######## config_jtag_tx ########
Fig. 1: config_jtag_tx, clock distribution
Bar = 20 um.
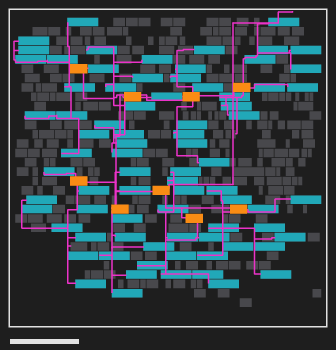
Fig. 2: config_jtag_tx, register map, names as in the netlist
Bar = 20 um. Other sequential cells in the stronger grey, the rest of the logic in the fainter grey.
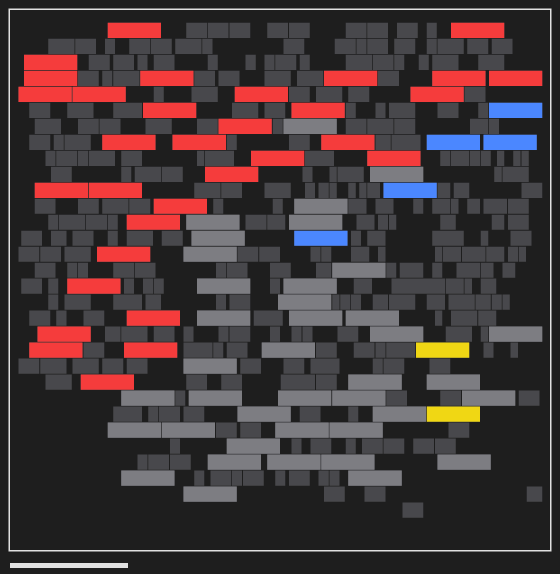
Fig. 3: config_jtag_tx, cell sizes after repair
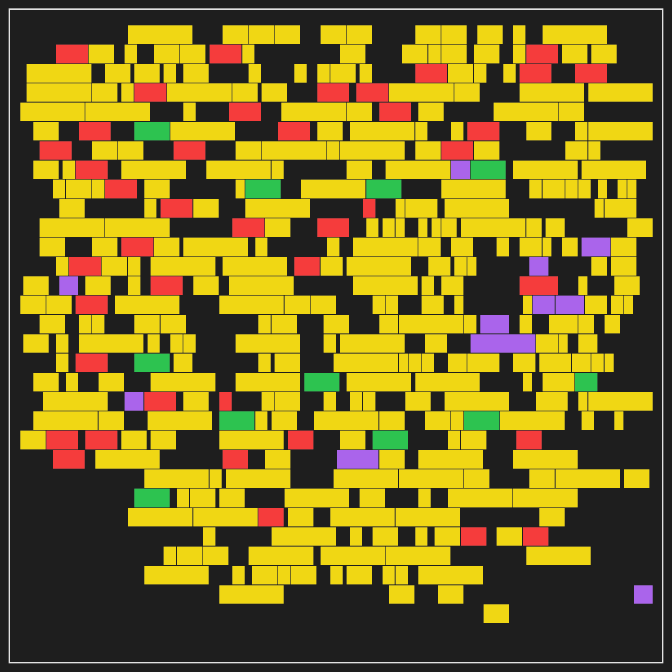
## src/rtl/config_jtag_pkg.sv

```systemverilog
// Shared constants and state encoding for the two-wire configuration link.
// Used by both the transmitter and the matching receiver.
package config_jtag_pkg;

    localparam int          SYNC_LEN   = 16;
    localparam logic [15:0] SYNC_WRITE = 16'hFAB1;
    localparam logic [15:0] SYNC_RESET = 16'hFAB0;

    typedef enum logic [1:0] {
        IDLE  = 2'd0,
        WRITE = 2'd1,
        RSTF  = 2'd2,
        GAP   = 2'd3
    } state_t;

endpackage

```

## src/rtl/config_jtag_shifter.sv

```systemverilog
// Parallel-load MSB-first shift register with a down-counter and last-bit flag.
// out_bit is the register MSB, so a loaded word is visible on the load edge.
module config_jtag_shifter #(
    parameter int WIDTH = 32,
    parameter int CW    = $clog2(WIDTH)
) (
    input  logic             clk,
    input  logic             reset,
    input  logic             load,
    input  logic [WIDTH-1:0] load_dat,
    input  logic [CW-1:0]    load_cnt,
    input  logic             shift,
    input  logic             clear,
    output logic             out_bit,
    output logic             last
);

    logic [WIDTH-1:0] sreg;
    logic [CW-1:0]    cnt;

    always_ff @(posedge clk or negedge reset) begin
        if (!reset) begin
            sreg <= '0;
            cnt  <= '0;
        end else if (clear) begin
            sreg <= '0;
            cnt  <= '0;
        end else if (load) begin
            sreg <= load_dat;
            cnt  <= load_cnt;
        end else if (shift) begin
            sreg <= {sreg[WIDTH-2:0], 1'b0};
            cnt  <= cnt - 1'b1;
        end
    end

    assign out_bit = sreg[WIDTH-1];
    assign last    = (cnt == '0);

endmodule

```

## src/rtl/config_jtag_tx.sv

```systemverilog
// Serial transmitter: frames 32-bit words or link resets onto tms/data_bit, MSB first.
// Bit i of a frame accepted at edge N is driven after edge N+i; frame ends with a forced idle gap.
// cmd_ready is high only in IDLE; cmd_valid may be held high for back-to-back frames.
module config_jtag_tx #(
    parameter int          DATA_WIDTH = 32,
    parameter logic [15:0] SYNC_WRITE = config_jtag_pkg::SYNC_WRITE,
    parameter logic [15:0] SYNC_RESET = config_jtag_pkg::SYNC_RESET,
    parameter int          GAP_CYCLES = 2
) (
    input  logic                  clk,
    input  logic                  reset,
    input  logic                  cmd_valid,
    output logic                  cmd_ready,
    input  logic                  cmd_is_reset,
    input  logic [DATA_WIDTH-1:0] cmd_data,
    output logic                  tms,
    output logic                  data_bit,
    output logic                  busy,
    output logic                  done
);

    import config_jtag_pkg::*;

    localparam int CW = $clog2(DATA_WIDTH);
    localparam int GW = (GAP_CYCLES > 1) ? $clog2(GAP_CYCLES) : 1;

    // Write frames right-align the sync so it completes together with the payload.
    localparam logic [DATA_WIDTH-1:0] TMS_WRITE_INIT = DATA_WIDTH'(SYNC_WRITE);
    localparam logic [DATA_WIDTH-1:0] TMS_RESET_INIT = DATA_WIDTH'(SYNC_RESET) << (DATA_WIDTH - SYNC_LEN);

    state_t          state;
    state_t          state_nxt;
    logic [GW-1:0]   gap_cnt;
    logic            done_q;
    logic            accept;
    logic            in_frame;
    logic            frame_end;
    logic            gap_end;
    logic            tms_bit;
    logic            tms_last;
    logic            pay_bit;
    logic            pay_last;
    logic [DATA_WIDTH-1:0] tms_load;
    logic [DATA_WIDTH-1:0] pay_load;
    logic [CW-1:0]   cnt_load;

    assign accept    = cmd_valid && (state == IDLE);
    assign in_frame  = (state == WRITE) || (state == RSTF);
    assign frame_end = ((state == WRITE) && pay_last) || ((state == RSTF) && tms_last);
    assign gap_end   = (state == GAP) && (gap_cnt == '0);

    assign tms_load = cmd_is_reset ? TMS_RESET_INIT : TMS_WRITE_INIT;
    assign pay_load = cmd_is_reset ? '0 : cmd_data;
    assign cnt_load = cmd_is_reset ? CW'(SYNC_LEN - 1) : CW'(DATA_WIDTH - 1);

    always_ff @(posedge clk or negedge reset) begin
        if (!reset) begin
            state <= IDLE;
        end else begin
            state <= state_nxt;
        end
    end

    always_comb begin
        state_nxt = state;
        case (state)
            IDLE:  if (accept)    state_nxt = cmd_is_reset ? RSTF : WRITE;
            WRITE: if (frame_end) state_nxt = GAP;
            RSTF:  if (frame_end) state_nxt = GAP;
            GAP:   if (gap_end)   state_nxt = IDLE;
            default:              state_nxt = IDLE;
        endcase
    end

    always_ff @(posedge clk or negedge reset) begin
        if (!reset) begin
            gap_cnt <= '0;
            done_q  <= 1'b0;
        end else begin
            done_q <= frame_end;
            if (frame_end) begin
                gap_cnt <= GW'(GAP_CYCLES - 1);
            end else if ((state == GAP) && (gap_cnt != '0)) begin
                gap_cnt <= gap_cnt - 1'b1;
            end
        end
    end

    // Clearing both shifters on the last edge makes the gap drive zeros.
    config_jtag_shifter #(.WIDTH(DATA_WIDTH), .CW(CW)) u_tms_shift (
        .clk      (clk),
        .reset    (reset),
        .load     (accept),
        .load_dat (tms_load),
        .load_cnt (cnt_load),
        .shift    (in_frame && !frame_end),
        .clear    (frame_end),
        .out_bit  (tms_bit),
        .last     (tms_last)
    );

    config_jtag_shifter #(.WIDTH(DATA_WIDTH), .CW(CW)) u_pay_shift (
        .clk      (clk),
        .reset    (reset),
        .load     (accept),
        .load_dat (pay_load),
        .load_cnt (cnt_load),
        .shift    (in_frame && !frame_end),
        .clear    (frame_end),
        .out_bit  (pay_bit),
        .last     (pay_last)
    );

    always_comb begin
        cmd_ready = (state == IDLE);
        busy      = (state != IDLE);
        done      = done_q;
        tms       = tms_bit;
        data_bit  = pay_bit;
    end

endmodule

```

## config.mk

```make
export PLATFORM = sky130hd
export DESIGN_NAME = config_jtag_tx
export DESIGN_NICKNAME = d
export VERILOG_FILES = /design/src/rtl/config_jtag_pkg.sv /design/src/rtl/config_jtag_shifter.sv /design/src/rtl/config_jtag_tx.sv
export SDC_FILE = /design/constraint.sdc
export NUM_CORES = 1
export LEC_CHECK = 0
export CORE_UTILIZATION = 50
export DETAILED_ROUTE_END_ITERATION = 6
export PLACE_DENSITY_LB_ADDON = 0.25
export SYNTH_ARGS = -nofsm -noshare
export SYNTH_HDL_FRONTEND = slang
export SYNTH_SLANG_ARGS = --single-unit
```

## constraint.sdc

```tcl
create_clock -name clk -period 4.64 [get_ports clk]
set_clock_uncertainty 0.05 [all_clocks]
set_input_delay 1.392 -clock clk [delete_from_list [all_inputs] [get_ports clk]]
set_output_delay 1.392 -clock clk [all_outputs]
set_load 0.05 [all_outputs]
```

==> impl_metrics.toml <==
# implementation run metrics
[synth]
synth.top_cell.area_share = 0.483
ys_seq_frac = 0.483
ff_type = "dfrtp_1"
synthCells = 343
xor_area_frac = 0.0173

[cts]
cts_tree = "built"

[layout]
final_cell_mix = "dfrtp_1 (78), mux2i_1 (62), a21oi_1 (62), clkdlybuf4s50_1 (39), a211oi_2 (31)"
comb_area_frac = 0.410
drive_gt1_frac = 0.170
area.growth.synth_to_final_pct = 13.5

[run_status]
status = "finished clean"

[final_timing]
finalSetupViolations = 0
period_used_share = 0.727
finalSetupTns_ns = 0

[power_and_ir_drop]
p_leak_nw = 1.96
p_sw_frac = 0.385
power_frac_comb = 0.533

[floorplan]
die_height_um = 91.9
chipArea_mm2 = 0.00844

[grt]
busiest_layer = "met2"

[worst_hold_path]
hp-start = "gap_cnt"

[job]
maxCapViolCount = 0

[detailed_routing]
drc_errors = 0
drt_pass1_iterations = 4
maxUsedRoutingLayer = "met4"

[setup_path]
critPathKind = "flip-flop to output port"
worstPathMaxFanout = 5
About Fig. 1:
Cyan stands for flip-flops, count 78. Magenta stands for clock wires, length 874 um. Orange stands for clock-net drivers, count 9.
Position of the flops: all over the die. There are 10 routed clock nets.
Late-Pin Clk Latency: 0.33 ns
Clock Power Share: 0.120
P_clk: 0.000417 W

About Fig. 2:
Yellow stands for `state`, flops 2. Red stands for `u_pay_shift.sreg`, flops 32. Blue stands for `u_tms_shift.cnt`, flops 5, where upper right.
Another 39 sequential cells are not coloured.
Register Area: 0.00195 mm2
Power Sequential: 0.00120 W
Finished Core Util: 0.590
sequential share of cell area: 0.426

About Fig. 3:
Green stands for x6 and larger, cells 11, share 3.0%. Yellow stands for x1 and smaller, cells 308, share 83%. Purple stands for x3 and x4, cells 11, share 3.0%. Red stands for x2, cells 41, share 11%.
Non-clk bufs: 44
Final Instance Area: 0.00458 mm2
final worst setup slack: 1.26 ns


######## jk_bank_arbiter ########
--- config.mk ---
export PLATFORM = sky130hd
export DESIGN_NAME = jk_bank_arbiter
export DESIGN_NICKNAME = d
export VERILOG_FILES = /design/src/rtl/jk_ctrl_pkg.sv /design/src/rtl/jk_bank.sv /design/src/rtl/jk_bank_arbiter.sv
export SDC_FILE = /design/constraint.sdc
export NUM_CORES = 1
export LEC_CHECK = 0
export ABC_CLOCK_PERIOD_IN_PS = 2600
export CORE_MARGIN = 2
export CORE_UTILIZATION = 46
export DETAILED_ROUTE_END_ITERATION = 12
export HOLD_SLACK_MARGIN = 0.02
export PLACE_DENSITY = 0.82
export SLEW_MARGIN = 40
export SYNTH_ARGS = -nofsm -noshare
export SYNTH_HDL_FRONTEND = slang
export SYNTH_HIERARCHICAL = 1
export SYNTH_SLANG_ARGS = --single-unit
--- constraint.sdc ---
create_clock -name clk -period 2.6 [get_ports clk]
set_input_delay 0.78 -clock clk [delete_from_list [all_inputs] [get_ports clk]]
set_output_delay 0.78 -clock clk [all_outputs]
set_load 0.05 [all_outputs]
--- src/rtl/jk_ctrl_pkg.sv ---
// Shared types for the JK bank command arbiter: command opcodes, FSM states
// and the single-bit JK next-state rule.
package jk_ctrl_pkg;

  localparam int unsigned DEFAULT_RPT_W = 4;

  typedef enum logic [1:0] {
    OP_HOLD   = 2'b00,
    OP_RESET  = 2'b01,
    OP_SET    = 2'b10,
    OP_TOGGLE = 2'b11
  } jk_op_t;

  typedef enum logic {
    S_IDLE  = 1'b0,
    S_APPLY = 1'b1
  } state_t;

  function automatic logic jk_next(input logic j, input logic k, input logic q);
    logic nq;
    case ({j, k})
      2'b00:   nq = q;
      2'b01:   nq = 1'b0;
      2'b10:   nq = 1'b1;
      default: nq = ~q;
    endcase
    return nq;
  endfunction

endpackage

--- src/rtl/jk_bank.sv ---
// WIDTH parallel JK flip-flops, asynchronously cleared to zero.
module jk_bank
  import jk_ctrl_pkg::*;
#(
  parameter int unsigned WIDTH = 8
) (
  input  logic             clk,
  input  logic             rst_n,
  input  logic [WIDTH-1:0] j,
  input  logic [WIDTH-1:0] k,
  output logic [WIDTH-1:0] q
);

  logic [WIDTH-1:0] q_q;
  logic [WIDTH-1:0] q_d;

  always_comb begin
    q_d = q_q;
    for (int unsigned b = 0; b < WIDTH; b++) begin
      q_d[b] = jk_next(j[b], k[b], q_q[b]);
    end
  end

  always_ff @(posedge clk or negedge rst_n) begin
    if (!rst_n) begin
      q_q <= '0;
    end else begin
      q_q <= q_d;
    end
  end

  assign q = q_q;

endmodule

--- src/rtl/jk_bank_arbiter.sv ---
// Round-robin arbiter/sequencer: grants one requester at a time and drives the
// JK bank with its op/mask for rpt+1 consecutive edges.
module jk_bank_arbiter
  import jk_ctrl_pkg::*;
#(
  parameter int unsigned NREQ  = 4,
  parameter int unsigned WIDTH = 8,
  parameter int unsigned RPT_W = DEFAULT_RPT_W
) (
  input  logic                    clk,
  input  logic                    rst_n,
  input  logic [NREQ-1:0]         req_valid,
  output logic [NREQ-1:0]         req_ready,
  input  logic [2*NREQ-1:0]       req_op,
  input  logic [WIDTH*NREQ-1:0]   req_mask,
  input  logic [RPT_W*NREQ-1:0]   req_rpt,
  output logic [WIDTH-1:0]        q,
  output logic                    busy,
  output logic [$clog2(NREQ)-1:0] grant_id,
  output logic                    done
);

  localparam int unsigned IDW = $clog2(NREQ);

  jk_op_t           op_arr   [NREQ];
  logic [WIDTH-1:0] mask_arr [NREQ];
  logic [RPT_W-1:0] rpt_arr  [NREQ];

  for (genvar gi = 0; gi < NREQ; gi++) begin : g_unpack
    assign op_arr[gi]   = jk_op_t'(req_op[2*gi +: 2]);
    assign mask_arr[gi] = req_mask[WIDTH*gi +: WIDTH];
    assign rpt_arr[gi]  = req_rpt[RPT_W*gi +: RPT_W];
  end

  state_t           state_q, state_d;
  jk_op_t           cur_op_q, cur_op_d;
  logic [WIDTH-1:0] cur_mask_q, cur_mask_d;
  logic [RPT_W-1:0] cnt_q, cnt_d;
  logic [IDW-1:0]   grant_q, grant_d;
  logic [IDW-1:0]   ptr_q, ptr_d;
  logic             done_q, done_d;

  logic             win_valid;
  logic [IDW-1:0]   win_idx;
  logic [IDW-1:0]   cand;

  logic [WIDTH-1:0] bank_j;
  logic [WIDTH-1:0] bank_k;

  // Search starts one past the last winner so the previous grantee ranks last.
  always_comb begin
    win_valid = 1'b0;
    win_idx   = '0;
    cand      = '0;
    for (int unsigned i = 1; i <= NREQ; i++) begin
      cand = IDW'((32'(ptr_q) + i) % NREQ);
      if (!win_valid && req_valid[cand]) begin
        win_valid = 1'b1;
        win_idx   = cand;
      end
    end
  end

  always_comb begin
    state_d    = state_q;
    cur_op_d   = cur_op_q;
    cur_mask_d = cur_mask_q;
    cnt_d      = cnt_q;
    grant_d    = grant_q;
    ptr_d      = ptr_q;
    done_d     = 1'b0;
    req_ready  = '0;
    bank_j     = '0;
    bank_k     = '0;

    case (state_q)
      S_IDLE: begin
        if (win_valid) begin
          req_ready  = NREQ'(1) << win_idx;
          cur_op_d   = op_arr[win_idx];
          cur_mask_d = mask_arr[win_idx];
          cnt_d      = rpt_arr[win_idx];
          grant_d    = win_idx;
          state_d    = S_APPLY;
        end
      end

      S_APPLY: begin
        bank_j = cur_mask_q & {WIDTH{cur_op_q[1]}};
        bank_k = cur_mask_q & {WIDTH{cur_op_q[0]}};
        if (cnt_q == '0) begin
          done_d  = 1'b1;
          ptr_d   = grant_q;
          state_d = S_IDLE;
        end else begin
          cnt_d = cnt_q - 1'b1;
        end
      end

      default: state_d = S_IDLE;
    endcase
  end

  always_ff @(posedge clk or negedge rst_n) begin
    if (!rst_n) begin
      state_q    <= S_IDLE;
      cur_op_q   <= OP_HOLD;
      cur_mask_q <= '0;
      cnt_q      <= '0;
      grant_q    <= '0;
      ptr_q      <= IDW'(NREQ - 1);
      done_q     <= 1'b0;
    end else begin
      state_q    <= state_d;
      cur_op_q   <= cur_op_d;
      cur_mask_q <= cur_mask_d;
      cnt_q      <= cnt_d;
      grant_q    <= grant_d;
      ptr_q      <= ptr_d;
      done_q     <= done_d;
    end
  end

  jk_bank #(
    .WIDTH(WIDTH)
  ) u_bank (
    .clk  (clk),
    .rst_n(rst_n),
    .j    (bank_j),
    .k    (bank_k),
    .q    (q)
  );

  assign busy     = (state_q == S_APPLY);
  assign grant_id = grant_q;
  assign done     = done_q;

endmodule
Fig. 4: jk_bank_arbiter, cell sizes after repair
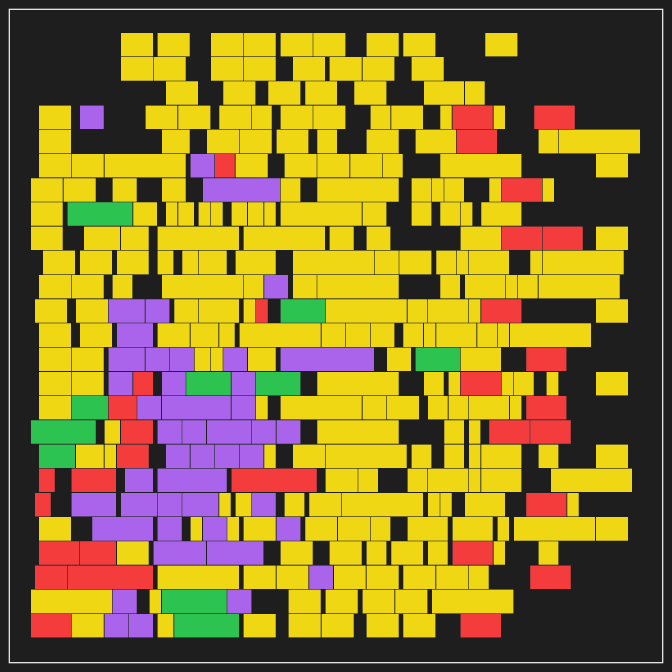
Yellow stands for x1 and smaller, cells 240, share 74%. Red stands for x2, cells 31, share 9.5%. Green stands for x6 and larger, cells 10, share 3.1%. Purple stands for x3 and x4, cells 45, share 14%.
final worst setup slack: -0.0193 ns
Syn-to-layout area delta: 55.4%
Non-clk bufs: 107
Final Instance Area: 0.00343 mm2

==> impl_metrics.toml <==
# implementation run metrics
[layout]
dominant_cells = "logic gates"
n_all_inverters = 21
bufAreaShareNonClock = 0.300
fin_cells = 380
layout.nets = 407

[setup_path]
required_ns = 1.82

[run_status]
status = "finished, violations left"
violations = "negative setup slack"

[final_timing]
finalSetupViolations = 2
hold_violations = 0
worstMarginPinSlew_ns = 0.513
worst_slack_ns = -0.0193
period_used_share = 1.01
final_max_slew_viol_count = 0

[placed_design]
dpl.hpwl_um = 4030

[power_and_ir_drop]
power.internal_w = 0.00187
p_sw_frac = 0.454
ir_worst_vdd_v = 0.000731

[synth]
synth_area_mm2 = 0.00221
avgSynthCellArea_um2 = 9.89

[detailed_routing]
wl_met2_um = 3070

[cts]
postCtsHoldBufs = 0
clkTransAtPathRegs_ns = 0.10

[worst_hold_path]
hold_path_end = "u_bank/q[2]"
hold_depth = 1

[grt]
gr-usage-met2 = 0.391
grt_pass1_wl_um = 9060

######## float_to_int_serial_flat ########
File: config.mk
export PLATFORM = sky130hd
export DESIGN_NAME = float_to_int_serial_flat
export DESIGN_NICKNAME = d
export VERILOG_FILES = /design/src/rtl/float_to_int_serial_if.sv /design/src/rtl/float_to_int_serial.sv /design/src/flat_wrapper.sv
export SDC_FILE = /design/constraint.sdc
export NUM_CORES = 1
export LEC_CHECK = 0
export ABC_AREA = 1
export CORE_MARGIN = 2
export CORE_UTILIZATION = 40
export CTS_CLUSTER_DIAMETER = 100
export CTS_CLUSTER_SIZE = 8
export DETAILED_ROUTE_END_ITERATION = 6
export GPL_TIMING_DRIVEN = 0
export PLACE_DENSITY = 0.72
export SLEW_MARGIN = 20
export SYNTH_ARGS = -nofsm -noshare
export SYNTH_HDL_FRONTEND = slang
export SYNTH_SLANG_ARGS = --single-unit
File: constraint.sdc
create_clock -name clk -period 4.1 [get_ports clk]
set_clock_uncertainty 0.1 [all_clocks]
set_input_delay 1.23 -clock clk [delete_from_list [all_inputs] [get_ports clk]]
set_output_delay 1.23 -clock clk [all_outputs]
set_load 0.02 [all_outputs]
File: src/rtl/float_to_int_serial_if.sv
// float_to_int_serial_if: valid/ready bundle between a float producer, the converter and an integer consumer
//   in_valid, fp_in   : operand offered by the producer (master)
//   in_ready          : converter can take an operand
//   out_valid         : int_out and flags hold a result until out_ready
//   out_ready         : consumer takes the result (master)
//   int_out           : signed two's-complement result
//   overflow, invalid, inexact : result flags
interface float_to_int_serial_if #(parameter int XLEN = 32);
    logic            in_valid, in_ready, out_valid, out_ready;
    logic            overflow, invalid, inexact;
    logic [XLEN-1:0] fp_in, int_out;
    modport master (output in_valid, fp_in, out_ready,
                    input  in_ready, out_valid, int_out, overflow, invalid, inexact);
    modport slave  (input  in_valid, fp_in, out_ready,
                    output in_ready, out_valid, int_out, overflow, invalid, inexact);
endinterface

File: src/rtl/float_to_int_serial.sv
// float_to_int_serial: IEEE-754 single to signed 32-bit integer, one shift per clock
//   clk, rst : rising-edge clock, asynchronous active-high reset
//   bus      : float_to_int_serial_if.slave (operand in, result + overflow/invalid/inexact out)
//   FTOI_ROUND_NEAREST_EN : define for round-to-nearest-even, otherwise truncate toward zero
module float_to_int_serial (
    input  logic clk,
    input  logic rst,
    float_to_int_serial_if.slave bus
);
    typedef enum logic [1:0] {IDLE, SHIFT, FIN, DONE} state_t;
    state_t      state;
    logic        s, left, sign, dir, guard, sticky, ovf, inv;
    logic [7:0]  ex;
    logic [22:0] fr;
    logic [4:0]  n, cnt;
    logic [31:0] mag, rnd, res, sat;
    assign s    = bus.fp_in[31];
    assign ex   = bus.fp_in[30:23];
    assign fr   = bus.fp_in[22:0];
    // the hidden-one mantissa sits at bit 23, so exponent 150 needs no shift
    assign left = ex >= 8'd150;
    assign n    = left ? 5'(ex - 8'd150) : 5'(8'd150 - ex);
    assign sat  = s ? 32'h8000_0000 : 32'h7fff_ffff;
    assign bus.in_ready = state == IDLE;
`ifdef FTOI_ROUND_NEAREST_EN
    assign rnd = mag + {31'b0, guard & (sticky | mag[0])};
`else
    assign rnd = mag;
`endif
    assign res = sign ? -rnd : rnd;
    always_ff @(posedge clk or posedge rst) begin
        if (rst) begin
            state         <= IDLE;
            sign          <= 1'b0;
            dir           <= 1'b0;
            guard         <= 1'b0;
            sticky        <= 1'b0;
            ovf           <= 1'b0;
            inv           <= 1'b0;
            cnt           <= 5'd0;
            mag           <= 32'd0;
            bus.out_valid <= 1'b0;
            bus.int_out   <= 32'd0;
            bus.overflow  <= 1'b0;
            bus.invalid   <= 1'b0;
            bus.inexact   <= 1'b0;
        end else begin
            case (state)
                IDLE: if (bus.in_valid) begin
                    // specials preload the final word in mag with sign cleared so FIN passes it through
                    ovf    <= 1'b0;
                    inv    <= 1'b0;
                    guard  <= 1'b0;
                    sticky <= 1'b0;
                    sign   <= 1'b0;
                    dir    <= left;
                    cnt    <= n;
                    state  <= FIN;
                    if (ex == 8'hff && fr != 23'd0) begin
                        mag <= 32'h8000_0000;
                        inv <= 1'b1;
                    end else if (s && ex == 8'd158 && fr == 23'd0) begin
                        mag <= 32'h8000_0000;
                    end else if (ex >= 8'd158) begin
                        mag <= sat;
                        ovf <= 1'b1;
                    end else if (ex < 8'd127) begin
                        // 0.5 <= |x| < 1 becomes guard=1 so the rounding path can lift it to 1
                        mag    <= 32'd0;
                        sign   <= s;
                        guard  <= ex == 8'd126;
                        sticky <= ex == 8'd126 ? fr != 23'd0 : (ex != 8'd0 || fr != 23'd0);
                    end else begin
                        mag  <= {9'd1, fr};
                        sign <= s;
                        if (n != 5'd0) state <= SHIFT;
                    end
                end
                SHIFT: begin
                    mag    <= dir ? mag << 1 : mag >> 1;
                    guard  <= dir ? 1'b0 : mag[0];
                    sticky <= sticky | guard;
                    cnt    <= cnt - 5'd1;
                    if (cnt == 5'd1) state <= FIN;
                end
                FIN: begin
                    bus.int_out   <= res;
                    bus.overflow  <= ovf;
                    bus.invalid   <= inv;
                    bus.inexact   <= guard | sticky;
                    bus.out_valid <= 1'b1;
                    state         <= DONE;
                end
                DONE: if (bus.out_ready) begin
                    bus.out_valid <= 1'b0;
                    state         <= IDLE;
                end
            endcase
        end
    end
endmodule

File: src/flat_wrapper.sv
// flat-port wrapper written by rule: the top's interface ports become plain ports
module float_to_int_serial_flat 
  (clk, rst, bus_in_valid, bus_fp_in, bus_out_ready, bus_in_ready, bus_out_valid, bus_int_out, bus_overflow, bus_invalid, bus_inexact);
  float_to_int_serial_if bus_i ();
  input  logic clk;
  input  logic rst;
  input wire logic [$bits(bus_i.in_valid)-1:0] bus_in_valid;
  input wire logic [$bits(bus_i.fp_in)-1:0] bus_fp_in;
  input wire logic [$bits(bus_i.out_ready)-1:0] bus_out_ready;
  output wire logic [$bits(bus_i.in_ready)-1:0] bus_in_ready;
  output wire logic [$bits(bus_i.out_valid)-1:0] bus_out_valid;
  output wire logic [$bits(bus_i.int_out)-1:0] bus_int_out;
  output wire logic [$bits(bus_i.overflow)-1:0] bus_overflow;
  output wire logic [$bits(bus_i.invalid)-1:0] bus_invalid;
  output wire logic [$bits(bus_i.inexact)-1:0] bus_inexact;
  assign bus_i.in_valid = bus_in_valid;
  assign bus_i.fp_in = bus_fp_in;
  assign bus_i.out_ready = bus_out_ready;
  assign bus_in_ready = bus_i.in_ready;
  assign bus_out_valid = bus_i.out_valid;
  assign bus_int_out = bus_i.int_out;
  assign bus_overflow = bus_i.overflow;
  assign bus_invalid = bus_i.invalid;
  assign bus_inexact = bus_i.inexact;
  float_to_int_serial u_core (.clk(clk), .rst(rst), .bus(bus_i));
endmodule
Fig. 5: float_to_int_serial_flat, clock distribution
Bar = 20 um.
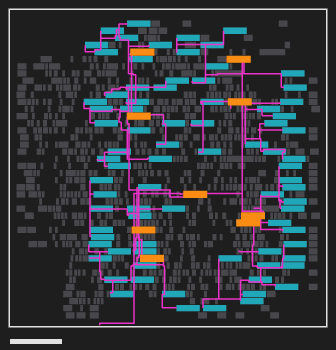
Orange stands for clock-net drivers, count 9. Cyan stands for flip-flops, count 81. Magenta stands for clock wires, length 1,120 um.
Position of the flops: all over the die. There are 10 routed clock nets.
Late-Pin Clk Latency: 0.35 ns
P_clk: 0.000851 W
Clock Power Share: 0.155

==> impl_metrics.toml <==
# implementation run metrics
[detailed_routing]
drt_pass1_iterations = 7
vias = 5569
maxUsedRoutingLayer = "met4"

[cts]
cts_setup_buffers = 0
cts_num_sinks = 81
post_cts_resized = 0

[run_status]
status = "finished clean"

[setup_path]
cp_slowest_cell = "clkdlybuf4s50_1"
worstPathCellList = "inv_1 > ha_1 > clkdlybuf4s50_1"
worstSetupStartpointType = "flip-flop"
slowest_delay_ns = 0.65
critPathArrivalTime_ns = 1.79

[power_and_ir_drop]
p_sw_frac = 0.474
pwr_density_cell_mw_per_mm2 = 818
power.internal_w = 0.00290

[grt]
grt_pass1_vias = 5263
grt_pass1_wl_um = 26200

[floorplan]
coreArea_mm2 = 0.0133
rows = 42

[placed_design]
dp.cells = 1056

[synth]
synthSimpleGateAreaFrac = 0.328
post-synth-top-count-cell = "nand2_1"
ys_seq_frac = 0.371
yosysWarnings = 0
ys_area_mm2 = 0.00546

[final_timing]
hold_violations = 0
worstMarginPinSlew_ns = 0.603

[layout]
comb_area_frac = 0.439

[worst_hold_path]
hp-class = "flip-flop to flip-flop"

######## dma_master ########
[config.mk]
export PLATFORM = sky130hd
export DESIGN_NAME = dma_master
export DESIGN_NICKNAME = d
export VERILOG_FILES = /design/src/rtl/dma_pkg.sv /design/src/rtl/dma_idx_ctr.sv /design/src/rtl/dma_master.sv
export SDC_FILE = /design/constraint.sdc
export NUM_CORES = 1
export LEC_CHECK = 0
export CAP_MARGIN = 5
export CORE_MARGIN = 2
export CORE_UTILIZATION = 40
export CTS_BUF_LIST = sky130_fd_sc_hd__clkbuf_4 sky130_fd_sc_hd__clkbuf_8 sky130_fd_sc_hd__clkbuf_16
export DETAILED_ROUTE_END_ITERATION = 8
export PLACE_DENSITY_LB_ADDON = 0.08
export SETUP_SLACK_MARGIN = 0.05
export SLEW_MARGIN = 10
export SYNTH_ARGS = -nofsm -noshare
export SYNTH_HDL_FRONTEND = slang
export SYNTH_HIERARCHICAL = 1
export SYNTH_SLANG_ARGS = --single-unit
[constraint.sdc]
create_clock -name clk -period 7.75 [get_ports clk]
set_clock_uncertainty 0.1 [all_clocks]
set_input_delay 1.1625 -clock clk [delete_from_list [all_inputs] [get_ports clk]]
set_output_delay 1.1625 -clock clk [all_outputs]
set_load 0.1 [all_outputs]
[src/rtl/dma_pkg.sv]
// Shared definitions for the DMA master: bus width defaults, index width
// and the controller state encoding.
package dma_pkg;

    localparam int unsigned DMA_ADDR_W = 8;
    localparam int unsigned DMA_DATA_W = 32;
    localparam int unsigned LEN_W      = 8;

    typedef enum logic [2:0] {
        ST_IDLE    = 3'd0,
        ST_RD_ADDR = 3'd1,
        ST_RD_DATA = 3'd2,
        ST_WR      = 3'd3,
        ST_DONE    = 3'd4
    } dma_state_e;

    // Every state except IDLE belongs to an active copy.
    function automatic logic state_is_busy(input dma_state_e s);
        return s != ST_IDLE;
    endfunction

endpackage

[src/rtl/dma_idx_ctr.sv]
// Word index for the DMA copy: cleared on an accepted start, advanced on
// each granted write, and flags the last word of the copy.
module dma_idx_ctr
    import dma_pkg::*;
(
    input  logic             clk,
    input  logic             reset_n,
    input  logic             clr,
    input  logic             inc,
    input  logic [LEN_W-1:0] len,
    output logic [LEN_W-1:0] idx,
    output logic [LEN_W-1:0] idx_nxt,
    output logic             last
);

    logic [LEN_W-1:0] idx_q;
    logic [LEN_W-1:0] idx_d;

    // Next index value; clear has priority over increment.
    always_comb begin
        idx_d   = idx_q;
        idx_nxt = idx_q + LEN_W'(1);
        if (clr) begin
            idx_d = '0;
        end else if (inc) begin
            idx_d = idx_nxt;
        end
        // len never exceeds 255, so idx+1 never wraps before matching len.
        last = (idx_nxt == len);
    end

    // Index register.
    always_ff @(posedge clk or negedge reset_n) begin
        if (!reset_n) begin
            idx_q <= '0;
        end else begin
            idx_q <= idx_d;
        end
    end

    assign idx = idx_q;

endmodule

[src/rtl/dma_master.sv]
// Single-channel DMA master: copies len words from src_addr to dst_addr
// over an arbitrated bus, one read/write pair per word.
module dma_master
    import dma_pkg::*;
#(
    parameter int unsigned ADDR_W = DMA_ADDR_W,
    parameter int unsigned DATA_W = DMA_DATA_W
) (
    input  logic              clk,
    input  logic              reset_n,
    input  logic              start,
    input  logic [ADDR_W-1:0] src_addr,
    input  logic [ADDR_W-1:0] dst_addr,
    input  logic [LEN_W-1:0]  len,
    output logic              busy,
    output logic              done,
    output logic              m_req,
    output logic              m_wr,
    output logic [ADDR_W-1:0] m_address,
    output logic [DATA_W-1:0] m_dout,
    input  logic              m_grant,
    input  logic [DATA_W-1:0] m_din
);

    dma_state_e state_q;
    dma_state_e state_d;

    logic [ADDR_W-1:0] src_q;
    logic [ADDR_W-1:0] src_d;
    logic [ADDR_W-1:0] dst_q;
    logic [ADDR_W-1:0] dst_d;
    logic [LEN_W-1:0]  len_q;
    logic [LEN_W-1:0]  len_d;
    logic [ADDR_W-1:0] addr_q;
    logic [ADDR_W-1:0] addr_d;
    logic [DATA_W-1:0] data_q;
    logic [DATA_W-1:0] data_d;

    logic              accept;
    logic              idx_inc;
    logic [LEN_W-1:0]  idx;
    logic [LEN_W-1:0]  idx_nxt;
    logic              idx_last;

    dma_idx_ctr u_idx_ctr (
        .clk     (clk),
        .reset_n (reset_n),
        .clr     (accept),
        .inc     (idx_inc),
        .len     (len_q),
        .idx     (idx),
        .idx_nxt (idx_nxt),
        .last    (idx_last)
    );

    // State register.
    always_ff @(posedge clk or negedge reset_n) begin
        if (!reset_n) begin
            state_q <= ST_IDLE;
        end else begin
            state_q <= state_d;
        end
    end

    // Next-state logic; start is only looked at in IDLE.
    always_comb begin
        state_d = state_q;
        unique case (state_q)
            ST_IDLE: begin
                if (start) begin
                    state_d = (len == '0) ? ST_DONE : ST_RD_ADDR;
                end
            end
            ST_RD_ADDR: begin
                if (m_grant) begin
                    state_d = ST_RD_DATA;
                end
            end
            ST_RD_DATA: begin
                state_d = ST_WR;
            end
            ST_WR: begin
                if (m_grant) begin
                    state_d = idx_last ? ST_DONE : ST_RD_ADDR;
                end
            end
            ST_DONE: begin
                state_d = ST_IDLE;
            end
            default: begin
                state_d = ST_IDLE;
            end
        endcase
    end

    // Control outputs decoded from the current state only.
    always_comb begin
        busy    = state_is_busy(state_q);
        done    = (state_q == ST_DONE);
        m_req   = (state_q == ST_RD_ADDR) || (state_q == ST_RD_DATA) || (state_q == ST_WR);
        m_wr    = (state_q == ST_WR);
        accept  = (state_q == ST_IDLE) && start;
        idx_inc = (state_q == ST_WR) && m_grant;
    end

    // Datapath next values: latch the request, and preload the bus address
    // for the state being entered so m_address is a plain register output.
    always_comb begin
        src_d  = src_q;
        dst_d  = dst_q;
        len_d  = len_q;
        addr_d = addr_q;
        data_d = data_q;
        if (accept) begin
            src_d = src_addr;
            dst_d = dst_addr;
            len_d = len;
            if (len != '0) begin
                addr_d = src_addr;
            end
        end
        if (state_q == ST_RD_DATA) begin
            data_d = m_din;
            addr_d = dst_q + ADDR_W'(idx);
        end
        if ((state_q == ST_WR) && m_grant && !idx_last) begin
            addr_d = src_q + ADDR_W'(idx_nxt);
        end
    end

    // Datapath registers.
    always_ff @(posedge clk or negedge reset_n) begin
        if (!reset_n) begin
            src_q  <= '0;
            dst_q  <= '0;
            len_q  <= '0;
            addr_q <= '0;
            data_q <= '0;
        end else begin
            src_q  <= src_d;
            dst_q  <= dst_d;
            len_q  <= len_d;
            addr_q <= addr_d;
            data_q <= data_d;
        end
    end

    assign m_address = addr_q;
    assign m_dout    = data_q;

endmodule

Fig. 6: dma_master, clock distribution
Bar = 20 um.
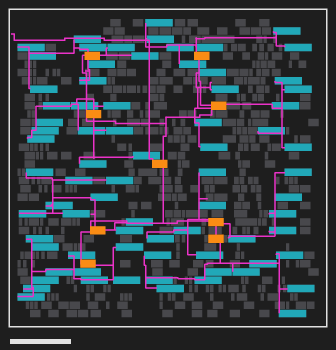
Orange stands for clock-net drivers, count 9. Magenta stands for clock wires, length 1,020 um. Cyan stands for flip-flops, count 75.
Position of the flops: all over the die. There are 10 routed clock nets.
Late-Pin Clk Latency: 0.34 ns

Fig. 7: dma_master, register map, names as in the netlist
Bar = 20 um. Other sequential cells in the stronger grey, the rest of the logic in the fainter grey.
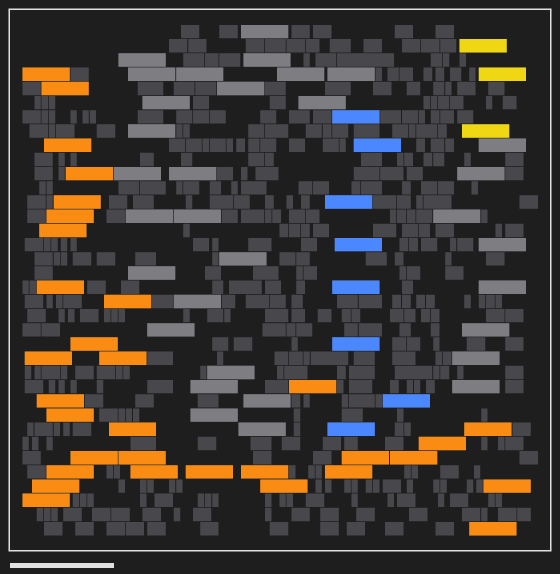
Blue stands for `src_q`, flops 8. Yellow stands for `state_q`, flops 3. Orange stands for `m_dout`, flops 32.
Another 32 sequential cells are not coloured.
Finished Core Util: 0.548
sequential share of cell area: 0.354
Register Area: 0.00188 mm2

==> impl_metrics.toml <==
# implementation run metrics
[synth]
yosysWarnings = 6
yosysUniqueCellTypes = 54
post-synth-top-count-cell = "nand2_1"
synth_stat.cells = 417

[floorplan]
io_pins = 104
fp_util = 0.408

[placed_design]
placed_area_mm2 = 0.00509
dp.cells = 637
dpl.hpwl_um = 6440

[grt]
grt_pass1_vias = 3148

[detailed_routing]
drtIter0Drc = 79
wl_um = 8980
drt_pass1_iterations = 5

[final_timing]
worstMarginPinSlew_ns = 0.988
finalSetupTns_ns = 0

[layout]
comb_area_frac = 0.365
largest_reg_flops = 32

[setup_path]
critPathKind = "flip-flop to output port"
cp_slowest_cell = "clkdlybuf4s50_1"
critPathArrivalTime_ns = 2.37
cp-startpoint = "state_q[2]"
cp_top_family = "buffers and inverters"

[cts]
numCtsBuffers = 9
cts_buffer_depth = 2

[run_status]
status = "finished clean"

######## axi_write_slave_burst ########
Fig. 8: axi_write_slave_burst, placement view
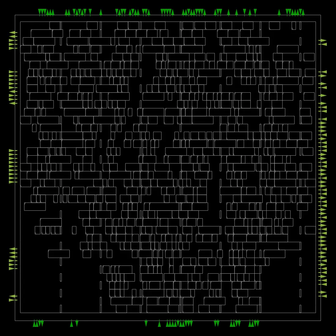
==> config.mk <==
export PLATFORM = sky130hd
export DESIGN_NAME = axi_write_slave_burst
export DESIGN_NICKNAME = d
export VERILOG_FILES = /design/src/rtl/axi_write_slave_burst.sv
export SDC_FILE = /design/constraint.sdc
export NUM_CORES = 1
export LEC_CHECK = 0
export ABC_CLOCK_PERIOD_IN_PS = 4400
export CORE_MARGIN = 1.5
export CORE_UTILIZATION = 45
export DETAILED_ROUTE_END_ITERATION = 8
export PLACE_DENSITY_LB_ADDON = 0.2
export SETUP_SLACK_MARGIN = 0.3
export SLEW_MARGIN = 25
export SYNTH_ARGS = -nofsm -noshare
export SYNTH_HDL_FRONTEND = slang
export SYNTH_SLANG_ARGS = --single-unit
==> constraint.sdc <==
create_clock -name ACLK -period 4.4 [get_ports ACLK]
set_input_delay 0.88 -clock ACLK [delete_from_list [all_inputs] [get_ports ACLK]]
set_output_delay 0.88 -clock ACLK [all_outputs]
set_load 0.005 [all_outputs]
==> src/rtl/axi_write_slave_burst.sv <==
// AXI3 write-channel slave: one burst in flight, beats forwarded to a
// local device port, FIXED/INCR/WRAP sequencing, one B response per burst.
module axi_write_slave_burst #(
    parameter int DATA_W = 32,
    parameter int ADDR_W = 32,
    parameter int ID_W   = 4
) (
    input  logic                ACLK,
    input  logic                ARESETn,
    input  logic [ID_W-1:0]     AWID,
    input  logic [ADDR_W-1:0]   AWADDR,
    input  logic [3:0]          AWLEN,
    input  logic [2:0]          AWSIZE,
    input  logic [1:0]          AWBURST,
    input  logic                AWVALID,
    output logic                AWREADY,
    input  logic [ID_W-1:0]     WID,
    input  logic [DATA_W-1:0]   WDATA,
    input  logic [DATA_W/8-1:0] WSTRB,
    input  logic                WLAST,
    input  logic                WVALID,
    output logic                WREADY,
    output logic [ID_W-1:0]     BID,
    output logic [1:0]          BRESP,
    output logic                BVALID,
    input  logic                BREADY,
    output logic [ADDR_W-1:0]   dev_addr,
    output logic [DATA_W-1:0]   dev_data,
    output logic [DATA_W/8-1:0] dev_strb,
    output logic                dev_valid,
    input  logic                dev_ready
);

    localparam int         STRB_W   = DATA_W / 8;
    localparam logic [2:0] MAX_SIZE = 3'($clog2(STRB_W));

    typedef enum logic [1:0] {IDLE, DATA, RESP} state_t;

    state_t            state;
    logic [ID_W-1:0]   id_q;
    logic [3:0]        len_q;
    logic [3:0]        cnt;
    logic [2:0]        size_q;
    logic [1:0]        burst_q;
    logic              err;

    logic              beat;
    logic              last_beat;
    logic              beat_err;
    logic              aw_err;
    logic [ADDR_W-1:0] step;
    logic [ADDR_W-1:0] wmask;
    logic [ADDR_W-1:0] amask;
    logic [ADDR_W-1:0] next_addr;

    assign AWREADY   = ARESETn && (state == IDLE);
    assign WREADY    = ARESETn && (state == DATA) && (err || dev_ready);
    assign dev_valid = ARESETn && (state == DATA) && !err && WVALID;
    assign dev_data  = WDATA;
    assign dev_strb  = WSTRB;

    assign beat      = WVALID && WREADY;
    assign last_beat = (cnt == len_q);
    // WLAST must coincide exactly with the AWLEN-counted final beat
    assign beat_err  = (WID != id_q) || (WLAST != last_beat);

    assign step  = ADDR_W'(1) << size_q;
    assign wmask = ((ADDR_W'(len_q) + ADDR_W'(1)) << size_q) - ADDR_W'(1);
    assign amask = (ADDR_W'(1) << AWSIZE) - ADDR_W'(1);

    always_comb begin
        aw_err = (AWSIZE > MAX_SIZE) || (AWBURST == 2'b11);
        if (AWBURST == 2'b10) begin
            if (!(AWLEN == 4'd1 || AWLEN == 4'd3 ||
                  AWLEN == 4'd7 || AWLEN == 4'd15))
                aw_err = 1'b1;
            if ((AWADDR & amask) != '0)
                aw_err = 1'b1;
        end
    end

    // WRAP window is a power of two, so base alignment is a mask
    always_comb begin
        next_addr = dev_addr;
        unique case (burst_q)
            2'b01:   next_addr = dev_addr + step;
            2'b10:   next_addr = (dev_addr & ~wmask) |
                                 ((dev_addr + step) & wmask);
            default: next_addr = dev_addr;
        endcase
    end

    always_ff @(posedge ACLK) begin
        if (!ARESETn) begin
            state    <= IDLE;
            BVALID   <= 1'b0;
            BRESP    <= 2'b00;
            BID      <= '0;
            cnt      <= 4'd0;
            err      <= 1'b0;
            dev_addr <= '0;
            id_q     <= '0;
            len_q    <= 4'd0;
            size_q   <= 3'd0;
            burst_q  <= 2'b00;
        end else begin
            unique case (state)
                IDLE: begin
                    if (AWVALID) begin
                        id_q     <= AWID;
                        dev_addr <= AWADDR;
                        len_q    <= AWLEN;
                        size_q   <= AWSIZE;
                        burst_q  <= AWBURST;
                        cnt      <= 4'd0;
                        err      <= aw_err;
                        state    <= DATA;
                    end
                end
                DATA: begin
                    if (beat) begin
                        cnt      <= cnt + 4'd1;
                        dev_addr <= next_addr;
                        if (beat_err)
                            err <= 1'b1;
                        if (last_beat) begin
                            state  <= RESP;
                            BVALID <= 1'b1;
                            BID    <= id_q;
                            BRESP  <= (err || beat_err) ? 2'b10 : 2'b00;
                        end
                    end
                end
                RESP: begin
                    if (BREADY) begin
                        BVALID <= 1'b0;
                        state  <= IDLE;
                    end
                end
                default: state <= IDLE;
            endcase
        end
    end

endmodule

==> impl_metrics.toml <==
# implementation run metrics
[floorplan]
chipArea_mm2 = 0.0112
io_pins = 170
die_height_um = 106

[cts]
cts_setup_buffers = 0
cts_tree = "built"
post_cts_resized = 0

[layout]
area.growth.synth_to_final_pct = 18.9
layout_top_cell = "clkdlybuf4s50_1"
fin_cells = 823
bufAreaShareNonClock = 0.185
logic_gates = 492
comb_area_frac = 0.538
fin_area_mm2 = 0.00564

[detailed_routing]
vias = 4864
drc_errors = 0
vias_per_cell = 5.91
wl_met2_um = 6610
maxUsedRoutingLayer = "met4"

[worst_hold_path]
hold_depth = 2
hp-start = "BVALID"

[final_timing]
final_max_slew_viol_count = 0
finalSetupViolations = 0

[grt]
grt_usage = 0.258
grt_pass1_wl_um = 23200
grt_max_degree = 50
met3_usage = 0.0575

[setup_path]
critPathBufInv = 0
cp-startpoint = "len_q[0]"
critPathArrivalTime_ns = 3.72

[run_status]
status = "finished clean"

[placed_design]
placed_area_mm2 = 0.00546
dpl.hpwl_um = 10400

[power_and_ir_drop]
p_total_w = 0.00152
pwr_density_cell_mw_per_mm2 = 270
power.internal_w = 0.000991

[synth]
adder_share = 0.0385
ys.flops = 58
avgSynthCellArea_um2 = 7.46
xor_area_frac = 0.0517

[job]
maxCapViolCount = 0
## Picture notes: Fig. 8
tap cells: 136
Finished Core Util: 0.549


######## input_conditioner_flat ########
Fig. 9: input_conditioner_flat, register map, names as in the netlist
Bar = 50 um. Other sequential cells in the stronger grey, the rest of the logic in the fainter grey.
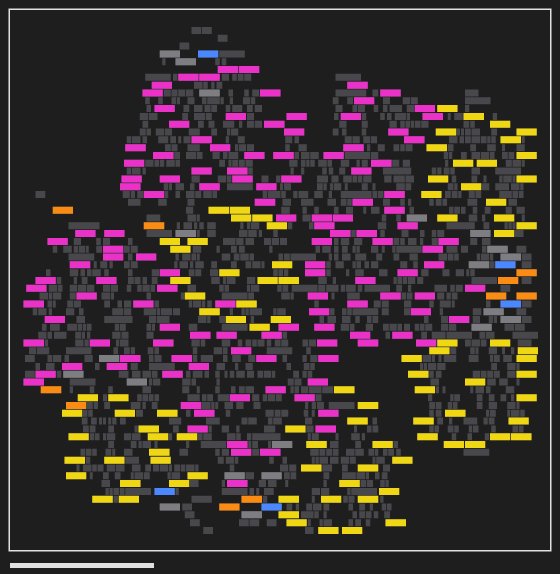
Fig. 10: input_conditioner_flat, clock distribution
Bar = 50 um.
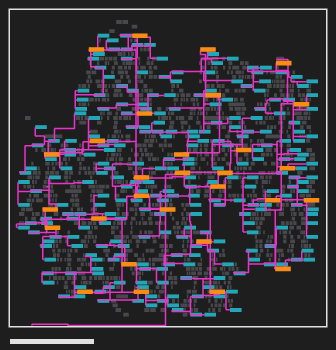
[src/rtl/input_conditioner_pkg.sv]
// Shared definitions for the input conditioner: channel indices,
// default timing constants per clock rate and a width helper.
package input_conditioner_pkg;

    // Channel assignment of the board's push-buttons.
    typedef enum logic [2:0] {
        BTN_UP     = 3'd0,
        BTN_DOWN   = 3'd1,
        BTN_LEFT   = 3'd2,
        BTN_RIGHT  = 3'd3,
        BTN_CENTER = 3'd4
    } btn_e;

    localparam int BTN_COUNT = 5;

    // Default timing at 50 MHz: 10 ms debounce, 0.5 s / 0.1 s repeat.
    localparam int DB_CYCLES_50MHZ     = 500000;
    localparam int REP_DELAY_50MHZ     = 25000000;
    localparam int REP_PERIOD_50MHZ    = 5000000;

    // Same intervals at 100 MHz.
    localparam int DB_CYCLES_100MHZ    = 1000000;
    localparam int REP_DELAY_100MHZ    = 50000000;
    localparam int REP_PERIOD_100MHZ   = 10000000;

    // Bits needed to hold values 0..v-1.
    function automatic int clog2(input int v);
        int r;
        r = 0;
        while ((1 << r) < v) r++;
        return (r < 1) ? 1 : r;
    endfunction

endpackage

[src/rtl/input_conditioner_if.sv]
// Pin/strobe bundle between board pins and the game logic.
// d: raw pins; level/rise/fall/press: conditioned outputs.
interface input_conditioner_if #(
    parameter int N_CH = 5
);
    logic [N_CH-1:0] d;
    logic [N_CH-1:0] level;
    logic [N_CH-1:0] rise;
    logic [N_CH-1:0] fall;
    logic [N_CH-1:0] press;

    modport master (
        output d,
        input  level, rise, fall, press
    );

    modport slave (
        input  d,
        output level, rise, fall, press
    );
endinterface

[src/rtl/input_conditioner_debounce_ch.sv]
// One channel: debounce of the synchronized level, edge strobes, auto-repeat.
// Ports: clk, rst (sync, active-high), s (synced pin), level/rise/fall/press.
module input_conditioner_debounce_ch
    import input_conditioner_pkg::*;
#(
    parameter int DB_CYCLES     = 500000,
    parameter int REPEAT_EN     = 1,
    parameter int REPEAT_DELAY  = 25000000,
    parameter int REPEAT_PERIOD = 5000000
) (
    input  logic clk,
    input  logic rst,
    input  logic s,
    output logic level,
    output logic rise,
    output logic fall,
    output logic press
);
    localparam int CW = clog2(DB_CYCLES + 1);
    localparam logic [CW-1:0] CMAX = CW'(DB_CYCLES - 1);

    logic [CW-1:0] cnt;
    logic          level_q;
    logic          rise_q;
    logic          fall_q;
    logic          acc;

    // New level has now held for DB_CYCLES consecutive edges.
    assign acc = (s != level_q) && (cnt == CMAX);

    always_ff @(posedge clk) begin
        if (rst) begin
            cnt     <= '0;
            level_q <= 1'b0;
            rise_q  <= 1'b0;
            fall_q  <= 1'b0;
        end else begin
            rise_q <= 1'b0;
            fall_q <= 1'b0;
            if (s == level_q) begin
                cnt <= '0;
            end else if (acc) begin
                cnt     <= '0;
                level_q <= s;
                rise_q  <= s;
                fall_q  <= ~s;
            end else begin
                cnt <= cnt + 1'b1;
            end
        end
    end

    assign level = level_q;
    assign rise  = rise_q;
    assign fall  = fall_q;

    generate
        if (REPEAT_EN != 0) begin : g_rep
            localparam int RMAX_I = (REPEAT_DELAY > REPEAT_PERIOD) ?
                                    REPEAT_DELAY : REPEAT_PERIOD;
            localparam int RW = clog2(RMAX_I + 1);
            localparam logic [RW-1:0] DMAX = RW'(REPEAT_DELAY - 1);
            localparam logic [RW-1:0] PMAX = RW'(REPEAT_PERIOD - 1);

            logic [RW-1:0] rcnt;
            logic          rep_q;
            logic          press_q;
            logic [RW-1:0] lim;

            // First tick waits the long delay, later ones the period.
            assign lim = rep_q ? PMAX : DMAX;

            always_ff @(posedge clk) begin
                if (rst) begin
                    rcnt    <= '0;
                    rep_q   <= 1'b0;
                    press_q <= 1'b0;
                end else begin
                    press_q <= 1'b0;
                    if (acc) begin
                        rcnt    <= '0;
                        rep_q   <= 1'b0;
                        press_q <= s;
                    end else if (level_q) begin
                        if (rcnt == lim) begin
                            rcnt    <= '0;
                            rep_q   <= 1'b1;
                            press_q <= 1'b1;
                        end else begin
                            rcnt <= rcnt + 1'b1;
                        end
                    end else begin
                        rcnt  <= '0;
                        rep_q <= 1'b0;
                    end
                end
            end

            assign press = press_q;
        end else begin : g_norep
            assign press = rise_q;
        end
    endgenerate

endmodule

[src/rtl/input_conditioner.sv]
// Multi-channel button front end: per-channel synchronizer chains feeding
// debounce/edge/repeat channels. Ports: clk, rst (sync, active-high), io.
module input_conditioner
    import input_conditioner_pkg::*;
#(
    parameter int N_CH          = 5,
    parameter int SYNC_STAGES   = 2,
    parameter int DB_CYCLES     = 500000,
    parameter int ACTIVE_LOW    = 0,
    parameter int REPEAT_EN     = 1,
    parameter int REPEAT_DELAY  = 25000000,
    parameter int REPEAT_PERIOD = 5000000
) (
    input  logic                clk,
    input  logic                rst,
    input_conditioner_if.slave  io
);
    generate
        if (SYNC_STAGES < 2) begin : g_bad_sync
            $error("input_conditioner: SYNC_STAGES must be >= 2");
        end
        if (DB_CYCLES < 1) begin : g_bad_db
            $error("input_conditioner: DB_CYCLES must be >= 1");
        end
        if (REPEAT_DELAY < 1 || REPEAT_PERIOD < 1) begin : g_bad_rep
            $error("input_conditioner: REPEAT_* must be >= 1");
        end
    endgenerate

    localparam logic INV = (ACTIVE_LOW != 0);

    logic [SYNC_STAGES-1:0] sync_q [N_CH];
    logic [N_CH-1:0]        s;
    logic [N_CH-1:0]        level_w;
    logic [N_CH-1:0]        rise_w;
    logic [N_CH-1:0]        fall_w;
    logic [N_CH-1:0]        press_w;

    // Synchronizers carry no reset: pins go straight into the first flop.
    always_ff @(posedge clk) begin
        for (int ch = 0; ch < N_CH; ch++) begin
            sync_q[ch] <= {sync_q[ch][SYNC_STAGES-2:0], io.d[ch]};
        end
    end

    genvar g;
    generate
        for (g = 0; g < N_CH; g++) begin : g_ch
            assign s[g] = sync_q[g][SYNC_STAGES-1] ^ INV;

            input_conditioner_debounce_ch #(
                .DB_CYCLES     (DB_CYCLES),
                .REPEAT_EN     (REPEAT_EN),
                .REPEAT_DELAY  (REPEAT_DELAY),
                .REPEAT_PERIOD (REPEAT_PERIOD)
            ) u_ch (
                .clk   (clk),
                .rst   (rst),
                .s     (s[g]),
                .level (level_w[g]),
                .rise  (rise_w[g]),
                .fall  (fall_w[g]),
                .press (press_w[g])
            );
        end
    endgenerate

    assign io.level = level_w;
    assign io.rise  = rise_w;
    assign io.fall  = fall_w;
    assign io.press = press_w;

endmodule
[src/flat_wrapper.sv]
// flat-port wrapper written by rule: the top's interface ports become plain ports
module input_conditioner_flat import input_conditioner_pkg::*;
#(
    parameter int N_CH          = 5,
    parameter int SYNC_STAGES   = 2,
    parameter int DB_CYCLES     = 500000,
    parameter int ACTIVE_LOW    = 0,
    parameter int REPEAT_EN     = 1,
    parameter int REPEAT_DELAY  = 25000000,
    parameter int REPEAT_PERIOD = 5000000
)
  (clk, rst, io_d, io_level, io_rise, io_fall, io_press);
  input_conditioner_if #(.N_CH(N_CH)) io_i ();
  input  logic clk;
  input  logic rst;
  input wire logic [$bits(io_i.d)-1:0] io_d;
  output wire logic [$bits(io_i.level)-1:0] io_level;
  output wire logic [$bits(io_i.rise)-1:0] io_rise;
  output wire logic [$bits(io_i.fall)-1:0] io_fall;
  output wire logic [$bits(io_i.press)-1:0] io_press;
  assign io_i.d = io_d;
  assign io_level = io_i.level;
  assign io_rise = io_i.rise;
  assign io_fall = io_i.fall;
  assign io_press = io_i.press;
  input_conditioner #(.N_CH(N_CH), .SYNC_STAGES(SYNC_STAGES), .DB_CYCLES(DB_CYCLES), .ACTIVE_LOW(ACTIVE_LOW), .REPEAT_EN(REPEAT_EN), .REPEAT_DELAY(REPEAT_DELAY), .REPEAT_PERIOD(REPEAT_PERIOD)) u_core (.clk(clk), .rst(rst), .io(io_i));
endmodule
[config.mk]
export PLATFORM = sky130hd
export DESIGN_NAME = input_conditioner_flat
export DESIGN_NICKNAME = d
export VERILOG_FILES = /design/src/rtl/input_conditioner_pkg.sv /design/src/rtl/input_conditioner_if.sv /design/src/rtl/input_conditioner_debounce_ch.sv /design/src/rtl/input_conditioner.sv /design/src/flat_wrapper.sv
export SDC_FILE = /design/constraint.sdc
export NUM_CORES = 1
export LEC_CHECK = 0
export CORE_MARGIN = 4
export CORE_UTILIZATION = 36
export CTS_CLUSTER_DIAMETER = 200
export DETAILED_ROUTE_END_ITERATION = 8
export MAX_ROUTING_LAYER = met4
export SYNTH_ARGS = -nofsm -noshare
export SYNTH_HDL_FRONTEND = slang
export SYNTH_HIERARCHICAL = 1
export SYNTH_SLANG_ARGS = --single-unit
[constraint.sdc]
create_clock -name clk -period 3 [get_ports clk]
set_input_delay 0.75 -clock clk [delete_from_list [all_inputs] [get_ports clk]]
set_output_delay 0.75 -clock clk [all_outputs]
set_load 0.03 [all_outputs]
==> impl_metrics.toml <==
# implementation run metrics
[run_status]
status = "finished clean"

[setup_path]
critPathKind = "flip-flop to flip-flop"
crit_path_end = "u_core/g_ch[0].u_ch/press"
cp_slowest_cell = "o21ai_2"
r2r_end = "u_core/g_ch[0].u_ch/press"
cp_top_family = "AND-OR/OR-AND gates"

[grt]
gr-usage-met2 = 0.213
grt_pass1_vias = 8722
busiest_layer = "met2"
grt_max_degree = 29

[power_and_ir_drop]
comb_power_w = 0.0000608
power_frac_comb = 0.009
p_total_w = 0.00707
seqPwrFrac = 0.482

[floorplan]
tap_cells = 435

[layout]
final_cell_mix = "dfxtp_1 (255), nor3_1 (83), nand2_1 (79), nor2_1 (73), xor2_1 (72)"
clkbuf_count = 41
largest_reg_flops = 125
clkCellAreaFrac = 0.0744
comb_area_frac = 0.461
drive_gt1_frac = 0.0881

[synth]
async_flop_share = 0
xor_area_frac = 0.0863
ys.flops = 255
synth_stat.cells = 1299

[placed_design]
dpl.hpwl_um = 15900

[detailed_routing]
drtIter0Drc = 451
vias = 9498

[cts]
cts_buffer_depth = 3
cts_tree = "built"

[final_timing]
hold_violations = 0

[worst_hold_path]
hold_path_end = "u_core/sync_q[0][7]"
Notes on Fig. 9 above:
Blue stands for `u_core/g_ch.u_ch/fall`, flops 5, where all over the die. Magenta stands for `u_core/g_ch.u_ch/g_rep.rcnt`, flops 125. Orange stands for `u_core/sync_q`, flops 10. Yellow stands for `u_core/g_ch.u_ch/cnt`, flops 95, where all over the die.
Finished Core Util: 0.418
Register Area: 0.00510 mm2
Power Sequential: 0.00341 W

Notes on Fig. 10 above:
Cyan stands for flip-flops, count 255. Magenta stands for clock wires, length 3,390 um. Orange stands for clock-net drivers, count 29.
There are 30 routed clock nets. Position of the flops: all over the die.
P_clk: 0.00360 W
Clock Power Share: 0.509
Layout Skew: 0.0109 ns
Late-Pin Clk Latency: 0.53 ns


######## instr_fetch_unit ########
$ cat config.mk
export PLATFORM = sky130hd
export DESIGN_NAME = instr_fetch_unit
export DESIGN_NICKNAME = d
export VERILOG_FILES = /design/src/rtl/baej_isa_pkg.sv /design/src/rtl/fetch_fifo.sv /design/src/rtl/instr_fetch_unit.sv
export SDC_FILE = /design/constraint.sdc
export NUM_CORES = 1
export LEC_CHECK = 0
export ABC_AREA = 1
export CORE_MARGIN = 8
export CORE_UTILIZATION = 55
export DETAILED_ROUTE_END_ITERATION = 8
export PLACE_DENSITY = 0.79
export SLEW_MARGIN = 20
export SYNTH_ARGS = -nofsm -noshare
export SYNTH_HDL_FRONTEND = slang
export SYNTH_SLANG_ARGS = --single-unit
$ cat constraint.sdc
create_clock -name clk -period 3.44 [get_ports clk]
set_clock_uncertainty 0.15 [all_clocks]
set_input_delay 0.344 -clock clk [delete_from_list [all_inputs] [get_ports clk]]
set_output_delay 0.344 -clock clk [all_outputs]
set_load 0.005 [all_outputs]
$ cat src/rtl/baej_isa_pkg.sv
// ISA constants shared by fetch and decode: opcode field position, opcode values
// and the set of opcodes that carry a second (immediate) word.
package baej_isa_pkg;

    localparam int OPC_MSB = 15;
    localparam int OPC_LSB = 12;

    typedef logic [OPC_MSB-OPC_LSB:0] opcode_t;

    localparam opcode_t OPC_NOP = 4'b0000;
    localparam opcode_t OPC_LDI = 4'b0001;
    localparam opcode_t OPC_ADD = 4'b0010;
    localparam opcode_t OPC_SUB = 4'b0011;
    localparam opcode_t OPC_AND = 4'b0100;
    localparam opcode_t OPC_OR  = 4'b0101;
    localparam opcode_t OPC_LD  = 4'b0110;
    localparam opcode_t OPC_ST  = 4'b0111;
    localparam opcode_t OPC_JMP = 4'b1000;
    localparam opcode_t OPC_BEQ = 4'b1001;

    // Only ldi is followed by an immediate word today.
    function automatic logic is_two_word(input opcode_t opc);
        return opc == OPC_LDI;
    endfunction

endpackage

$ cat src/rtl/fetch_fifo.sv
// Prefetch FIFO holding {word, pc} pairs: one push and up to two pops per clock,
// with the head and head+1 entries visible combinationally for instruction pairing.
module fetch_fifo #(
    parameter int DATA_W = 16,
    parameter int ADDR_W = 16,
    parameter int DEPTH  = 4,
    localparam int PW    = $clog2(DEPTH),
    localparam int CW    = PW + 1
) (
    input  logic              clk,
    input  logic              rst_n,
    input  logic              flush,
    input  logic              push,
    input  logic [DATA_W-1:0] push_word,
    input  logic [ADDR_W-1:0] push_pc,
    input  logic [1:0]        pop_n,
    output logic [CW-1:0]     count,
    output logic [DATA_W-1:0] head_word,
    output logic [ADDR_W-1:0] head_pc,
    output logic [DATA_W-1:0] head1_word
);

    logic [DATA_W-1:0] word_mem [DEPTH];
    logic [ADDR_W-1:0] pc_mem   [DEPTH];
    logic [PW-1:0]     rd_ptr_reg;
    logic [PW-1:0]     wr_ptr_reg;
    logic [PW-1:0]     rd_ptr1;
    logic [CW-1:0]     count_reg;
    logic              do_push;

    // A flush wins over a push arriving in the same cycle.
    assign do_push = push && !flush;
    assign rd_ptr1 = rd_ptr_reg + PW'(1);

    always_ff @(posedge clk) begin
        if (do_push) begin
            word_mem[wr_ptr_reg] <= push_word;
            pc_mem[wr_ptr_reg]   <= push_pc;
        end
    end

    always_ff @(posedge clk) begin
        if (!rst_n || flush) begin
            rd_ptr_reg <= '0;
            wr_ptr_reg <= '0;
            count_reg  <= '0;
        end else begin
            if (do_push) begin
                wr_ptr_reg <= wr_ptr_reg + PW'(1);
            end
            rd_ptr_reg <= rd_ptr_reg + PW'(pop_n);
            count_reg  <= count_reg + CW'(do_push) - CW'(pop_n);
        end
    end

    assign count      = count_reg;
    assign head_word  = word_mem[rd_ptr_reg];
    assign head_pc    = pc_mem[rd_ptr_reg];
    assign head1_word = word_mem[rd_ptr1];

    // The fetch credit check must make a push into a full FIFO impossible.
    overflow_chk: assert property (@(posedge clk) disable iff (!rst_n || flush)
        !(do_push && pop_n == 2'd0 && count_reg == CW'(DEPTH)));

endmodule

$ cat src/rtl/instr_fetch_unit.sv
// Instruction fetch stage: streams words from pc into a prefetch FIFO, pairs
// two-word instructions and hands bundles to decode over a valid/ready handshake.
module instr_fetch_unit
    import baej_isa_pkg::*;
#(
    parameter int                ADDR_W     = 16,
    parameter int                DATA_W     = 16,
    parameter int                FIFO_DEPTH = 4,
    parameter logic [ADDR_W-1:0] RESET_PC   = '0
) (
    input  logic              clk,
    input  logic              rst_n,
    input  logic              fetch_en,
    output logic [ADDR_W-1:0] mem_addr,
    output logic              mem_rd,
    input  logic [DATA_W-1:0] mem_rdata,
    input  logic              redirect,
    input  logic [ADDR_W-1:0] redirect_pc,
    output logic              instr_valid,
    input  logic              instr_ready,
    output logic [DATA_W-1:0] instr_word,
    output logic [DATA_W-1:0] instr_imm,
    output logic [ADDR_W-1:0] instr_pc,
    output logic              instr_two_word
);

    localparam int            CW      = $clog2(FIFO_DEPTH) + 1;
    localparam logic [CW:0]   DEPTH_C = FIFO_DEPTH[CW:0];

    logic [ADDR_W-1:0] pc_reg;
    logic [ADDR_W-1:0] issue_pc_reg;
    logic              inflight_reg;
    logic              squash_reg;
    logic [CW-1:0]     fifo_count;
    logic [DATA_W-1:0] head_word;
    logic [DATA_W-1:0] head1_word;
    logic [ADDR_W-1:0] head_pc;
    logic              issue;
    logic              push;
    logic              head_two;
    logic              bundle_ok;
    logic              valid_int;
    logic              fire;
    logic [1:0]        pop_n;

    // Credit: words already buffered plus the one in flight must leave room.
    assign issue = rst_n && fetch_en && !redirect &&
                   (({1'b0, fifo_count} + {{CW{1'b0}}, inflight_reg}) < DEPTH_C);
    assign mem_rd   = issue;
    assign mem_addr = pc_reg;

    assign push      = inflight_reg && !squash_reg;
    assign head_two  = is_two_word(head_word[OPC_MSB:OPC_LSB]);
    assign bundle_ok = head_two ? (fifo_count >= CW'(2)) : (fifo_count >= CW'(1));
    assign valid_int = rst_n && !redirect && bundle_ok;
    assign fire      = valid_int && instr_ready;
    assign pop_n     = !fire ? 2'd0 : (head_two ? 2'd2 : 2'd1);

    assign instr_valid    = valid_int;
    assign instr_word     = valid_int ? head_word : '0;
    assign instr_pc       = valid_int ? head_pc : '0;
    assign instr_two_word = valid_int && head_two;
    assign instr_imm      = (valid_int && head_two) ? head1_word : '0;

    always_ff @(posedge clk) begin
        if (!rst_n) begin
            pc_reg       <= RESET_PC;
            issue_pc_reg <= '0;
            inflight_reg <= 1'b0;
            squash_reg   <= 1'b0;
        end else begin
            inflight_reg <= issue;
            squash_reg   <= redirect && inflight_reg;
            if (issue) begin
                issue_pc_reg <= pc_reg;
            end
            if (redirect) begin
                pc_reg <= redirect_pc;
            end else if (issue) begin
                pc_reg <= pc_reg + ADDR_W'(1);
            end
        end
    end

    fetch_fifo #(
        .DATA_W (DATA_W),
        .ADDR_W (ADDR_W),
        .DEPTH  (FIFO_DEPTH)
    ) u_fifo (
        .clk        (clk),
        .rst_n      (rst_n),
        .flush      (redirect),
        .push       (push),
        .push_word  (mem_rdata),
        .push_pc    (issue_pc_reg),
        .pop_n      (pop_n),
        .count      (fifo_count),
        .head_word  (head_word),
        .head_pc    (head_pc),
        .head1_word (head1_word)
    );

endmodule

Fig. 11: instr_fetch_unit, wire density map
The die is cut into 27 by 27 equal tiles; dark blue is low, red is high, scaled to the fullest tile. Values are wire area over tile area, all layers added.
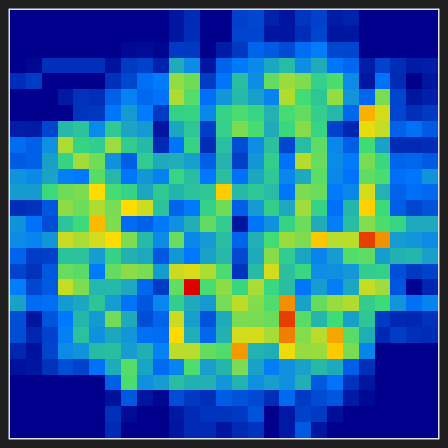
The fullest tile reaches 0.61. 17% of the tiles are nearly empty. The mean over all tiles is 0.17.
Routed WL: 18,300 um
via count: 5,850

==> impl_metrics.toml <==
# implementation run metrics
[layout]
comb_area_frac = 0.264
clkCellAreaFrac = 0.0645
seq_share = 0.500

[synth]
xor_area_frac = 0.0106
ys.flops = 169
ff_type = "edfxtp_1"

[power_and_ir_drop]
p_sw_frac = 0.208
seqPwrFrac = 0.513
power_frac_comb = 0.041

[cts]
post_cts_resized = 2
numCtsBuffers = 17
htree_levels = 4
clock_tree.root_cell = "clkbuf_16"

[detailed_routing]
wl_met2_um = 9200
drtIter0Drc = 636

[placed_design]
pre_cts_ws_ns = 0.287

[floorplan]
io_pins = 104

[grt]
grt_pass1_wl_um = 29200

[run_status]
status = "finished clean"
Fig. 12: instr_fetch_unit, clock distribution
Bar = 50 um.
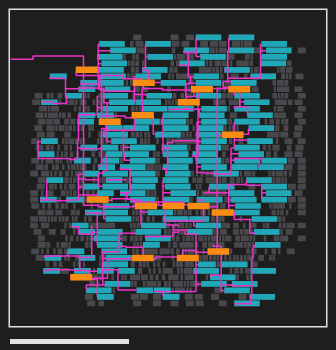
Magenta stands for clock wires, length 1,800 um. Orange stands for clock-net drivers, count 17. Cyan stands for flip-flops, count 169.
There are 18 routed clock nets.
Late-Pin Clk Latency: 0.42 ns
Clock Power Share: 0.445
P_clk: 0.00194 W


######## seq_multiplier ########
Fig. 13: seq_multiplier, clock distribution
Bar = 50 um.
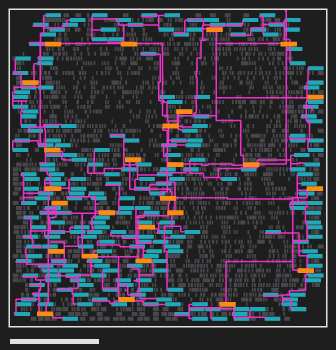
Fig. 14: seq_multiplier, cell sizes after repair
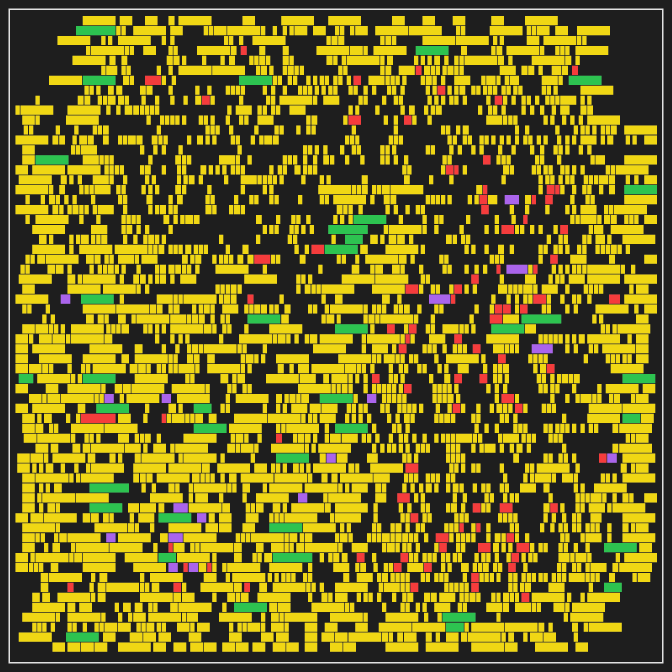
Fig. 15: seq_multiplier, register map, names as in the netlist
Bar = 50 um. Other sequential cells in the stronger grey, the rest of the logic in the fainter grey.
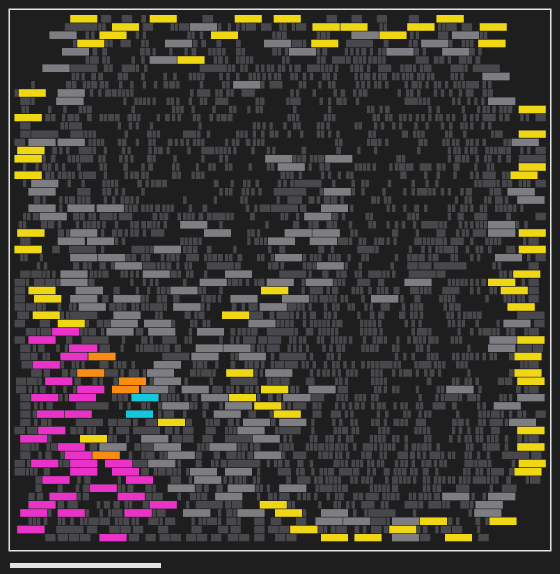
### src/rtl/seq_multiplier.sv
// 32x32 -> 64-bit sequential shift-add multiplier: one partial product per cycle, 32 iterations.
// Optional signed support (sgn port, magnitude multiply plus final negation) enabled by `define MULT_SIGNED_EN.
module seq_multiplier (
    input  logic        clk,
    input  logic        rst,
`ifdef MULT_SIGNED_EN
    input  logic        sgn,
`endif
    input  logic        start,
    input  logic [31:0] a,
    input  logic [31:0] b,
    output logic        busy,
    output logic        done,
    output logic [31:0] result_lo,
    output logic [31:0] result_hi
);

    localparam int unsigned DATA_W = 32;
    localparam int unsigned PROD_W = 2 * DATA_W;
    localparam int unsigned CNT_W  = 5;

    typedef enum logic [1:0] {
        S_IDLE = 2'd0,
        S_RUN  = 2'd1,
        S_DONE = 2'd2
    } state_t;

    state_t              r_state;
    state_t              w_state_nxt;
    logic [PROD_W-1:0]   r_mcand;
    logic [PROD_W-1:0]   w_mcand_nxt;
    logic [DATA_W-1:0]   r_mplier;
    logic [DATA_W-1:0]   w_mplier_nxt;
    logic [PROD_W-1:0]   r_acc;
    logic [PROD_W-1:0]   w_acc_nxt;
    logic [CNT_W-1:0]    r_cnt;
    logic [CNT_W-1:0]    w_cnt_nxt;
    logic                r_neg;
    logic                w_neg_nxt;
    logic [PROD_W-1:0]   r_res;
    logic [PROD_W-1:0]   w_res_nxt;
    logic                r_busy;
    logic                r_done;

    logic                w_a_neg;
    logic                w_b_neg;
    logic [DATA_W-1:0]   w_a_mag;
    logic [DATA_W-1:0]   w_b_mag;
    logic [PROD_W-1:0]   w_step;
    logic [PROD_W-1:0]   w_prod;

    // Operands are reduced to magnitudes so the iteration is always unsigned.
`ifdef MULT_SIGNED_EN
    assign w_a_neg = sgn & a[DATA_W-1];
    assign w_b_neg = sgn & b[DATA_W-1];
`else
    assign w_a_neg = 1'b0;
    assign w_b_neg = 1'b0;
`endif

    assign w_a_mag = w_a_neg ? DATA_W'(~a + 32'd1) : a;
    assign w_b_mag = w_b_neg ? DATA_W'(~b + 32'd1) : b;

    assign w_step  = r_acc + (r_mplier[0] ? r_mcand : '0);
    assign w_prod  = r_neg ? PROD_W'(~w_step + 64'd1) : w_step;

    // Next-state and datapath update.
    always_comb begin
        w_state_nxt  = r_state;
        w_mcand_nxt  = r_mcand;
        w_mplier_nxt = r_mplier;
        w_acc_nxt    = r_acc;
        w_cnt_nxt    = r_cnt;
        w_neg_nxt    = r_neg;
        w_res_nxt    = r_res;

        case (r_state)
            S_IDLE: begin
                if (start) begin
                    w_state_nxt  = S_RUN;
                    w_mcand_nxt  = PROD_W'(w_a_mag);
                    w_mplier_nxt = w_b_mag;
                    w_acc_nxt    = '0;
                    w_cnt_nxt    = '0;
                    w_neg_nxt    = w_a_neg ^ w_b_neg;
                end
            end
            S_RUN: begin
                w_acc_nxt    = w_step;
                w_mcand_nxt  = r_mcand << 1;
                w_mplier_nxt = r_mplier >> 1;
                w_cnt_nxt    = r_cnt + 5'd1;
                if (r_cnt == CNT_W'(DATA_W - 1)) begin
                    w_state_nxt = S_DONE;
                    w_res_nxt   = w_prod;
                end
            end
            S_DONE: begin
                w_state_nxt = S_IDLE;
            end
            default: begin
                w_state_nxt = S_IDLE;
            end
        endcase
    end

    always_ff @(posedge clk or posedge rst) begin
        if (rst) begin
            r_state  <= S_IDLE;
            r_mcand  <= '0;
            r_mplier <= '0;
            r_acc    <= '0;
            r_cnt    <= '0;
            r_neg    <= 1'b0;
            r_res    <= '0;
            r_busy   <= 1'b0;
            r_done   <= 1'b0;
        end else begin
            r_state  <= w_state_nxt;
            r_mcand  <= w_mcand_nxt;
            r_mplier <= w_mplier_nxt;
            r_acc    <= w_acc_nxt;
            r_cnt    <= w_cnt_nxt;
            r_neg    <= w_neg_nxt;
            r_res    <= w_res_nxt;
            r_busy   <= (w_state_nxt == S_RUN);
            r_done   <= (w_state_nxt == S_DONE);
        end
    end

    assign busy      = r_busy;
    assign done      = r_done;
    assign result_lo = r_res[DATA_W-1:0];
    assign result_hi = r_res[PROD_W-1:DATA_W];

endmodule

### config.mk
export PLATFORM = sky130hd
export DESIGN_NAME = seq_multiplier
export DESIGN_NICKNAME = d
export VERILOG_FILES = /design/src/rtl/seq_multiplier.sv
export SDC_FILE = /design/constraint.sdc
export NUM_CORES = 1
export LEC_CHECK = 0
export ABC_AREA = 1
export CAP_MARGIN = 10
export CORE_UTILIZATION = 49
export CTS_CLUSTER_SIZE = 24
export DETAILED_ROUTE_END_ITERATION = 12
export HOLD_SLACK_MARGIN = 0.08
export PLACE_DENSITY = 0.72
export SYNTH_ARGS = -nofsm -noshare
export SYNTH_HDL_FRONTEND = slang
export SYNTH_SLANG_ARGS = --single-unit
export TNS_END_PERCENT = 1
### constraint.sdc
create_clock -name clk -period 8.05 [get_ports clk]
set_input_delay 1.61 -clock clk [delete_from_list [all_inputs] [get_ports clk]]
set_output_delay 1.61 -clock clk [all_outputs]
set_load 0.01 [all_outputs]
==> impl_metrics.toml <==
# implementation run metrics
[run_status]
status = "finished clean"

[worst_hold_path]
hold_path_end = "r_res[36]"

[layout]
final_cell_mix = "nand2_1 (892), inv_1 (406), dfrtp_1 (232), nor2_1 (220), clkdlybuf4s50_1 (132)"
antenna_cells = 0
logic_gates = 1599
fillers = 2986

[power_and_ir_drop]
power_leader = "combinational logic"
power_frac_comb = 0.606
seqPwrFrac = 0.244
p_leak_nw = 10.1

[setup_path]
crit_path_end = "r_mcand[30]"
r2r_cells = 16
worstPathCellList = "clkdlybuf4s50_1 > nand2_1 > nor2_2 > nor2_4 > buf_4 > inv_2 > buf_4 > o22ai_1 > nor2_1"
worstSetupStartpointType = "primary input"
rr_startpoint = "r_mplier[0]"
critPathArrivalTime_ns = 4.32

[placed_design]
io_buffers = 132
dp.cells = 2797

[detailed_routing]
m1WireLength_um = 22700
ant_nets = 0
wl_per_cell_um = 16.8

[synth]
xor_area_frac = 0.0121
ys_sh_aoi = 0.0722
top_logic_kind = "simple AND/OR/NAND/NOR gates"
synth_area_mm2 = 0.0152
top_area_cell = "dfrtp_1"
synth_stat.cells = 2320
ys_seq_frac = 0.383

[final_timing]
finalSetupViolations = 0
rsz0062_at_grt = "no"
hold_violations = 0
period_minus_slack_ns = 3.83

[floorplan]
tap_cells = 396
io_pins = 133
coreArea_mm2 = 0.0306
die_height_um = 178
fp_util = 0.498
rows = 64

[cts]
post_cts_resized = 0

[grt]
grt_max_degree = 117
grt_overflow = 0
gr-usage-met2 = 0.470

[job]
maxCapViolCount = 0
Notes on Fig. 13 above:
Orange stands for clock-net drivers, count 26. Magenta stands for clock wires, length 3,290 um. Cyan stands for flip-flops, count 233.
Position of the flops: all over the die. There are 27 routed clock nets.
Clock Power Share: 0.150
Layout Skew: 0.0199 ns
P_clk: 0.00129 W
Late-Pin Clk Latency: 0.57 ns

Notes on Fig. 14 above:
Green stands for x6 and larger, cells 38, share 1.6%. Purple stands for x3 and x4, cells 17, share 0.69%. Yellow stands for x1 and smaller, cells 2,307, share 94%. Red stands for x2, cells 87, share 3.6%.
final worst setup slack: 4.22 ns
Non-clk bufs: 142
Syn-to-layout area delta: 17.0%
Final Instance Area: 0.0178 mm2

Notes on Fig. 15 above:
Cyan stands for `r_state`, flops 2. Magenta stands for `r_mplier`, flops 32, where lower left. Orange stands for `r_cnt`, flops 5. Yellow stands for `r_res`, flops 64, where all over the die.
Power Sequential: 0.00210 W
Register Area: 0.00583 mm2
Finished Core Util: 0.583
sequential share of cell area: 0.327


######## ddr3_req_sched ########
Fig. 16: ddr3_req_sched, wire density map
The die is cut into 18 by 18 equal tiles; dark blue is low, red is high, scaled to the fullest tile. Values are wire area over tile area, all layers added.
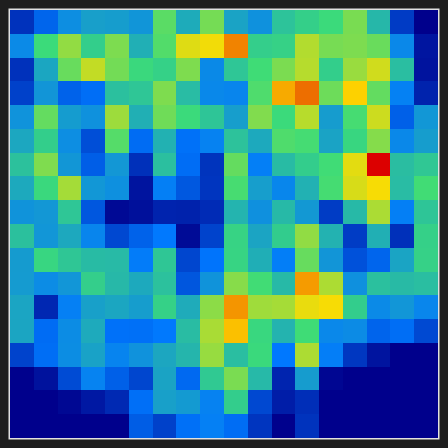
Fig. 17: ddr3_req_sched, placement view
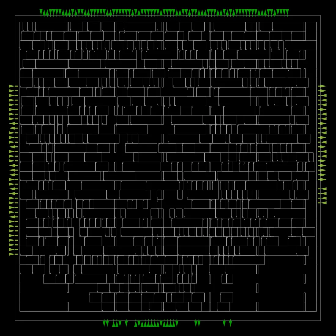
Fig. 18: ddr3_req_sched, clock distribution
Bar = 20 um.
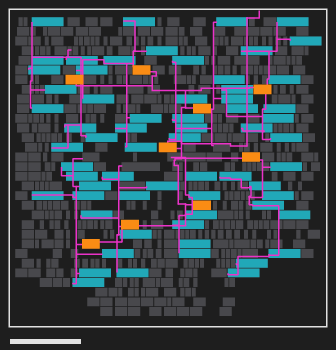
--- src/rtl/ddr3_req_sched.sv ---
// Two-port DDR3 transfer scheduler: arbitrates port requests, launches one UI-engine
// transfer at a time and reports completion/fault. DDR3_SCHED_FIXED_PRIO_EN selects fixed port-0 priority.
module ddr3_req_sched #(
  parameter int BUF_DEPTH      = 10,
  parameter int MEM_ADDR_DEPTH = 28
) (
  input  logic                        ui_clk,
  input  logic                        rst,
  input  logic                        i_app_phy_init_done,
  input  logic [1:0]                  i_req,
  input  logic [1:0]                  i_wr,
  input  logic [2*MEM_ADDR_DEPTH-1:0] i_addr,
  input  logic [2*BUF_DEPTH-1:0]      i_count,
  input  logic [2*BUF_DEPTH-1:0]      i_start,
  output logic [1:0]                  o_ack,
  output logic [1:0]                  o_done,
  output logic [1:0]                  o_fault,
  output logic [MEM_ADDR_DEPTH-1:0]   o_xfer_ddr3_addr,
  output logic [BUF_DEPTH-1:0]        o_xfer_count,
  output logic [BUF_DEPTH-1:0]        o_xfer_start,
  output logic                        o_ibuf_go,
  output logic                        o_obuf_go,
  input  logic                        i_ibuf_bsy,
  input  logic                        i_obuf_bsy,
  input  logic                        i_ibuf_ddr3_fault,
  input  logic                        i_obuf_ddr3_fault,
  output logic [1:0]                  o_sch_state
);

  // Handshake: i_req is a level sampled only in SCH_IDLE; o_ack/o_done are single-cycle
  // pulses; go stays high until the matching engine busy is sampled high (or the issue timer expires).
  typedef enum logic [1:0] {
    SCH_IDLE  = 2'd0,
    SCH_ISSUE = 2'd1,
    SCH_BUSY  = 2'd2,
    SCH_DONE  = 2'd3
  } sch_state_t;

  sch_state_t r_state;
  logic       r_port;
  logic       r_wr;
  logic       r_fault;
  logic [3:0] r_timer;

  logic                      grant_port;
  logic [MEM_ADDR_DEPTH-1:0] sel_addr;
  logic [BUF_DEPTH-1:0]      sel_count;
  logic [BUF_DEPTH-1:0]      sel_start;
  logic                      sel_wr;
  logic                      eng_bsy;
  logic                      eng_fault;

  function automatic logic [1:0] port_mask(input logic p);
    return p ? 2'b10 : 2'b01;
  endfunction

`ifdef DDR3_SCHED_FIXED_PRIO_EN
  assign grant_port = ~i_req[0];
`else
  logic r_last;

  // With both ports asking, the one not served last wins.
  always_comb begin
    grant_port = i_req[1];
    if (i_req == 2'b11) begin
      grant_port = ~r_last;
    end
  end
`endif

  assign sel_addr  = grant_port ? i_addr[2*MEM_ADDR_DEPTH-1:MEM_ADDR_DEPTH] : i_addr[MEM_ADDR_DEPTH-1:0];
  assign sel_count = grant_port ? i_count[2*BUF_DEPTH-1:BUF_DEPTH] : i_count[BUF_DEPTH-1:0];
  assign sel_start = grant_port ? i_start[2*BUF_DEPTH-1:BUF_DEPTH] : i_start[BUF_DEPTH-1:0];
  assign sel_wr    = i_wr[grant_port];

  assign eng_bsy   = r_wr ? i_ibuf_bsy : i_obuf_bsy;
  assign eng_fault = r_wr ? i_ibuf_ddr3_fault : i_obuf_ddr3_fault;

  assign o_fault     = o_done & {2{r_fault}};
  assign o_sch_state = r_state;

  always_ff @(posedge ui_clk or posedge rst) begin
    if (rst) begin
      r_state          <= SCH_IDLE;
      r_port           <= 1'b0;
      r_wr             <= 1'b0;
      r_fault          <= 1'b0;
      r_timer          <= 4'd0;
      o_ack            <= 2'b00;
      o_done           <= 2'b00;
      o_ibuf_go        <= 1'b0;
      o_obuf_go        <= 1'b0;
      o_xfer_ddr3_addr <= '0;
      o_xfer_count     <= '0;
      o_xfer_start     <= '0;
`ifndef DDR3_SCHED_FIXED_PRIO_EN
      r_last           <= 1'b1;
`endif
    end else begin
      o_ack  <= 2'b00;
      o_done <= 2'b00;
      case (r_state)
        SCH_IDLE: begin
          if (i_app_phy_init_done && (i_req != 2'b00)) begin
            o_ack            <= port_mask(grant_port);
            r_port           <= grant_port;
            r_wr             <= sel_wr;
            r_fault          <= 1'b0;
            r_timer          <= 4'd0;
            o_xfer_ddr3_addr <= sel_addr;
            o_xfer_count     <= sel_count;
            o_xfer_start     <= sel_start;
            // Go rises together with ack so the engine starts one cycle after the request.
            if (sel_count != '0) begin
              o_ibuf_go <= sel_wr;
              o_obuf_go <= ~sel_wr;
            end
`ifndef DDR3_SCHED_FIXED_PRIO_EN
            r_last           <= grant_port;
`endif
            r_state          <= SCH_ISSUE;
          end
        end
        SCH_ISSUE: begin
          if (o_xfer_count == '0) begin
            o_done  <= port_mask(r_port);
            r_state <= SCH_DONE;
          end else if (eng_bsy) begin
            o_ibuf_go <= 1'b0;
            o_obuf_go <= 1'b0;
            r_state   <= SCH_BUSY;
          end else if (r_timer == 4'd15) begin
            o_ibuf_go <= 1'b0;
            o_obuf_go <= 1'b0;
            r_fault   <= 1'b1;
            o_done    <= port_mask(r_port);
            r_state   <= SCH_DONE;
          end else begin
            r_timer <= r_timer + 4'd1;
          end
        end
        SCH_BUSY: begin
          if (!eng_bsy) begin
            r_fault <= eng_fault;
            o_done  <= port_mask(r_port);
            r_state <= SCH_DONE;
          end
        end
        SCH_DONE: begin
          r_state <= SCH_IDLE;
        end
        default: begin
          r_state <= SCH_IDLE;
        end
      endcase
    end
  end

endmodule

--- config.mk ---
export PLATFORM = sky130hd
export DESIGN_NAME = ddr3_req_sched
export DESIGN_NICKNAME = d
export VERILOG_FILES = /design/src/rtl/ddr3_req_sched.sv
export SDC_FILE = /design/constraint.sdc
export NUM_CORES = 1
export LEC_CHECK = 0
export ABC_AREA = 1
export ABC_CLOCK_PERIOD_IN_PS = 3650
export CORE_UTILIZATION = 43
export CTS_CLUSTER_DIAMETER = 150
export DETAILED_ROUTE_END_ITERATION = 7
export PLACE_DENSITY = 0.88
export SYNTH_ARGS = -nofsm -noshare
export SYNTH_HDL_FRONTEND = slang
export SYNTH_SLANG_ARGS = --single-unit
--- constraint.sdc ---
create_clock -name ui_clk -period 3.65 [get_ports ui_clk]
set_input_delay 0.73 -clock ui_clk [delete_from_list [all_inputs] [get_ports ui_clk]]
set_output_delay 0.73 -clock ui_clk [all_outputs]
set_load 0.03 [all_outputs]
==> impl_metrics.toml <==
# implementation run metrics
[run_status]
status = "finished clean"

[synth]
synthSimpleGateAreaFrac = 0.368
avgSynthCellArea_um2 = 7.76
async_flop_share = 1.00

[grt]
grt_max_degree = 65
gr-usage-met2 = 0.437
met1_usage = 0.284
met3_usage = 0.0739
grt_overflow = 0
antenna_found_initial = 0

[layout]
regMostFlops = "o_xfer_ddr3_addr"
layout.nets = 692
regArea_mm2 = 0.00160
clkbuf_count = 14
top_regs = "o_xfer_ddr3_addr (28), o_xfer_count (10), o_xfer_start (10)"
largest_reg_flops = 28
logic_gates = 308
seq_share = 0.311
comb_area_frac = 0.275
antenna_cells = 0

[worst_hold_path]
hold_path_end = "o_done[0]"
hp-start = "r_port"

[floorplan]
io_pins = 165
chipArea_mm2 = 0.00792

[final_timing]
hold_violations = 0
worstMarginPinSlew_ns = 0.813
period_used_share = 0.691
final_max_slew_viol_count = 0

[detailed_routing]
wl_met2_um = 5290
vias_per_cell = 4.91
met3_length_um = 607
ant_nets = 0
drtIter0Drc = 166

[setup_path]
crit_path_end = "o_xfer_start[1]"
critPathCaptureType = "flip-flop"
cp_top_family = "buffers and inverters"
slowest_delay_ns = 0.78
r2r_cells = 8
rr_startpoint = "o_sch_state[1]"

[power_and_ir_drop]
seqPwrFrac = 0.304
powerSeq_w = 0.00123

[cts]
cts_tree = "built"

[placed_design]
pre_cts_ws_ns = 0.811
dpl.hpwl_um = 7190
## Picture notes: Fig. 16
The mean over all tiles is 0.20. 9.0% of the tiles are nearly empty. The fullest tile reaches 0.58. 22% of the tiles are over half the peak.
Routed WL: 9810 um
DR WL/cell: 14.4 um
Tot GR Track Use: 0.246
via count: 3,355

## Picture notes: Fig. 17
flop count: 64
tap cells: 99
row cnt: 31
# fillers: 608
core area: 0.00729 mm2

## Picture notes: Fig. 18
Cyan stands for flip-flops, count 64. Magenta stands for clock wires, length 823 um. Orange stands for clock-net drivers, count 9.
Position of the flops: all over the die.
P_clk: 0.000703 W
Layout Skew: 0.00846 ns


######## conv_accum_quant_flat ########
Fig. 19: conv_accum_quant_flat, wire density map
The die is cut into 31 by 31 equal tiles; dark blue is low, red is high, scaled to the fullest tile. Values are wire area over tile area, all layers added.
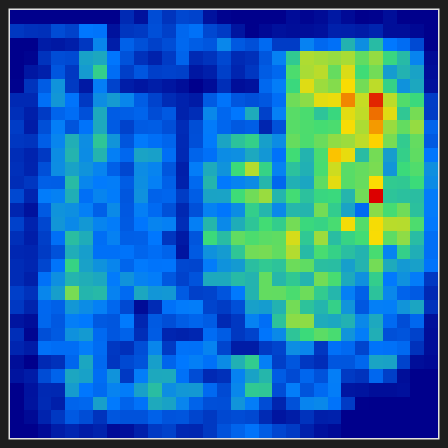
Fig. 20: conv_accum_quant_flat, clock distribution
Bar = 50 um.
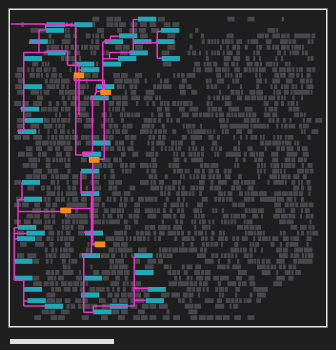
**src/rtl/cnn_pkg.sv**
```systemverilog
// Shared CNN datapath definitions: default accumulator width, int8 limits
// and the accumulator FSM state encoding.
package cnn_pkg;

   localparam int ACC_W_DEF = 32;
   localparam int Q_MAX     = 127;
   localparam int Q_MIN     = -128;

   typedef enum logic {
      ST_ACCUM = 1'b0,
      ST_HOLD  = 1'b1
   } state_t;

endpackage

```
**src/rtl/conv_accum_quant_if.sv**
```systemverilog
// Bus bundle for conv_accum_quant: product stream in, int8 result out.
//
// Handshake rule for both streams: a transfer happens on a rising clock edge
// where valid && ready are both high. A source holds valid and its payload
// stable until that transfer. A source never waits for ready before raising
// valid.
interface conv_accum_quant_if;

   logic        prodValid_in;
   logic        prodLast_in;
   logic [31:0] prodData_in;
   logic        prodReady_out;
   logic [31:0] bias_in;
   logic [4:0]  shift_in;
   logic        resValid_out;
   logic [7:0]  resData_out;
   logic        resReady_in;
   logic        lenErr_out;

   modport master (
      output prodValid_in, prodLast_in, prodData_in, bias_in, shift_in, resReady_in,
      input  prodReady_out, resValid_out, resData_out, lenErr_out
   );

   modport slave (
      input  prodValid_in, prodLast_in, prodData_in, bias_in, shift_in, resReady_in,
      output prodReady_out, resValid_out, resData_out, lenErr_out
   );

endinterface

```
**src/rtl/acc_requant.sv**
```systemverilog
// Combinational requantizer: round-to-nearest, arithmetic right shift,
// optional ReLU, saturate to int8.
// Optional feature macro: CONV_ACC_RELU_EN (clamps negative values to 0).
module acc_requant
   import cnn_pkg::*;
#(
   parameter int ACC_W = ACC_W_DEF
) (
   input  logic [ACC_W-1:0] i_sum,
   input  logic [4:0]       i_shift,
   output logic [7:0]       o_q
);

   // One extra bit keeps sum + round term from wrapping.
   localparam logic signed [ACC_W:0] L_MAX = (ACC_W+1)'(Q_MAX);
   localparam logic signed [ACC_W:0] L_MIN = (ACC_W+1)'(Q_MIN);

   logic signed [ACC_W:0] w_ext;
   logic signed [ACC_W:0] w_rnd;
   logic signed [ACC_W:0] w_shr;
   logic signed [ACC_W:0] w_act;

   // Round, shift, optional ReLU, then clamp into the int8 range.
   always_comb begin
      w_ext = signed'({i_sum[ACC_W-1], i_sum});
      w_rnd = '0;
      if (i_shift != 5'd0) begin
         w_rnd = (ACC_W+1)'(1) << (i_shift - 5'd1);
      end
      w_shr = (w_ext + w_rnd) >>> i_shift;
`ifdef CONV_ACC_RELU_EN
      w_act = w_shr[ACC_W] ? '0 : w_shr;
`else
      w_act = w_shr;
`endif
      if (w_act > L_MAX) begin
         o_q = L_MAX[7:0];
      end else if (w_act < L_MIN) begin
         o_q = L_MIN[7:0];
      end else begin
         o_q = w_act[7:0];
      end
   end

endmodule

```
**src/rtl/conv_accum_quant.sv**
```systemverilog
// Kernel-window accumulator: sums signed products, adds bias on the last
// beat, requantizes to int8 and holds the result until the consumer takes it.
// A new window may start in the same cycle the held result is consumed.
module conv_accum_quant
   import cnn_pkg::*;
#(
   parameter int KERNEL_LEN = 25,
   parameter int ACC_W      = ACC_W_DEF
) (
   input  logic               clk_in,
   input  logic               rst_n_in,
   input  logic               clear_in,
   conv_accum_quant_if.slave  bus,
   output state_t             o_dbg_state
);

   localparam int CNT_W = $clog2(KERNEL_LEN) + 1;
   localparam logic [CNT_W-1:0] L_LAST_IDX = CNT_W'(KERNEL_LEN - 1);

   state_t           r_state;
   state_t           w_state_nxt;
   logic [ACC_W-1:0] r_acc;
   logic [CNT_W-1:0] r_cnt;
   logic [7:0]       r_res;
   logic             r_err;

   logic             w_ready;
   logic             w_accept;
   logic             w_last;
   logic             w_consume;
   logic [ACC_W-1:0] w_beat;
   logic [ACC_W-1:0] w_sum;
   logic [7:0]       w_q;

   assign w_ready   = (r_state != ST_HOLD) || bus.resReady_in;
   assign w_accept  = bus.prodValid_in && w_ready;
   assign w_last    = w_accept && bus.prodLast_in;
   assign w_consume = (r_state == ST_HOLD) && bus.resReady_in;
   assign w_beat    = ACC_W'(signed'(bus.prodData_in));
   assign w_sum     = r_acc + w_beat + ACC_W'(signed'(bus.bias_in));

   acc_requant #(.ACC_W(ACC_W)) u_requant (
      .i_sum   (w_sum),
      .i_shift (bus.shift_in),
      .o_q     (w_q)
   );

   // State register.
   always_ff @(posedge clk_in or negedge rst_n_in) begin
      if (!rst_n_in) begin
         r_state <= ST_ACCUM;
      end else begin
         r_state <= w_state_nxt;
      end
   end

   // Next state: clear wins, a new last beat re-enters HOLD even while the
   // previous result is being consumed, otherwise a consume returns to ACCUM.
   always_comb begin
      w_state_nxt = r_state;
      if (clear_in) begin
         w_state_nxt = ST_ACCUM;
      end else if (w_last) begin
         w_state_nxt = ST_HOLD;
      end else if (w_consume) begin
         w_state_nxt = ST_ACCUM;
      end
   end

   // Accumulator, beat counter, held result and sticky length error.
   always_ff @(posedge clk_in or negedge rst_n_in) begin
      if (!rst_n_in) begin
         r_acc <= '0;
         r_cnt <= '0;
         r_res <= '0;
         r_err <= 1'b0;
      end else if (clear_in) begin
         r_acc <= '0;
         r_cnt <= '0;
         r_err <= 1'b0;
      end else if (w_accept) begin
         if (bus.prodLast_in) begin
            r_acc <= '0;
            r_cnt <= '0;
            r_res <= w_q;
            if (r_cnt != L_LAST_IDX) begin
               r_err <= 1'b1;
            end
         end else begin
            r_acc <= r_acc + w_beat;
            // Saturate so an overlong window cannot wrap back to a legal count.
            if (r_cnt != '1) begin
               r_cnt <= r_cnt + CNT_W'(1);
            end
         end
      end
   end

   assign bus.prodReady_out = w_ready;
   assign bus.resValid_out  = (r_state == ST_HOLD);
   assign bus.resData_out   = r_res;
   assign bus.lenErr_out    = r_err;
   assign o_dbg_state       = r_state;

endmodule

```
**src/flat_wrapper.sv**
```systemverilog
// flat-port wrapper written by rule: the top's interface ports become plain ports
module conv_accum_quant_flat import cnn_pkg::*;
#(
   parameter int KERNEL_LEN = 25,
   parameter int ACC_W      = ACC_W_DEF
)
  (clk_in, rst_n_in, clear_in, o_dbg_state, bus_prodValid_in, bus_prodLast_in, bus_prodData_in, bus_bias_in, bus_shift_in, bus_resReady_in, bus_prodReady_out, bus_resValid_out, bus_resData_out, bus_lenErr_out);
  conv_accum_quant_if bus_i ();
  input  logic clk_in;
  input  logic rst_n_in;
  input  logic clear_in;
  output state_t o_dbg_state;
  input wire logic [$bits(bus_i.prodValid_in)-1:0] bus_prodValid_in;
  input wire logic [$bits(bus_i.prodLast_in)-1:0] bus_prodLast_in;
  input wire logic [$bits(bus_i.prodData_in)-1:0] bus_prodData_in;
  input wire logic [$bits(bus_i.bias_in)-1:0] bus_bias_in;
  input wire logic [$bits(bus_i.shift_in)-1:0] bus_shift_in;
  input wire logic [$bits(bus_i.resReady_in)-1:0] bus_resReady_in;
  output wire logic [$bits(bus_i.prodReady_out)-1:0] bus_prodReady_out;
  output wire logic [$bits(bus_i.resValid_out)-1:0] bus_resValid_out;
  output wire logic [$bits(bus_i.resData_out)-1:0] bus_resData_out;
  output wire logic [$bits(bus_i.lenErr_out)-1:0] bus_lenErr_out;
  assign bus_i.prodValid_in = bus_prodValid_in;
  assign bus_i.prodLast_in = bus_prodLast_in;
  assign bus_i.prodData_in = bus_prodData_in;
  assign bus_i.bias_in = bus_bias_in;
  assign bus_i.shift_in = bus_shift_in;
  assign bus_i.resReady_in = bus_resReady_in;
  assign bus_prodReady_out = bus_i.prodReady_out;
  assign bus_resValid_out = bus_i.resValid_out;
  assign bus_resData_out = bus_i.resData_out;
  assign bus_lenErr_out = bus_i.lenErr_out;
  conv_accum_quant #(.KERNEL_LEN(KERNEL_LEN), .ACC_W(ACC_W)) u_core (.clk_in(clk_in), .rst_n_in(rst_n_in), .clear_in(clear_in), .bus(bus_i), .o_dbg_state(o_dbg_state));
endmodule
```
**config.mk**
```make
export PLATFORM = sky130hd
export DESIGN_NAME = conv_accum_quant_flat
export DESIGN_NICKNAME = d
export VERILOG_FILES = /design/src/rtl/cnn_pkg.sv /design/src/rtl/conv_accum_quant_if.sv /design/src/rtl/acc_requant.sv /design/src/rtl/conv_accum_quant.sv /design/src/flat_wrapper.sv
export SDC_FILE = /design/constraint.sdc
export NUM_CORES = 1
export LEC_CHECK = 0
export ABC_CLOCK_PERIOD_IN_PS = 16800
export CAP_MARGIN = 20
export CORE_MARGIN = 1.5
export CORE_UTILIZATION = 45
export CTS_BUF_LIST = sky130_fd_sc_hd__clkbuf_8
export DETAILED_ROUTE_END_ITERATION = 10
export GPL_ROUTABILITY_DRIVEN = 0
export GPL_TIMING_DRIVEN = 0
export PLACE_DENSITY_LB_ADDON = 0.08
export SYNTH_ARGS = -nofsm -noshare
export SYNTH_HDL_FRONTEND = slang
export SYNTH_HIERARCHICAL = 1
export SYNTH_SLANG_ARGS = --single-unit
```
**constraint.sdc**
```tcl
create_clock -name clk_in -period 16.8 [get_ports clk_in]
set_input_delay 3.36 -clock clk_in [delete_from_list [all_inputs] [get_ports clk_in]]
set_output_delay 3.36 -clock clk_in [all_outputs]
set_load 0.02 [all_outputs]
```
==> impl_metrics.toml <==
# implementation run metrics
[setup_path]
reg2reg_slack_ns = 8.06
worstPathMaxFanout = 10
critPathBufInv = 3
required_ns = 17.06
slowest_delay_ns = 0.58
cp_slowest_cell = "xnor2_1"
cp-startpoint = "bus_prodData_in[0]"
worstSetupStartpointType = "primary input"

[layout]
dominant_cells = "logic gates"
fin_area_mm2 = 0.0114
clkbuf_count = 7
comb_area_frac = 0.744
layout.nets = 1625
flop-count = 48
antenna_cells = 0
final_cell_mix = "nand2_1 (134), nor2_1 (131), a21oi_1 (119), ha_1 (101), clkdlybuf4s50_1 (83)"

[placed_design]
placed_area_mm2 = 0.0113
io_buffers = 84

[synth]
ys.flops = 48
top_area_cell = "ha_1"
topCellsByArea = "ha_1 (13%), dfrtp_1 (12%), a21oi_1 (5.9%), nand2_1 (5.0%), nor2_1 (4.9%)"
adder_share = 0.131
top_cells_by_count = "nand2_1 (134), nor2_1 (131), a21oi_1 (119), ha_1 (101), o21ai_0 (67)"
ys_sh_aoi = 0.377

[cts]
cts_setup_buffers = 0
cts_tree = "built"
numCtsBuffers = 5
htree_levels = 2

[floorplan]
coreArea_mm2 = 0.0219
dieWidth_um = 153

[detailed_routing]
m1WireLength_um = 16100
vias_per_cell = 6.45
wl_met2_um = 16100

[run_status]
status = "finished clean"

[power_and_ir_drop]
p_sw_frac = 0.545
pwr_density_cell_mw_per_mm2 = 103
comb_power_w = 0.000941

[worst_hold_path]
hold_depth = 2

[grt]
antenna_found_initial = 0
gr-usage-met2 = 0.497

[final_timing]
max_slew_margin = 0.200
finalSetupTns_ns = 0

[job]
maxCapViolCount = 0
Notes on Fig. 19 above:
The mean over all tiles is 0.26. 6.5% of the tiles are nearly empty. 13% of the tiles are over half the peak. The fullest tile reaches 0.99. The densest ninth of the die: middle right.
Routed WL: 36,200 um
via count: 11,137
DR WL/cell: 20.9 um
Tot GR Track Use: 0.305

Notes on Fig. 20 above:
Orange stands for clock-net drivers, count 5. Cyan stands for flip-flops, count 48. Magenta stands for clock wires, length 786 um.
There are 6 routed clock nets.
Late-Pin Clk Latency: 0.32 ns
Layout Skew: 0.0131 ns
P_clk: 0.0000945 W
Clock Power Share: 0.081


######## bomb_exp_module_flat ########
Fig. 21: bomb_exp_module_flat, cell sizes after repair
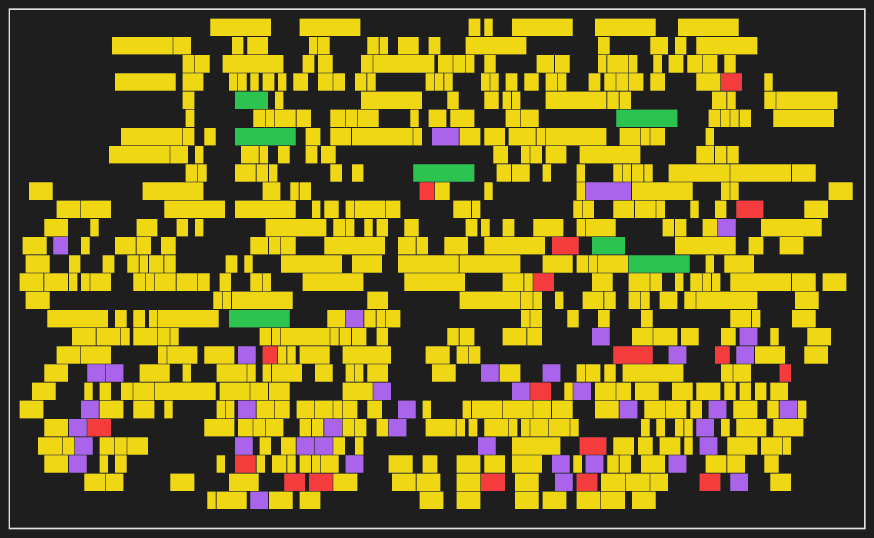
<file path="src/rtl/bomb_exp_if.sv">
// Pixel, sprite and placement inputs plus bomb/explosion status outputs of bomb_exp_module.
interface bomb_exp_if;
    logic [9:0] x;
    logic [9:0] y;
    logic [9:0] x_b;
    logic [9:0] y_b;
    logic       place;
    logic       bomb_on;
    logic       exp_on;
    logic       post_exp_active;
    logic       bomb_active;
    logic       exp_done;
    logic [5:0] bomb_tx;
    logic [4:0] bomb_ty;

    modport master (
        output x, y, x_b, y_b, place,
        input  bomb_on, exp_on, post_exp_active, bomb_active, exp_done, bomb_tx, bomb_ty
    );

    modport slave (
        input  x, y, x_b, y_b, place,
        output bomb_on, exp_on, post_exp_active, bomb_active, exp_done, bomb_tx, bomb_ty
    );
endinterface

</file>
<file path="src/rtl/bomb_exp_module.sv">
// Single player bomb: placement snap, arm/explode/hold timing, and the bomb/flame pixel masks.
module bomb_exp_module #(
    parameter int BOMB_TIME = 200000000,
    parameter int EXP_TIME  = 50000000,
    parameter int POST_TIME = 25000000,
    parameter int RANGE     = 2
) (
    input  logic       clk,
    input  logic       reset,
    bomb_exp_if.slave  bus
);

    typedef enum logic [1:0] {IDLE, ARMED, EXPLODE, POST_EXP} state_t;

    localparam logic [27:0] BOMB_LAST = 28'(BOMB_TIME - 1);
    localparam logic [27:0] EXP_LAST  = 28'(EXP_TIME - 1);
    localparam logic [27:0] EXP_PRE   = 28'(EXP_TIME - 2);
    localparam logic [27:0] POST_LAST = 28'(POST_TIME - 1);
    localparam logic [9:0]  X_WALL_L  = 10'd48;
    localparam logic [9:0]  Y_WALL_U  = 10'd31;
    localparam logic [5:0]  RANGE_W   = 6'(RANGE);

    state_t      state;
    logic [27:0] timer;
    logic [5:0]  tx_q;
    logic [4:0]  ty_q;
    logic        active_q;
    logic        post_q;
    logic        done_q;

    // Sprite top-left snapped to the tile containing its centre, clamped to the arena.
    logic [5:0] snap_x, snap_y;
    logic [5:0] snap_tx;
    logic [4:0] snap_ty;

    always_comb begin
        // NOTE: every path assigns snap_tx/snap_ty, so no latch is inferred.
        snap_x = 6'((bus.x_b - (X_WALL_L - 10'd8)) >> 4);
        snap_y = 6'((bus.y_b - (Y_WALL_U - 10'd8)) >> 4);
        if (bus.x_b < X_WALL_L)   snap_tx = '0;
        else if (snap_x > 6'd32)  snap_tx = 6'd32;
        else                      snap_tx = snap_x;
        if (bus.y_b < Y_WALL_U)   snap_ty = '0;
        else if (snap_y > 6'd26)  snap_ty = 5'd26;
        else                      snap_ty = snap_y[4:0];
    end

    // Status outputs are set on the transition into a state so they align with it.
    always_ff @(posedge clk or posedge reset) begin
        if (reset) begin
            state    <= IDLE;
            timer    <= '0;
            tx_q     <= '0;
            ty_q     <= '0;
            active_q <= 1'b0;
            post_q   <= 1'b0;
            done_q   <= 1'b0;
        end else begin
            // NOTE: non-blocking assignments so every flop sees pre-edge values.
            done_q <= 1'b0;
            unique case (state)
                IDLE: begin
                    if (bus.place) begin
                        state    <= ARMED;
                        timer    <= '0;
                        tx_q     <= snap_tx;
                        ty_q     <= snap_ty;
                        active_q <= 1'b1;
                    end
                end
                ARMED: begin
                    if (timer == BOMB_LAST) begin
                        state  <= EXPLODE;
                        timer  <= '0;
                        post_q <= 1'b1;
                        done_q <= (EXP_TIME == 1);
                    end else begin
                        timer <= timer + 28'd1;
                    end
                end
                EXPLODE: begin
                    if (timer == EXP_LAST) begin
                        state <= POST_EXP;
                        timer <= '0;
                    end else begin
                        timer  <= timer + 28'd1;
                        done_q <= (EXP_TIME > 1) && (timer == EXP_PRE);
                    end
                end
                POST_EXP: begin
                    if (timer == POST_LAST) begin
                        state    <= IDLE;
                        timer    <= '0;
                        active_q <= 1'b0;
                        post_q   <= 1'b0;
                    end else begin
                        timer <= timer + 28'd1;
                    end
                end
                default: state <= IDLE;
            endcase
        end
    end

    // Pixel tile; 6 bits hold every (x-48)>>4 result, so in_arena needs no wider copy.
    logic [5:0] px, py;
    logic [5:0] btx, bty;
    logic [5:0] dx, dy;
    logic       in_arena, centre, h_arm, v_arm;

    always_comb begin
        px       = 6'((bus.x - X_WALL_L) >> 4);
        py       = 6'((bus.y - Y_WALL_U) >> 4);
        btx      = tx_q;
        bty      = {1'b0, ty_q};
        in_arena = (bus.x >= X_WALL_L) && (bus.y >= Y_WALL_U) && (px <= 6'd32) && (py <= 6'd26);
        dx       = (px >= btx) ? (px - btx) : (btx - px);
        dy       = (py >= bty) ? (py - bty) : (bty - py);
        centre   = (px == btx) && (py == bty);
        // Odd rows/columns are flanked by pillars, so that arm never propagates.
        h_arm    = (py == bty) && !bty[0] && (dx <= RANGE_W);
        v_arm    = (px == btx) && !btx[0] && (dy <= RANGE_W);
    end

    assign bus.bomb_on         = (state == ARMED) && in_arena && centre;
    assign bus.exp_on          = (state == EXPLODE) && in_arena && (centre || h_arm || v_arm);
    assign bus.bomb_active     = active_q;
    assign bus.post_exp_active = post_q;
    assign bus.exp_done        = done_q;
    assign bus.bomb_tx         = tx_q;
    assign bus.bomb_ty         = ty_q;

endmodule

</file>
<file path="src/flat_wrapper.sv">
// flat-port wrapper written by rule: the top's interface ports become plain ports
module bomb_exp_module_flat 
#(
    parameter int BOMB_TIME = 200000000,
    parameter int EXP_TIME  = 50000000,
    parameter int POST_TIME = 25000000,
    parameter int RANGE     = 2
)
  (clk, reset, bus_x, bus_y, bus_x_b, bus_y_b, bus_place, bus_bomb_on, bus_exp_on, bus_post_exp_active, bus_bomb_active, bus_exp_done, bus_bomb_tx, bus_bomb_ty);
  bomb_exp_if bus_i ();
  input  logic clk;
  input  logic reset;
  input wire logic [$bits(bus_i.x)-1:0] bus_x;
  input wire logic [$bits(bus_i.y)-1:0] bus_y;
  input wire logic [$bits(bus_i.x_b)-1:0] bus_x_b;
  input wire logic [$bits(bus_i.y_b)-1:0] bus_y_b;
  input wire logic [$bits(bus_i.place)-1:0] bus_place;
  output wire logic [$bits(bus_i.bomb_on)-1:0] bus_bomb_on;
  output wire logic [$bits(bus_i.exp_on)-1:0] bus_exp_on;
  output wire logic [$bits(bus_i.post_exp_active)-1:0] bus_post_exp_active;
  output wire logic [$bits(bus_i.bomb_active)-1:0] bus_bomb_active;
  output wire logic [$bits(bus_i.exp_done)-1:0] bus_exp_done;
  output wire logic [$bits(bus_i.bomb_tx)-1:0] bus_bomb_tx;
  output wire logic [$bits(bus_i.bomb_ty)-1:0] bus_bomb_ty;
  assign bus_i.x = bus_x;
  assign bus_i.y = bus_y;
  assign bus_i.x_b = bus_x_b;
  assign bus_i.y_b = bus_y_b;
  assign bus_i.place = bus_place;
  assign bus_bomb_on = bus_i.bomb_on;
  assign bus_exp_on = bus_i.exp_on;
  assign bus_post_exp_active = bus_i.post_exp_active;
  assign bus_bomb_active = bus_i.bomb_active;
  assign bus_exp_done = bus_i.exp_done;
  assign bus_bomb_tx = bus_i.bomb_tx;
  assign bus_bomb_ty = bus_i.bomb_ty;
  bomb_exp_module #(.BOMB_TIME(BOMB_TIME), .EXP_TIME(EXP_TIME), .POST_TIME(POST_TIME), .RANGE(RANGE)) u_core (.clk(clk), .reset(reset), .bus(bus_i));
endmodule
</file>
<file path="config.mk">
export PLATFORM = sky130hd
export DESIGN_NAME = bomb_exp_module_flat
export DESIGN_NICKNAME = d
export VERILOG_FILES = /design/src/rtl/bomb_exp_if.sv /design/src/rtl/bomb_exp_module.sv /design/src/flat_wrapper.sv
export SDC_FILE = /design/constraint.sdc
export NUM_CORES = 1
export LEC_CHECK = 0
export ABC_CLOCK_PERIOD_IN_PS = 5900
export CORE_ASPECT_RATIO = 0.6
export CORE_UTILIZATION = 40
export CTS_CLUSTER_SIZE = 30
export DETAILED_ROUTE_END_ITERATION = 10
export PLACE_DENSITY_LB_ADDON = 0.08
export SLEW_MARGIN = 30
export SYNTH_ARGS = -nofsm -noshare
export SYNTH_HDL_FRONTEND = slang
export SYNTH_SLANG_ARGS = --single-unit
export TNS_END_PERCENT = 30
</file>
<file path="constraint.sdc">
create_clock -name clk -period 5.9 [get_ports clk]
set_input_delay 1.18 -clock clk [delete_from_list [all_inputs] [get_ports clk]]
set_output_delay 1.18 -clock clk [all_outputs]
set_load 0.02 [all_outputs]
</file>
==> impl_metrics.toml <==
# implementation run metrics
[detailed_routing]
wl_per_cell_um = 15.4

[job]
tool_warnings = 45

[synth]
ys_sh_aoi = 0.210
top_area_cell = "dfrtp_1"
top_logic_kind = "simple AND/OR/NAND/NOR gates"

[grt]
antenna_found_initial = 0

[final_timing]
period_used_share = 0.944

[layout]
regArea_mm2 = 0.00110
fillers = 889

[setup_path]
rr_startpoint = "u_core.timer[0]"
r2r_end = "u_core.timer[7]"

[power_and_ir_drop]
comb_power_w = 0.000177
p_total_w = 0.000774

[cts]
postCtsHoldBufs = 0
clkTransAtPathRegs_ns = 0.06

[placed_design]
dp.cells = 681

[run_status]
status = "finished clean"

[worst_hold_path]
hold_path_end = "u_core.timer[26]"
## Picture notes: Fig. 21
Red stands for x2, cells 18, share 3.2%. Green stands for x6 and larger, cells 7, share 1.3%. Yellow stands for x1 and smaller, cells 492, share 88%. Purple stands for x3 and x4, cells 41, share 7.3%.
Non-clk bufs: 89
Final Instance Area: 0.00486 mm2
Syn-to-layout area delta: 28.2%
final worst setup slack: 0.328 ns


######## addsub_arbiter ########
Fig. 22: addsub_arbiter, clock distribution
Bar = 20 um.
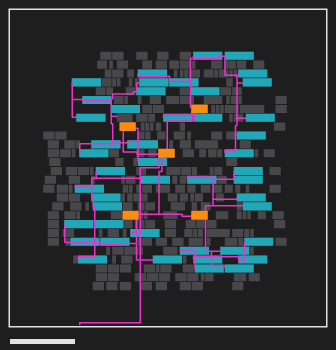
`config.mk`:
```
export PLATFORM = sky130hd
export DESIGN_NAME = addsub_arbiter
export DESIGN_NICKNAME = d
export VERILOG_FILES = /design/src/rtl/addsub_pkg.sv /design/src/rtl/addsub_alu.sv /design/src/rtl/addsub_arbiter.sv
export SDC_FILE = /design/constraint.sdc
export NUM_CORES = 1
export LEC_CHECK = 0
export CAP_MARGIN = 25
export CORE_MARGIN = 10
export CORE_UTILIZATION = 40
export DETAILED_ROUTE_END_ITERATION = 10
export PLACE_DENSITY = 0.74
export SLEW_MARGIN = 20
export SYNTH_ARGS = -nofsm -noshare
export SYNTH_HDL_FRONTEND = slang
export SYNTH_SLANG_ARGS = --single-unit
```
`constraint.sdc`:
```
create_clock -name clk -period 2.7 [get_ports clk]
set_clock_uncertainty 0.1 [all_clocks]
set_input_delay 0.405 -clock clk [delete_from_list [all_inputs] [get_ports clk]]
set_output_delay 0.405 -clock clk [all_outputs]
set_load 0.01 [all_outputs]
```
`src/rtl/addsub_pkg.sv`:
```
// Shared types and constants for the two-requester add/subtract controller.
package addsub_pkg;

    typedef enum logic [1:0] {
        IDLE = 2'd0,
        EXEC = 2'd1,
        DONE = 2'd2
    } state_t;

    localparam logic OP_ADD  = 1'b0;
    localparam logic OP_SUB  = 1'b1;

    localparam logic ID_REQ0 = 1'b0;
    localparam logic ID_REQ1 = 1'b1;

endpackage

```
`src/rtl/addsub_alu.sv`:
```
// Combinational WIDTH-bit add/subtract, modulo 2^WIDTH; zero latency, no flow control.
module addsub_alu
    import addsub_pkg::*;
#(
    parameter int WIDTH = 8
) (
    input  logic [WIDTH-1:0] a,
    input  logic [WIDTH-1:0] b,
    input  logic             op,
    output logic [WIDTH-1:0] result
);

    // Carry/borrow fall off the top; subtraction wraps as two's complement.
    assign result = (op == OP_SUB) ? (a - b) : (a + b);

endmodule

```
`src/rtl/addsub_arbiter.sv`:
```
// Round-robin sharing of one add/sub ALU between two requesters; result valid 2 cycles after accept.
// Result is held in DONE until out_ready; requesters see ready=0 whenever the controller is not IDLE.
module addsub_arbiter
    import addsub_pkg::*;
#(
    parameter int WIDTH = 8,
    parameter int CNT_W = 16
) (
    input  logic             clk,
    input  logic             rst,
    input  logic             req0_valid,
    output logic             req0_ready,
    input  logic [WIDTH-1:0] req0_a,
    input  logic [WIDTH-1:0] req0_b,
    input  logic             req0_op,
    input  logic             req1_valid,
    output logic             req1_ready,
    input  logic [WIDTH-1:0] req1_a,
    input  logic [WIDTH-1:0] req1_b,
    input  logic             req1_op,
    output logic             out_valid,
    input  logic             out_ready,
    output logic [WIDTH-1:0] out_result,
    output logic             out_id,
    output logic             busy,
    output logic [CNT_W-1:0] ops_done
);

    state_t           state;
    state_t           state_nxt;
    logic             last_grant;
    logic             grant_vld;
    logic             grant_id;
    logic             accept;
    logic             deliver;
    logic [WIDTH-1:0] a_q;
    logic [WIDTH-1:0] b_q;
    logic             op_q;
    logic             id_q;
    logic [WIDTH-1:0] alu_result;

    // On a tie the requester that did not win last time gets the slot.
    always_comb begin
        grant_vld = req0_valid | req1_valid;
        grant_id  = ID_REQ0;
        if (req0_valid && req1_valid)
            grant_id = ~last_grant;
        else if (req1_valid)
            grant_id = ID_REQ1;
    end

    assign accept     = (state == IDLE) && grant_vld;
    assign deliver    = (state == DONE) && out_ready;
    assign req0_ready = accept && (grant_id == ID_REQ0);
    assign req1_ready = accept && (grant_id == ID_REQ1);
    assign out_valid  = (state == DONE);
    assign busy       = (state != IDLE);

    always_ff @(posedge clk or posedge rst) begin
        if (rst)
            state <= IDLE;
        else
            state <= state_nxt;
    end

    always_comb begin
        state_nxt = state;
        case (state)
            IDLE:    if (accept) state_nxt = EXEC;
            EXEC:    state_nxt = DONE;
            DONE:    if (out_ready) state_nxt = IDLE;
            default: state_nxt = IDLE;
        endcase
    end

    always_ff @(posedge clk or posedge rst) begin
        if (rst) begin
            last_grant <= ID_REQ1;
            a_q        <= '0;
            b_q        <= '0;
            op_q       <= OP_ADD;
            id_q       <= ID_REQ0;
            out_result <= '0;
            out_id     <= ID_REQ0;
            ops_done   <= '0;
        end else begin
            if (accept) begin
                a_q        <= (grant_id == ID_REQ1) ? req1_a  : req0_a;
                b_q        <= (grant_id == ID_REQ1) ? req1_b  : req0_b;
                op_q       <= (grant_id == ID_REQ1) ? req1_op : req0_op;
                id_q       <= grant_id;
                last_grant <= grant_id;
            end
            if (state == EXEC) begin
                out_result <= alu_result;
                out_id     <= id_q;
            end
            if (deliver)
                ops_done <= ops_done + CNT_W'(1);
        end
    end

    addsub_alu #(
        .WIDTH (WIDTH)
    ) u_alu (
        .a      (a_q),
        .b      (b_q),
        .op     (op_q),
        .result (alu_result)
    );

endmodule
```
==> impl_metrics.toml <==
# implementation run metrics
[detailed_routing]
wl_per_cell_um = 15.4
m1WireLength_um = 2570
vias_per_cell = 5.11
wl_met2_um = 2680

[layout]
buffers = 72
bufAreaShareNonClock = 0.220
logic_gates = 138
clkCellAreaFrac = 0.0257

[synth]
ys_seq_frac = 0.486
adder_share = 0.0559
synth-edff-count = 0
top_cells_by_count = "dfrtp_1 (45), inv_1 (30), nand2_1 (22), xnor2_1 (21), a222oi_1 (17)"

[grt]
grt_pass1_vias = 1904
grt_max_degree = 25
gr-usage-met2 = 0.192

[cts]
cts_buffer_depth = 2
cts_tree = "built"
cts_setup_buffers = 0

[run_status]
status = "finished clean"

[setup_path]
required_ns = 2.76
crit_cells = 10
critPathBufInv = 1

[final_timing]
worstMarginPinSlew_ns = 0.593

[power_and_ir_drop]
power_frac_comb = 0.568
p_sw_frac = 0.397

[placed_design]
io_buffers = 67
## Picture notes: Fig. 22
Orange stands for clock-net drivers, count 5. Magenta stands for clock wires, length 571 um. Cyan stands for flip-flops, count 46.
There are 6 routed clock nets.
Late-Pin Clk Latency: 0.29 ns
Clock Power Share: 0.111
P_clk: 0.000412 W



==> notes/layouts.md <==
Pictures saved along the way, in no particular order.

Placement view.
picture 1
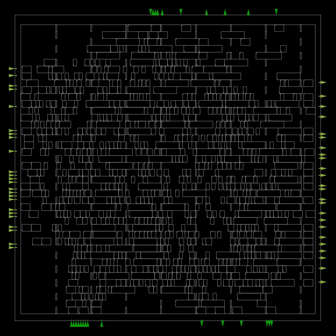
picture 2
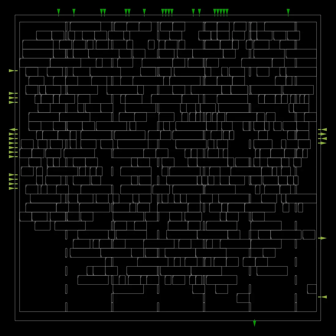
picture 3
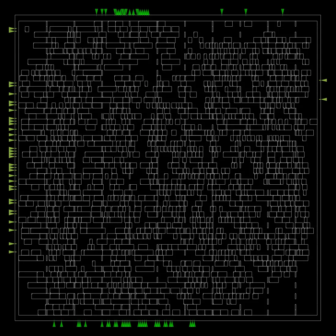
picture 4
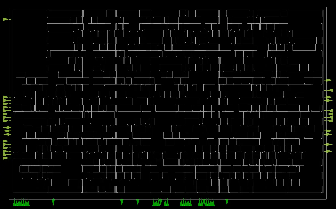
picture 5
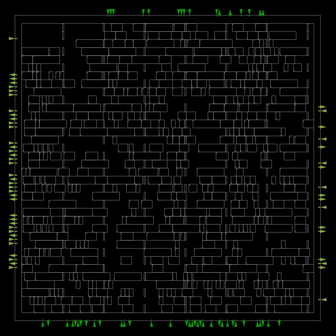
picture 6
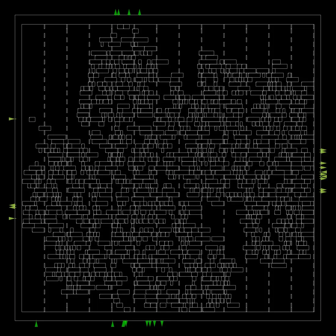
float_to_int_serial_flat is picture 1.
dma_master is picture 5.
conv_accum_quant_flat is picture 3.
bomb_exp_module_flat is picture 4.
input_conditioner_flat is picture 6.
config_jtag_tx is picture 2.
The one with the most sequential cells is picture 6.
The one with the lowest utilization is picture 6.


==> notes/layouts.md <==
Pictures saved along the way, in no particular order.

Clock distribution.
image #1
Bar = 20 um.
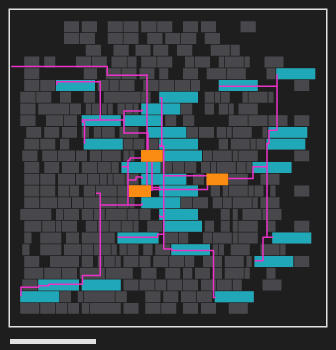
image #2
Bar = 20 um.
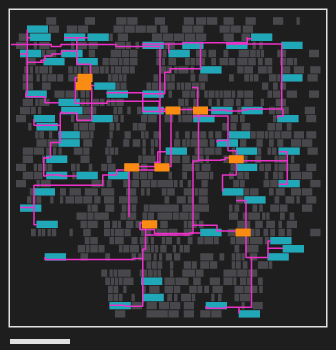
image #3
Bar = 50 um.
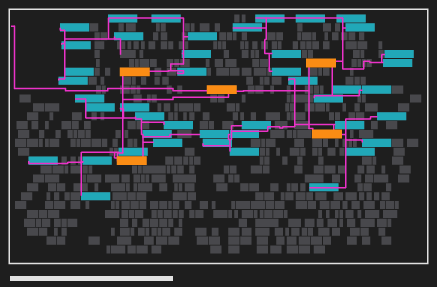
- fewest sequential cells: image #1
Image #1 comes from jk_bank_arbiter.
Image #3 comes from bomb_exp_module_flat.
Image #2 comes from axi_write_slave_burst.

Power and IR drop assume default switching activity.
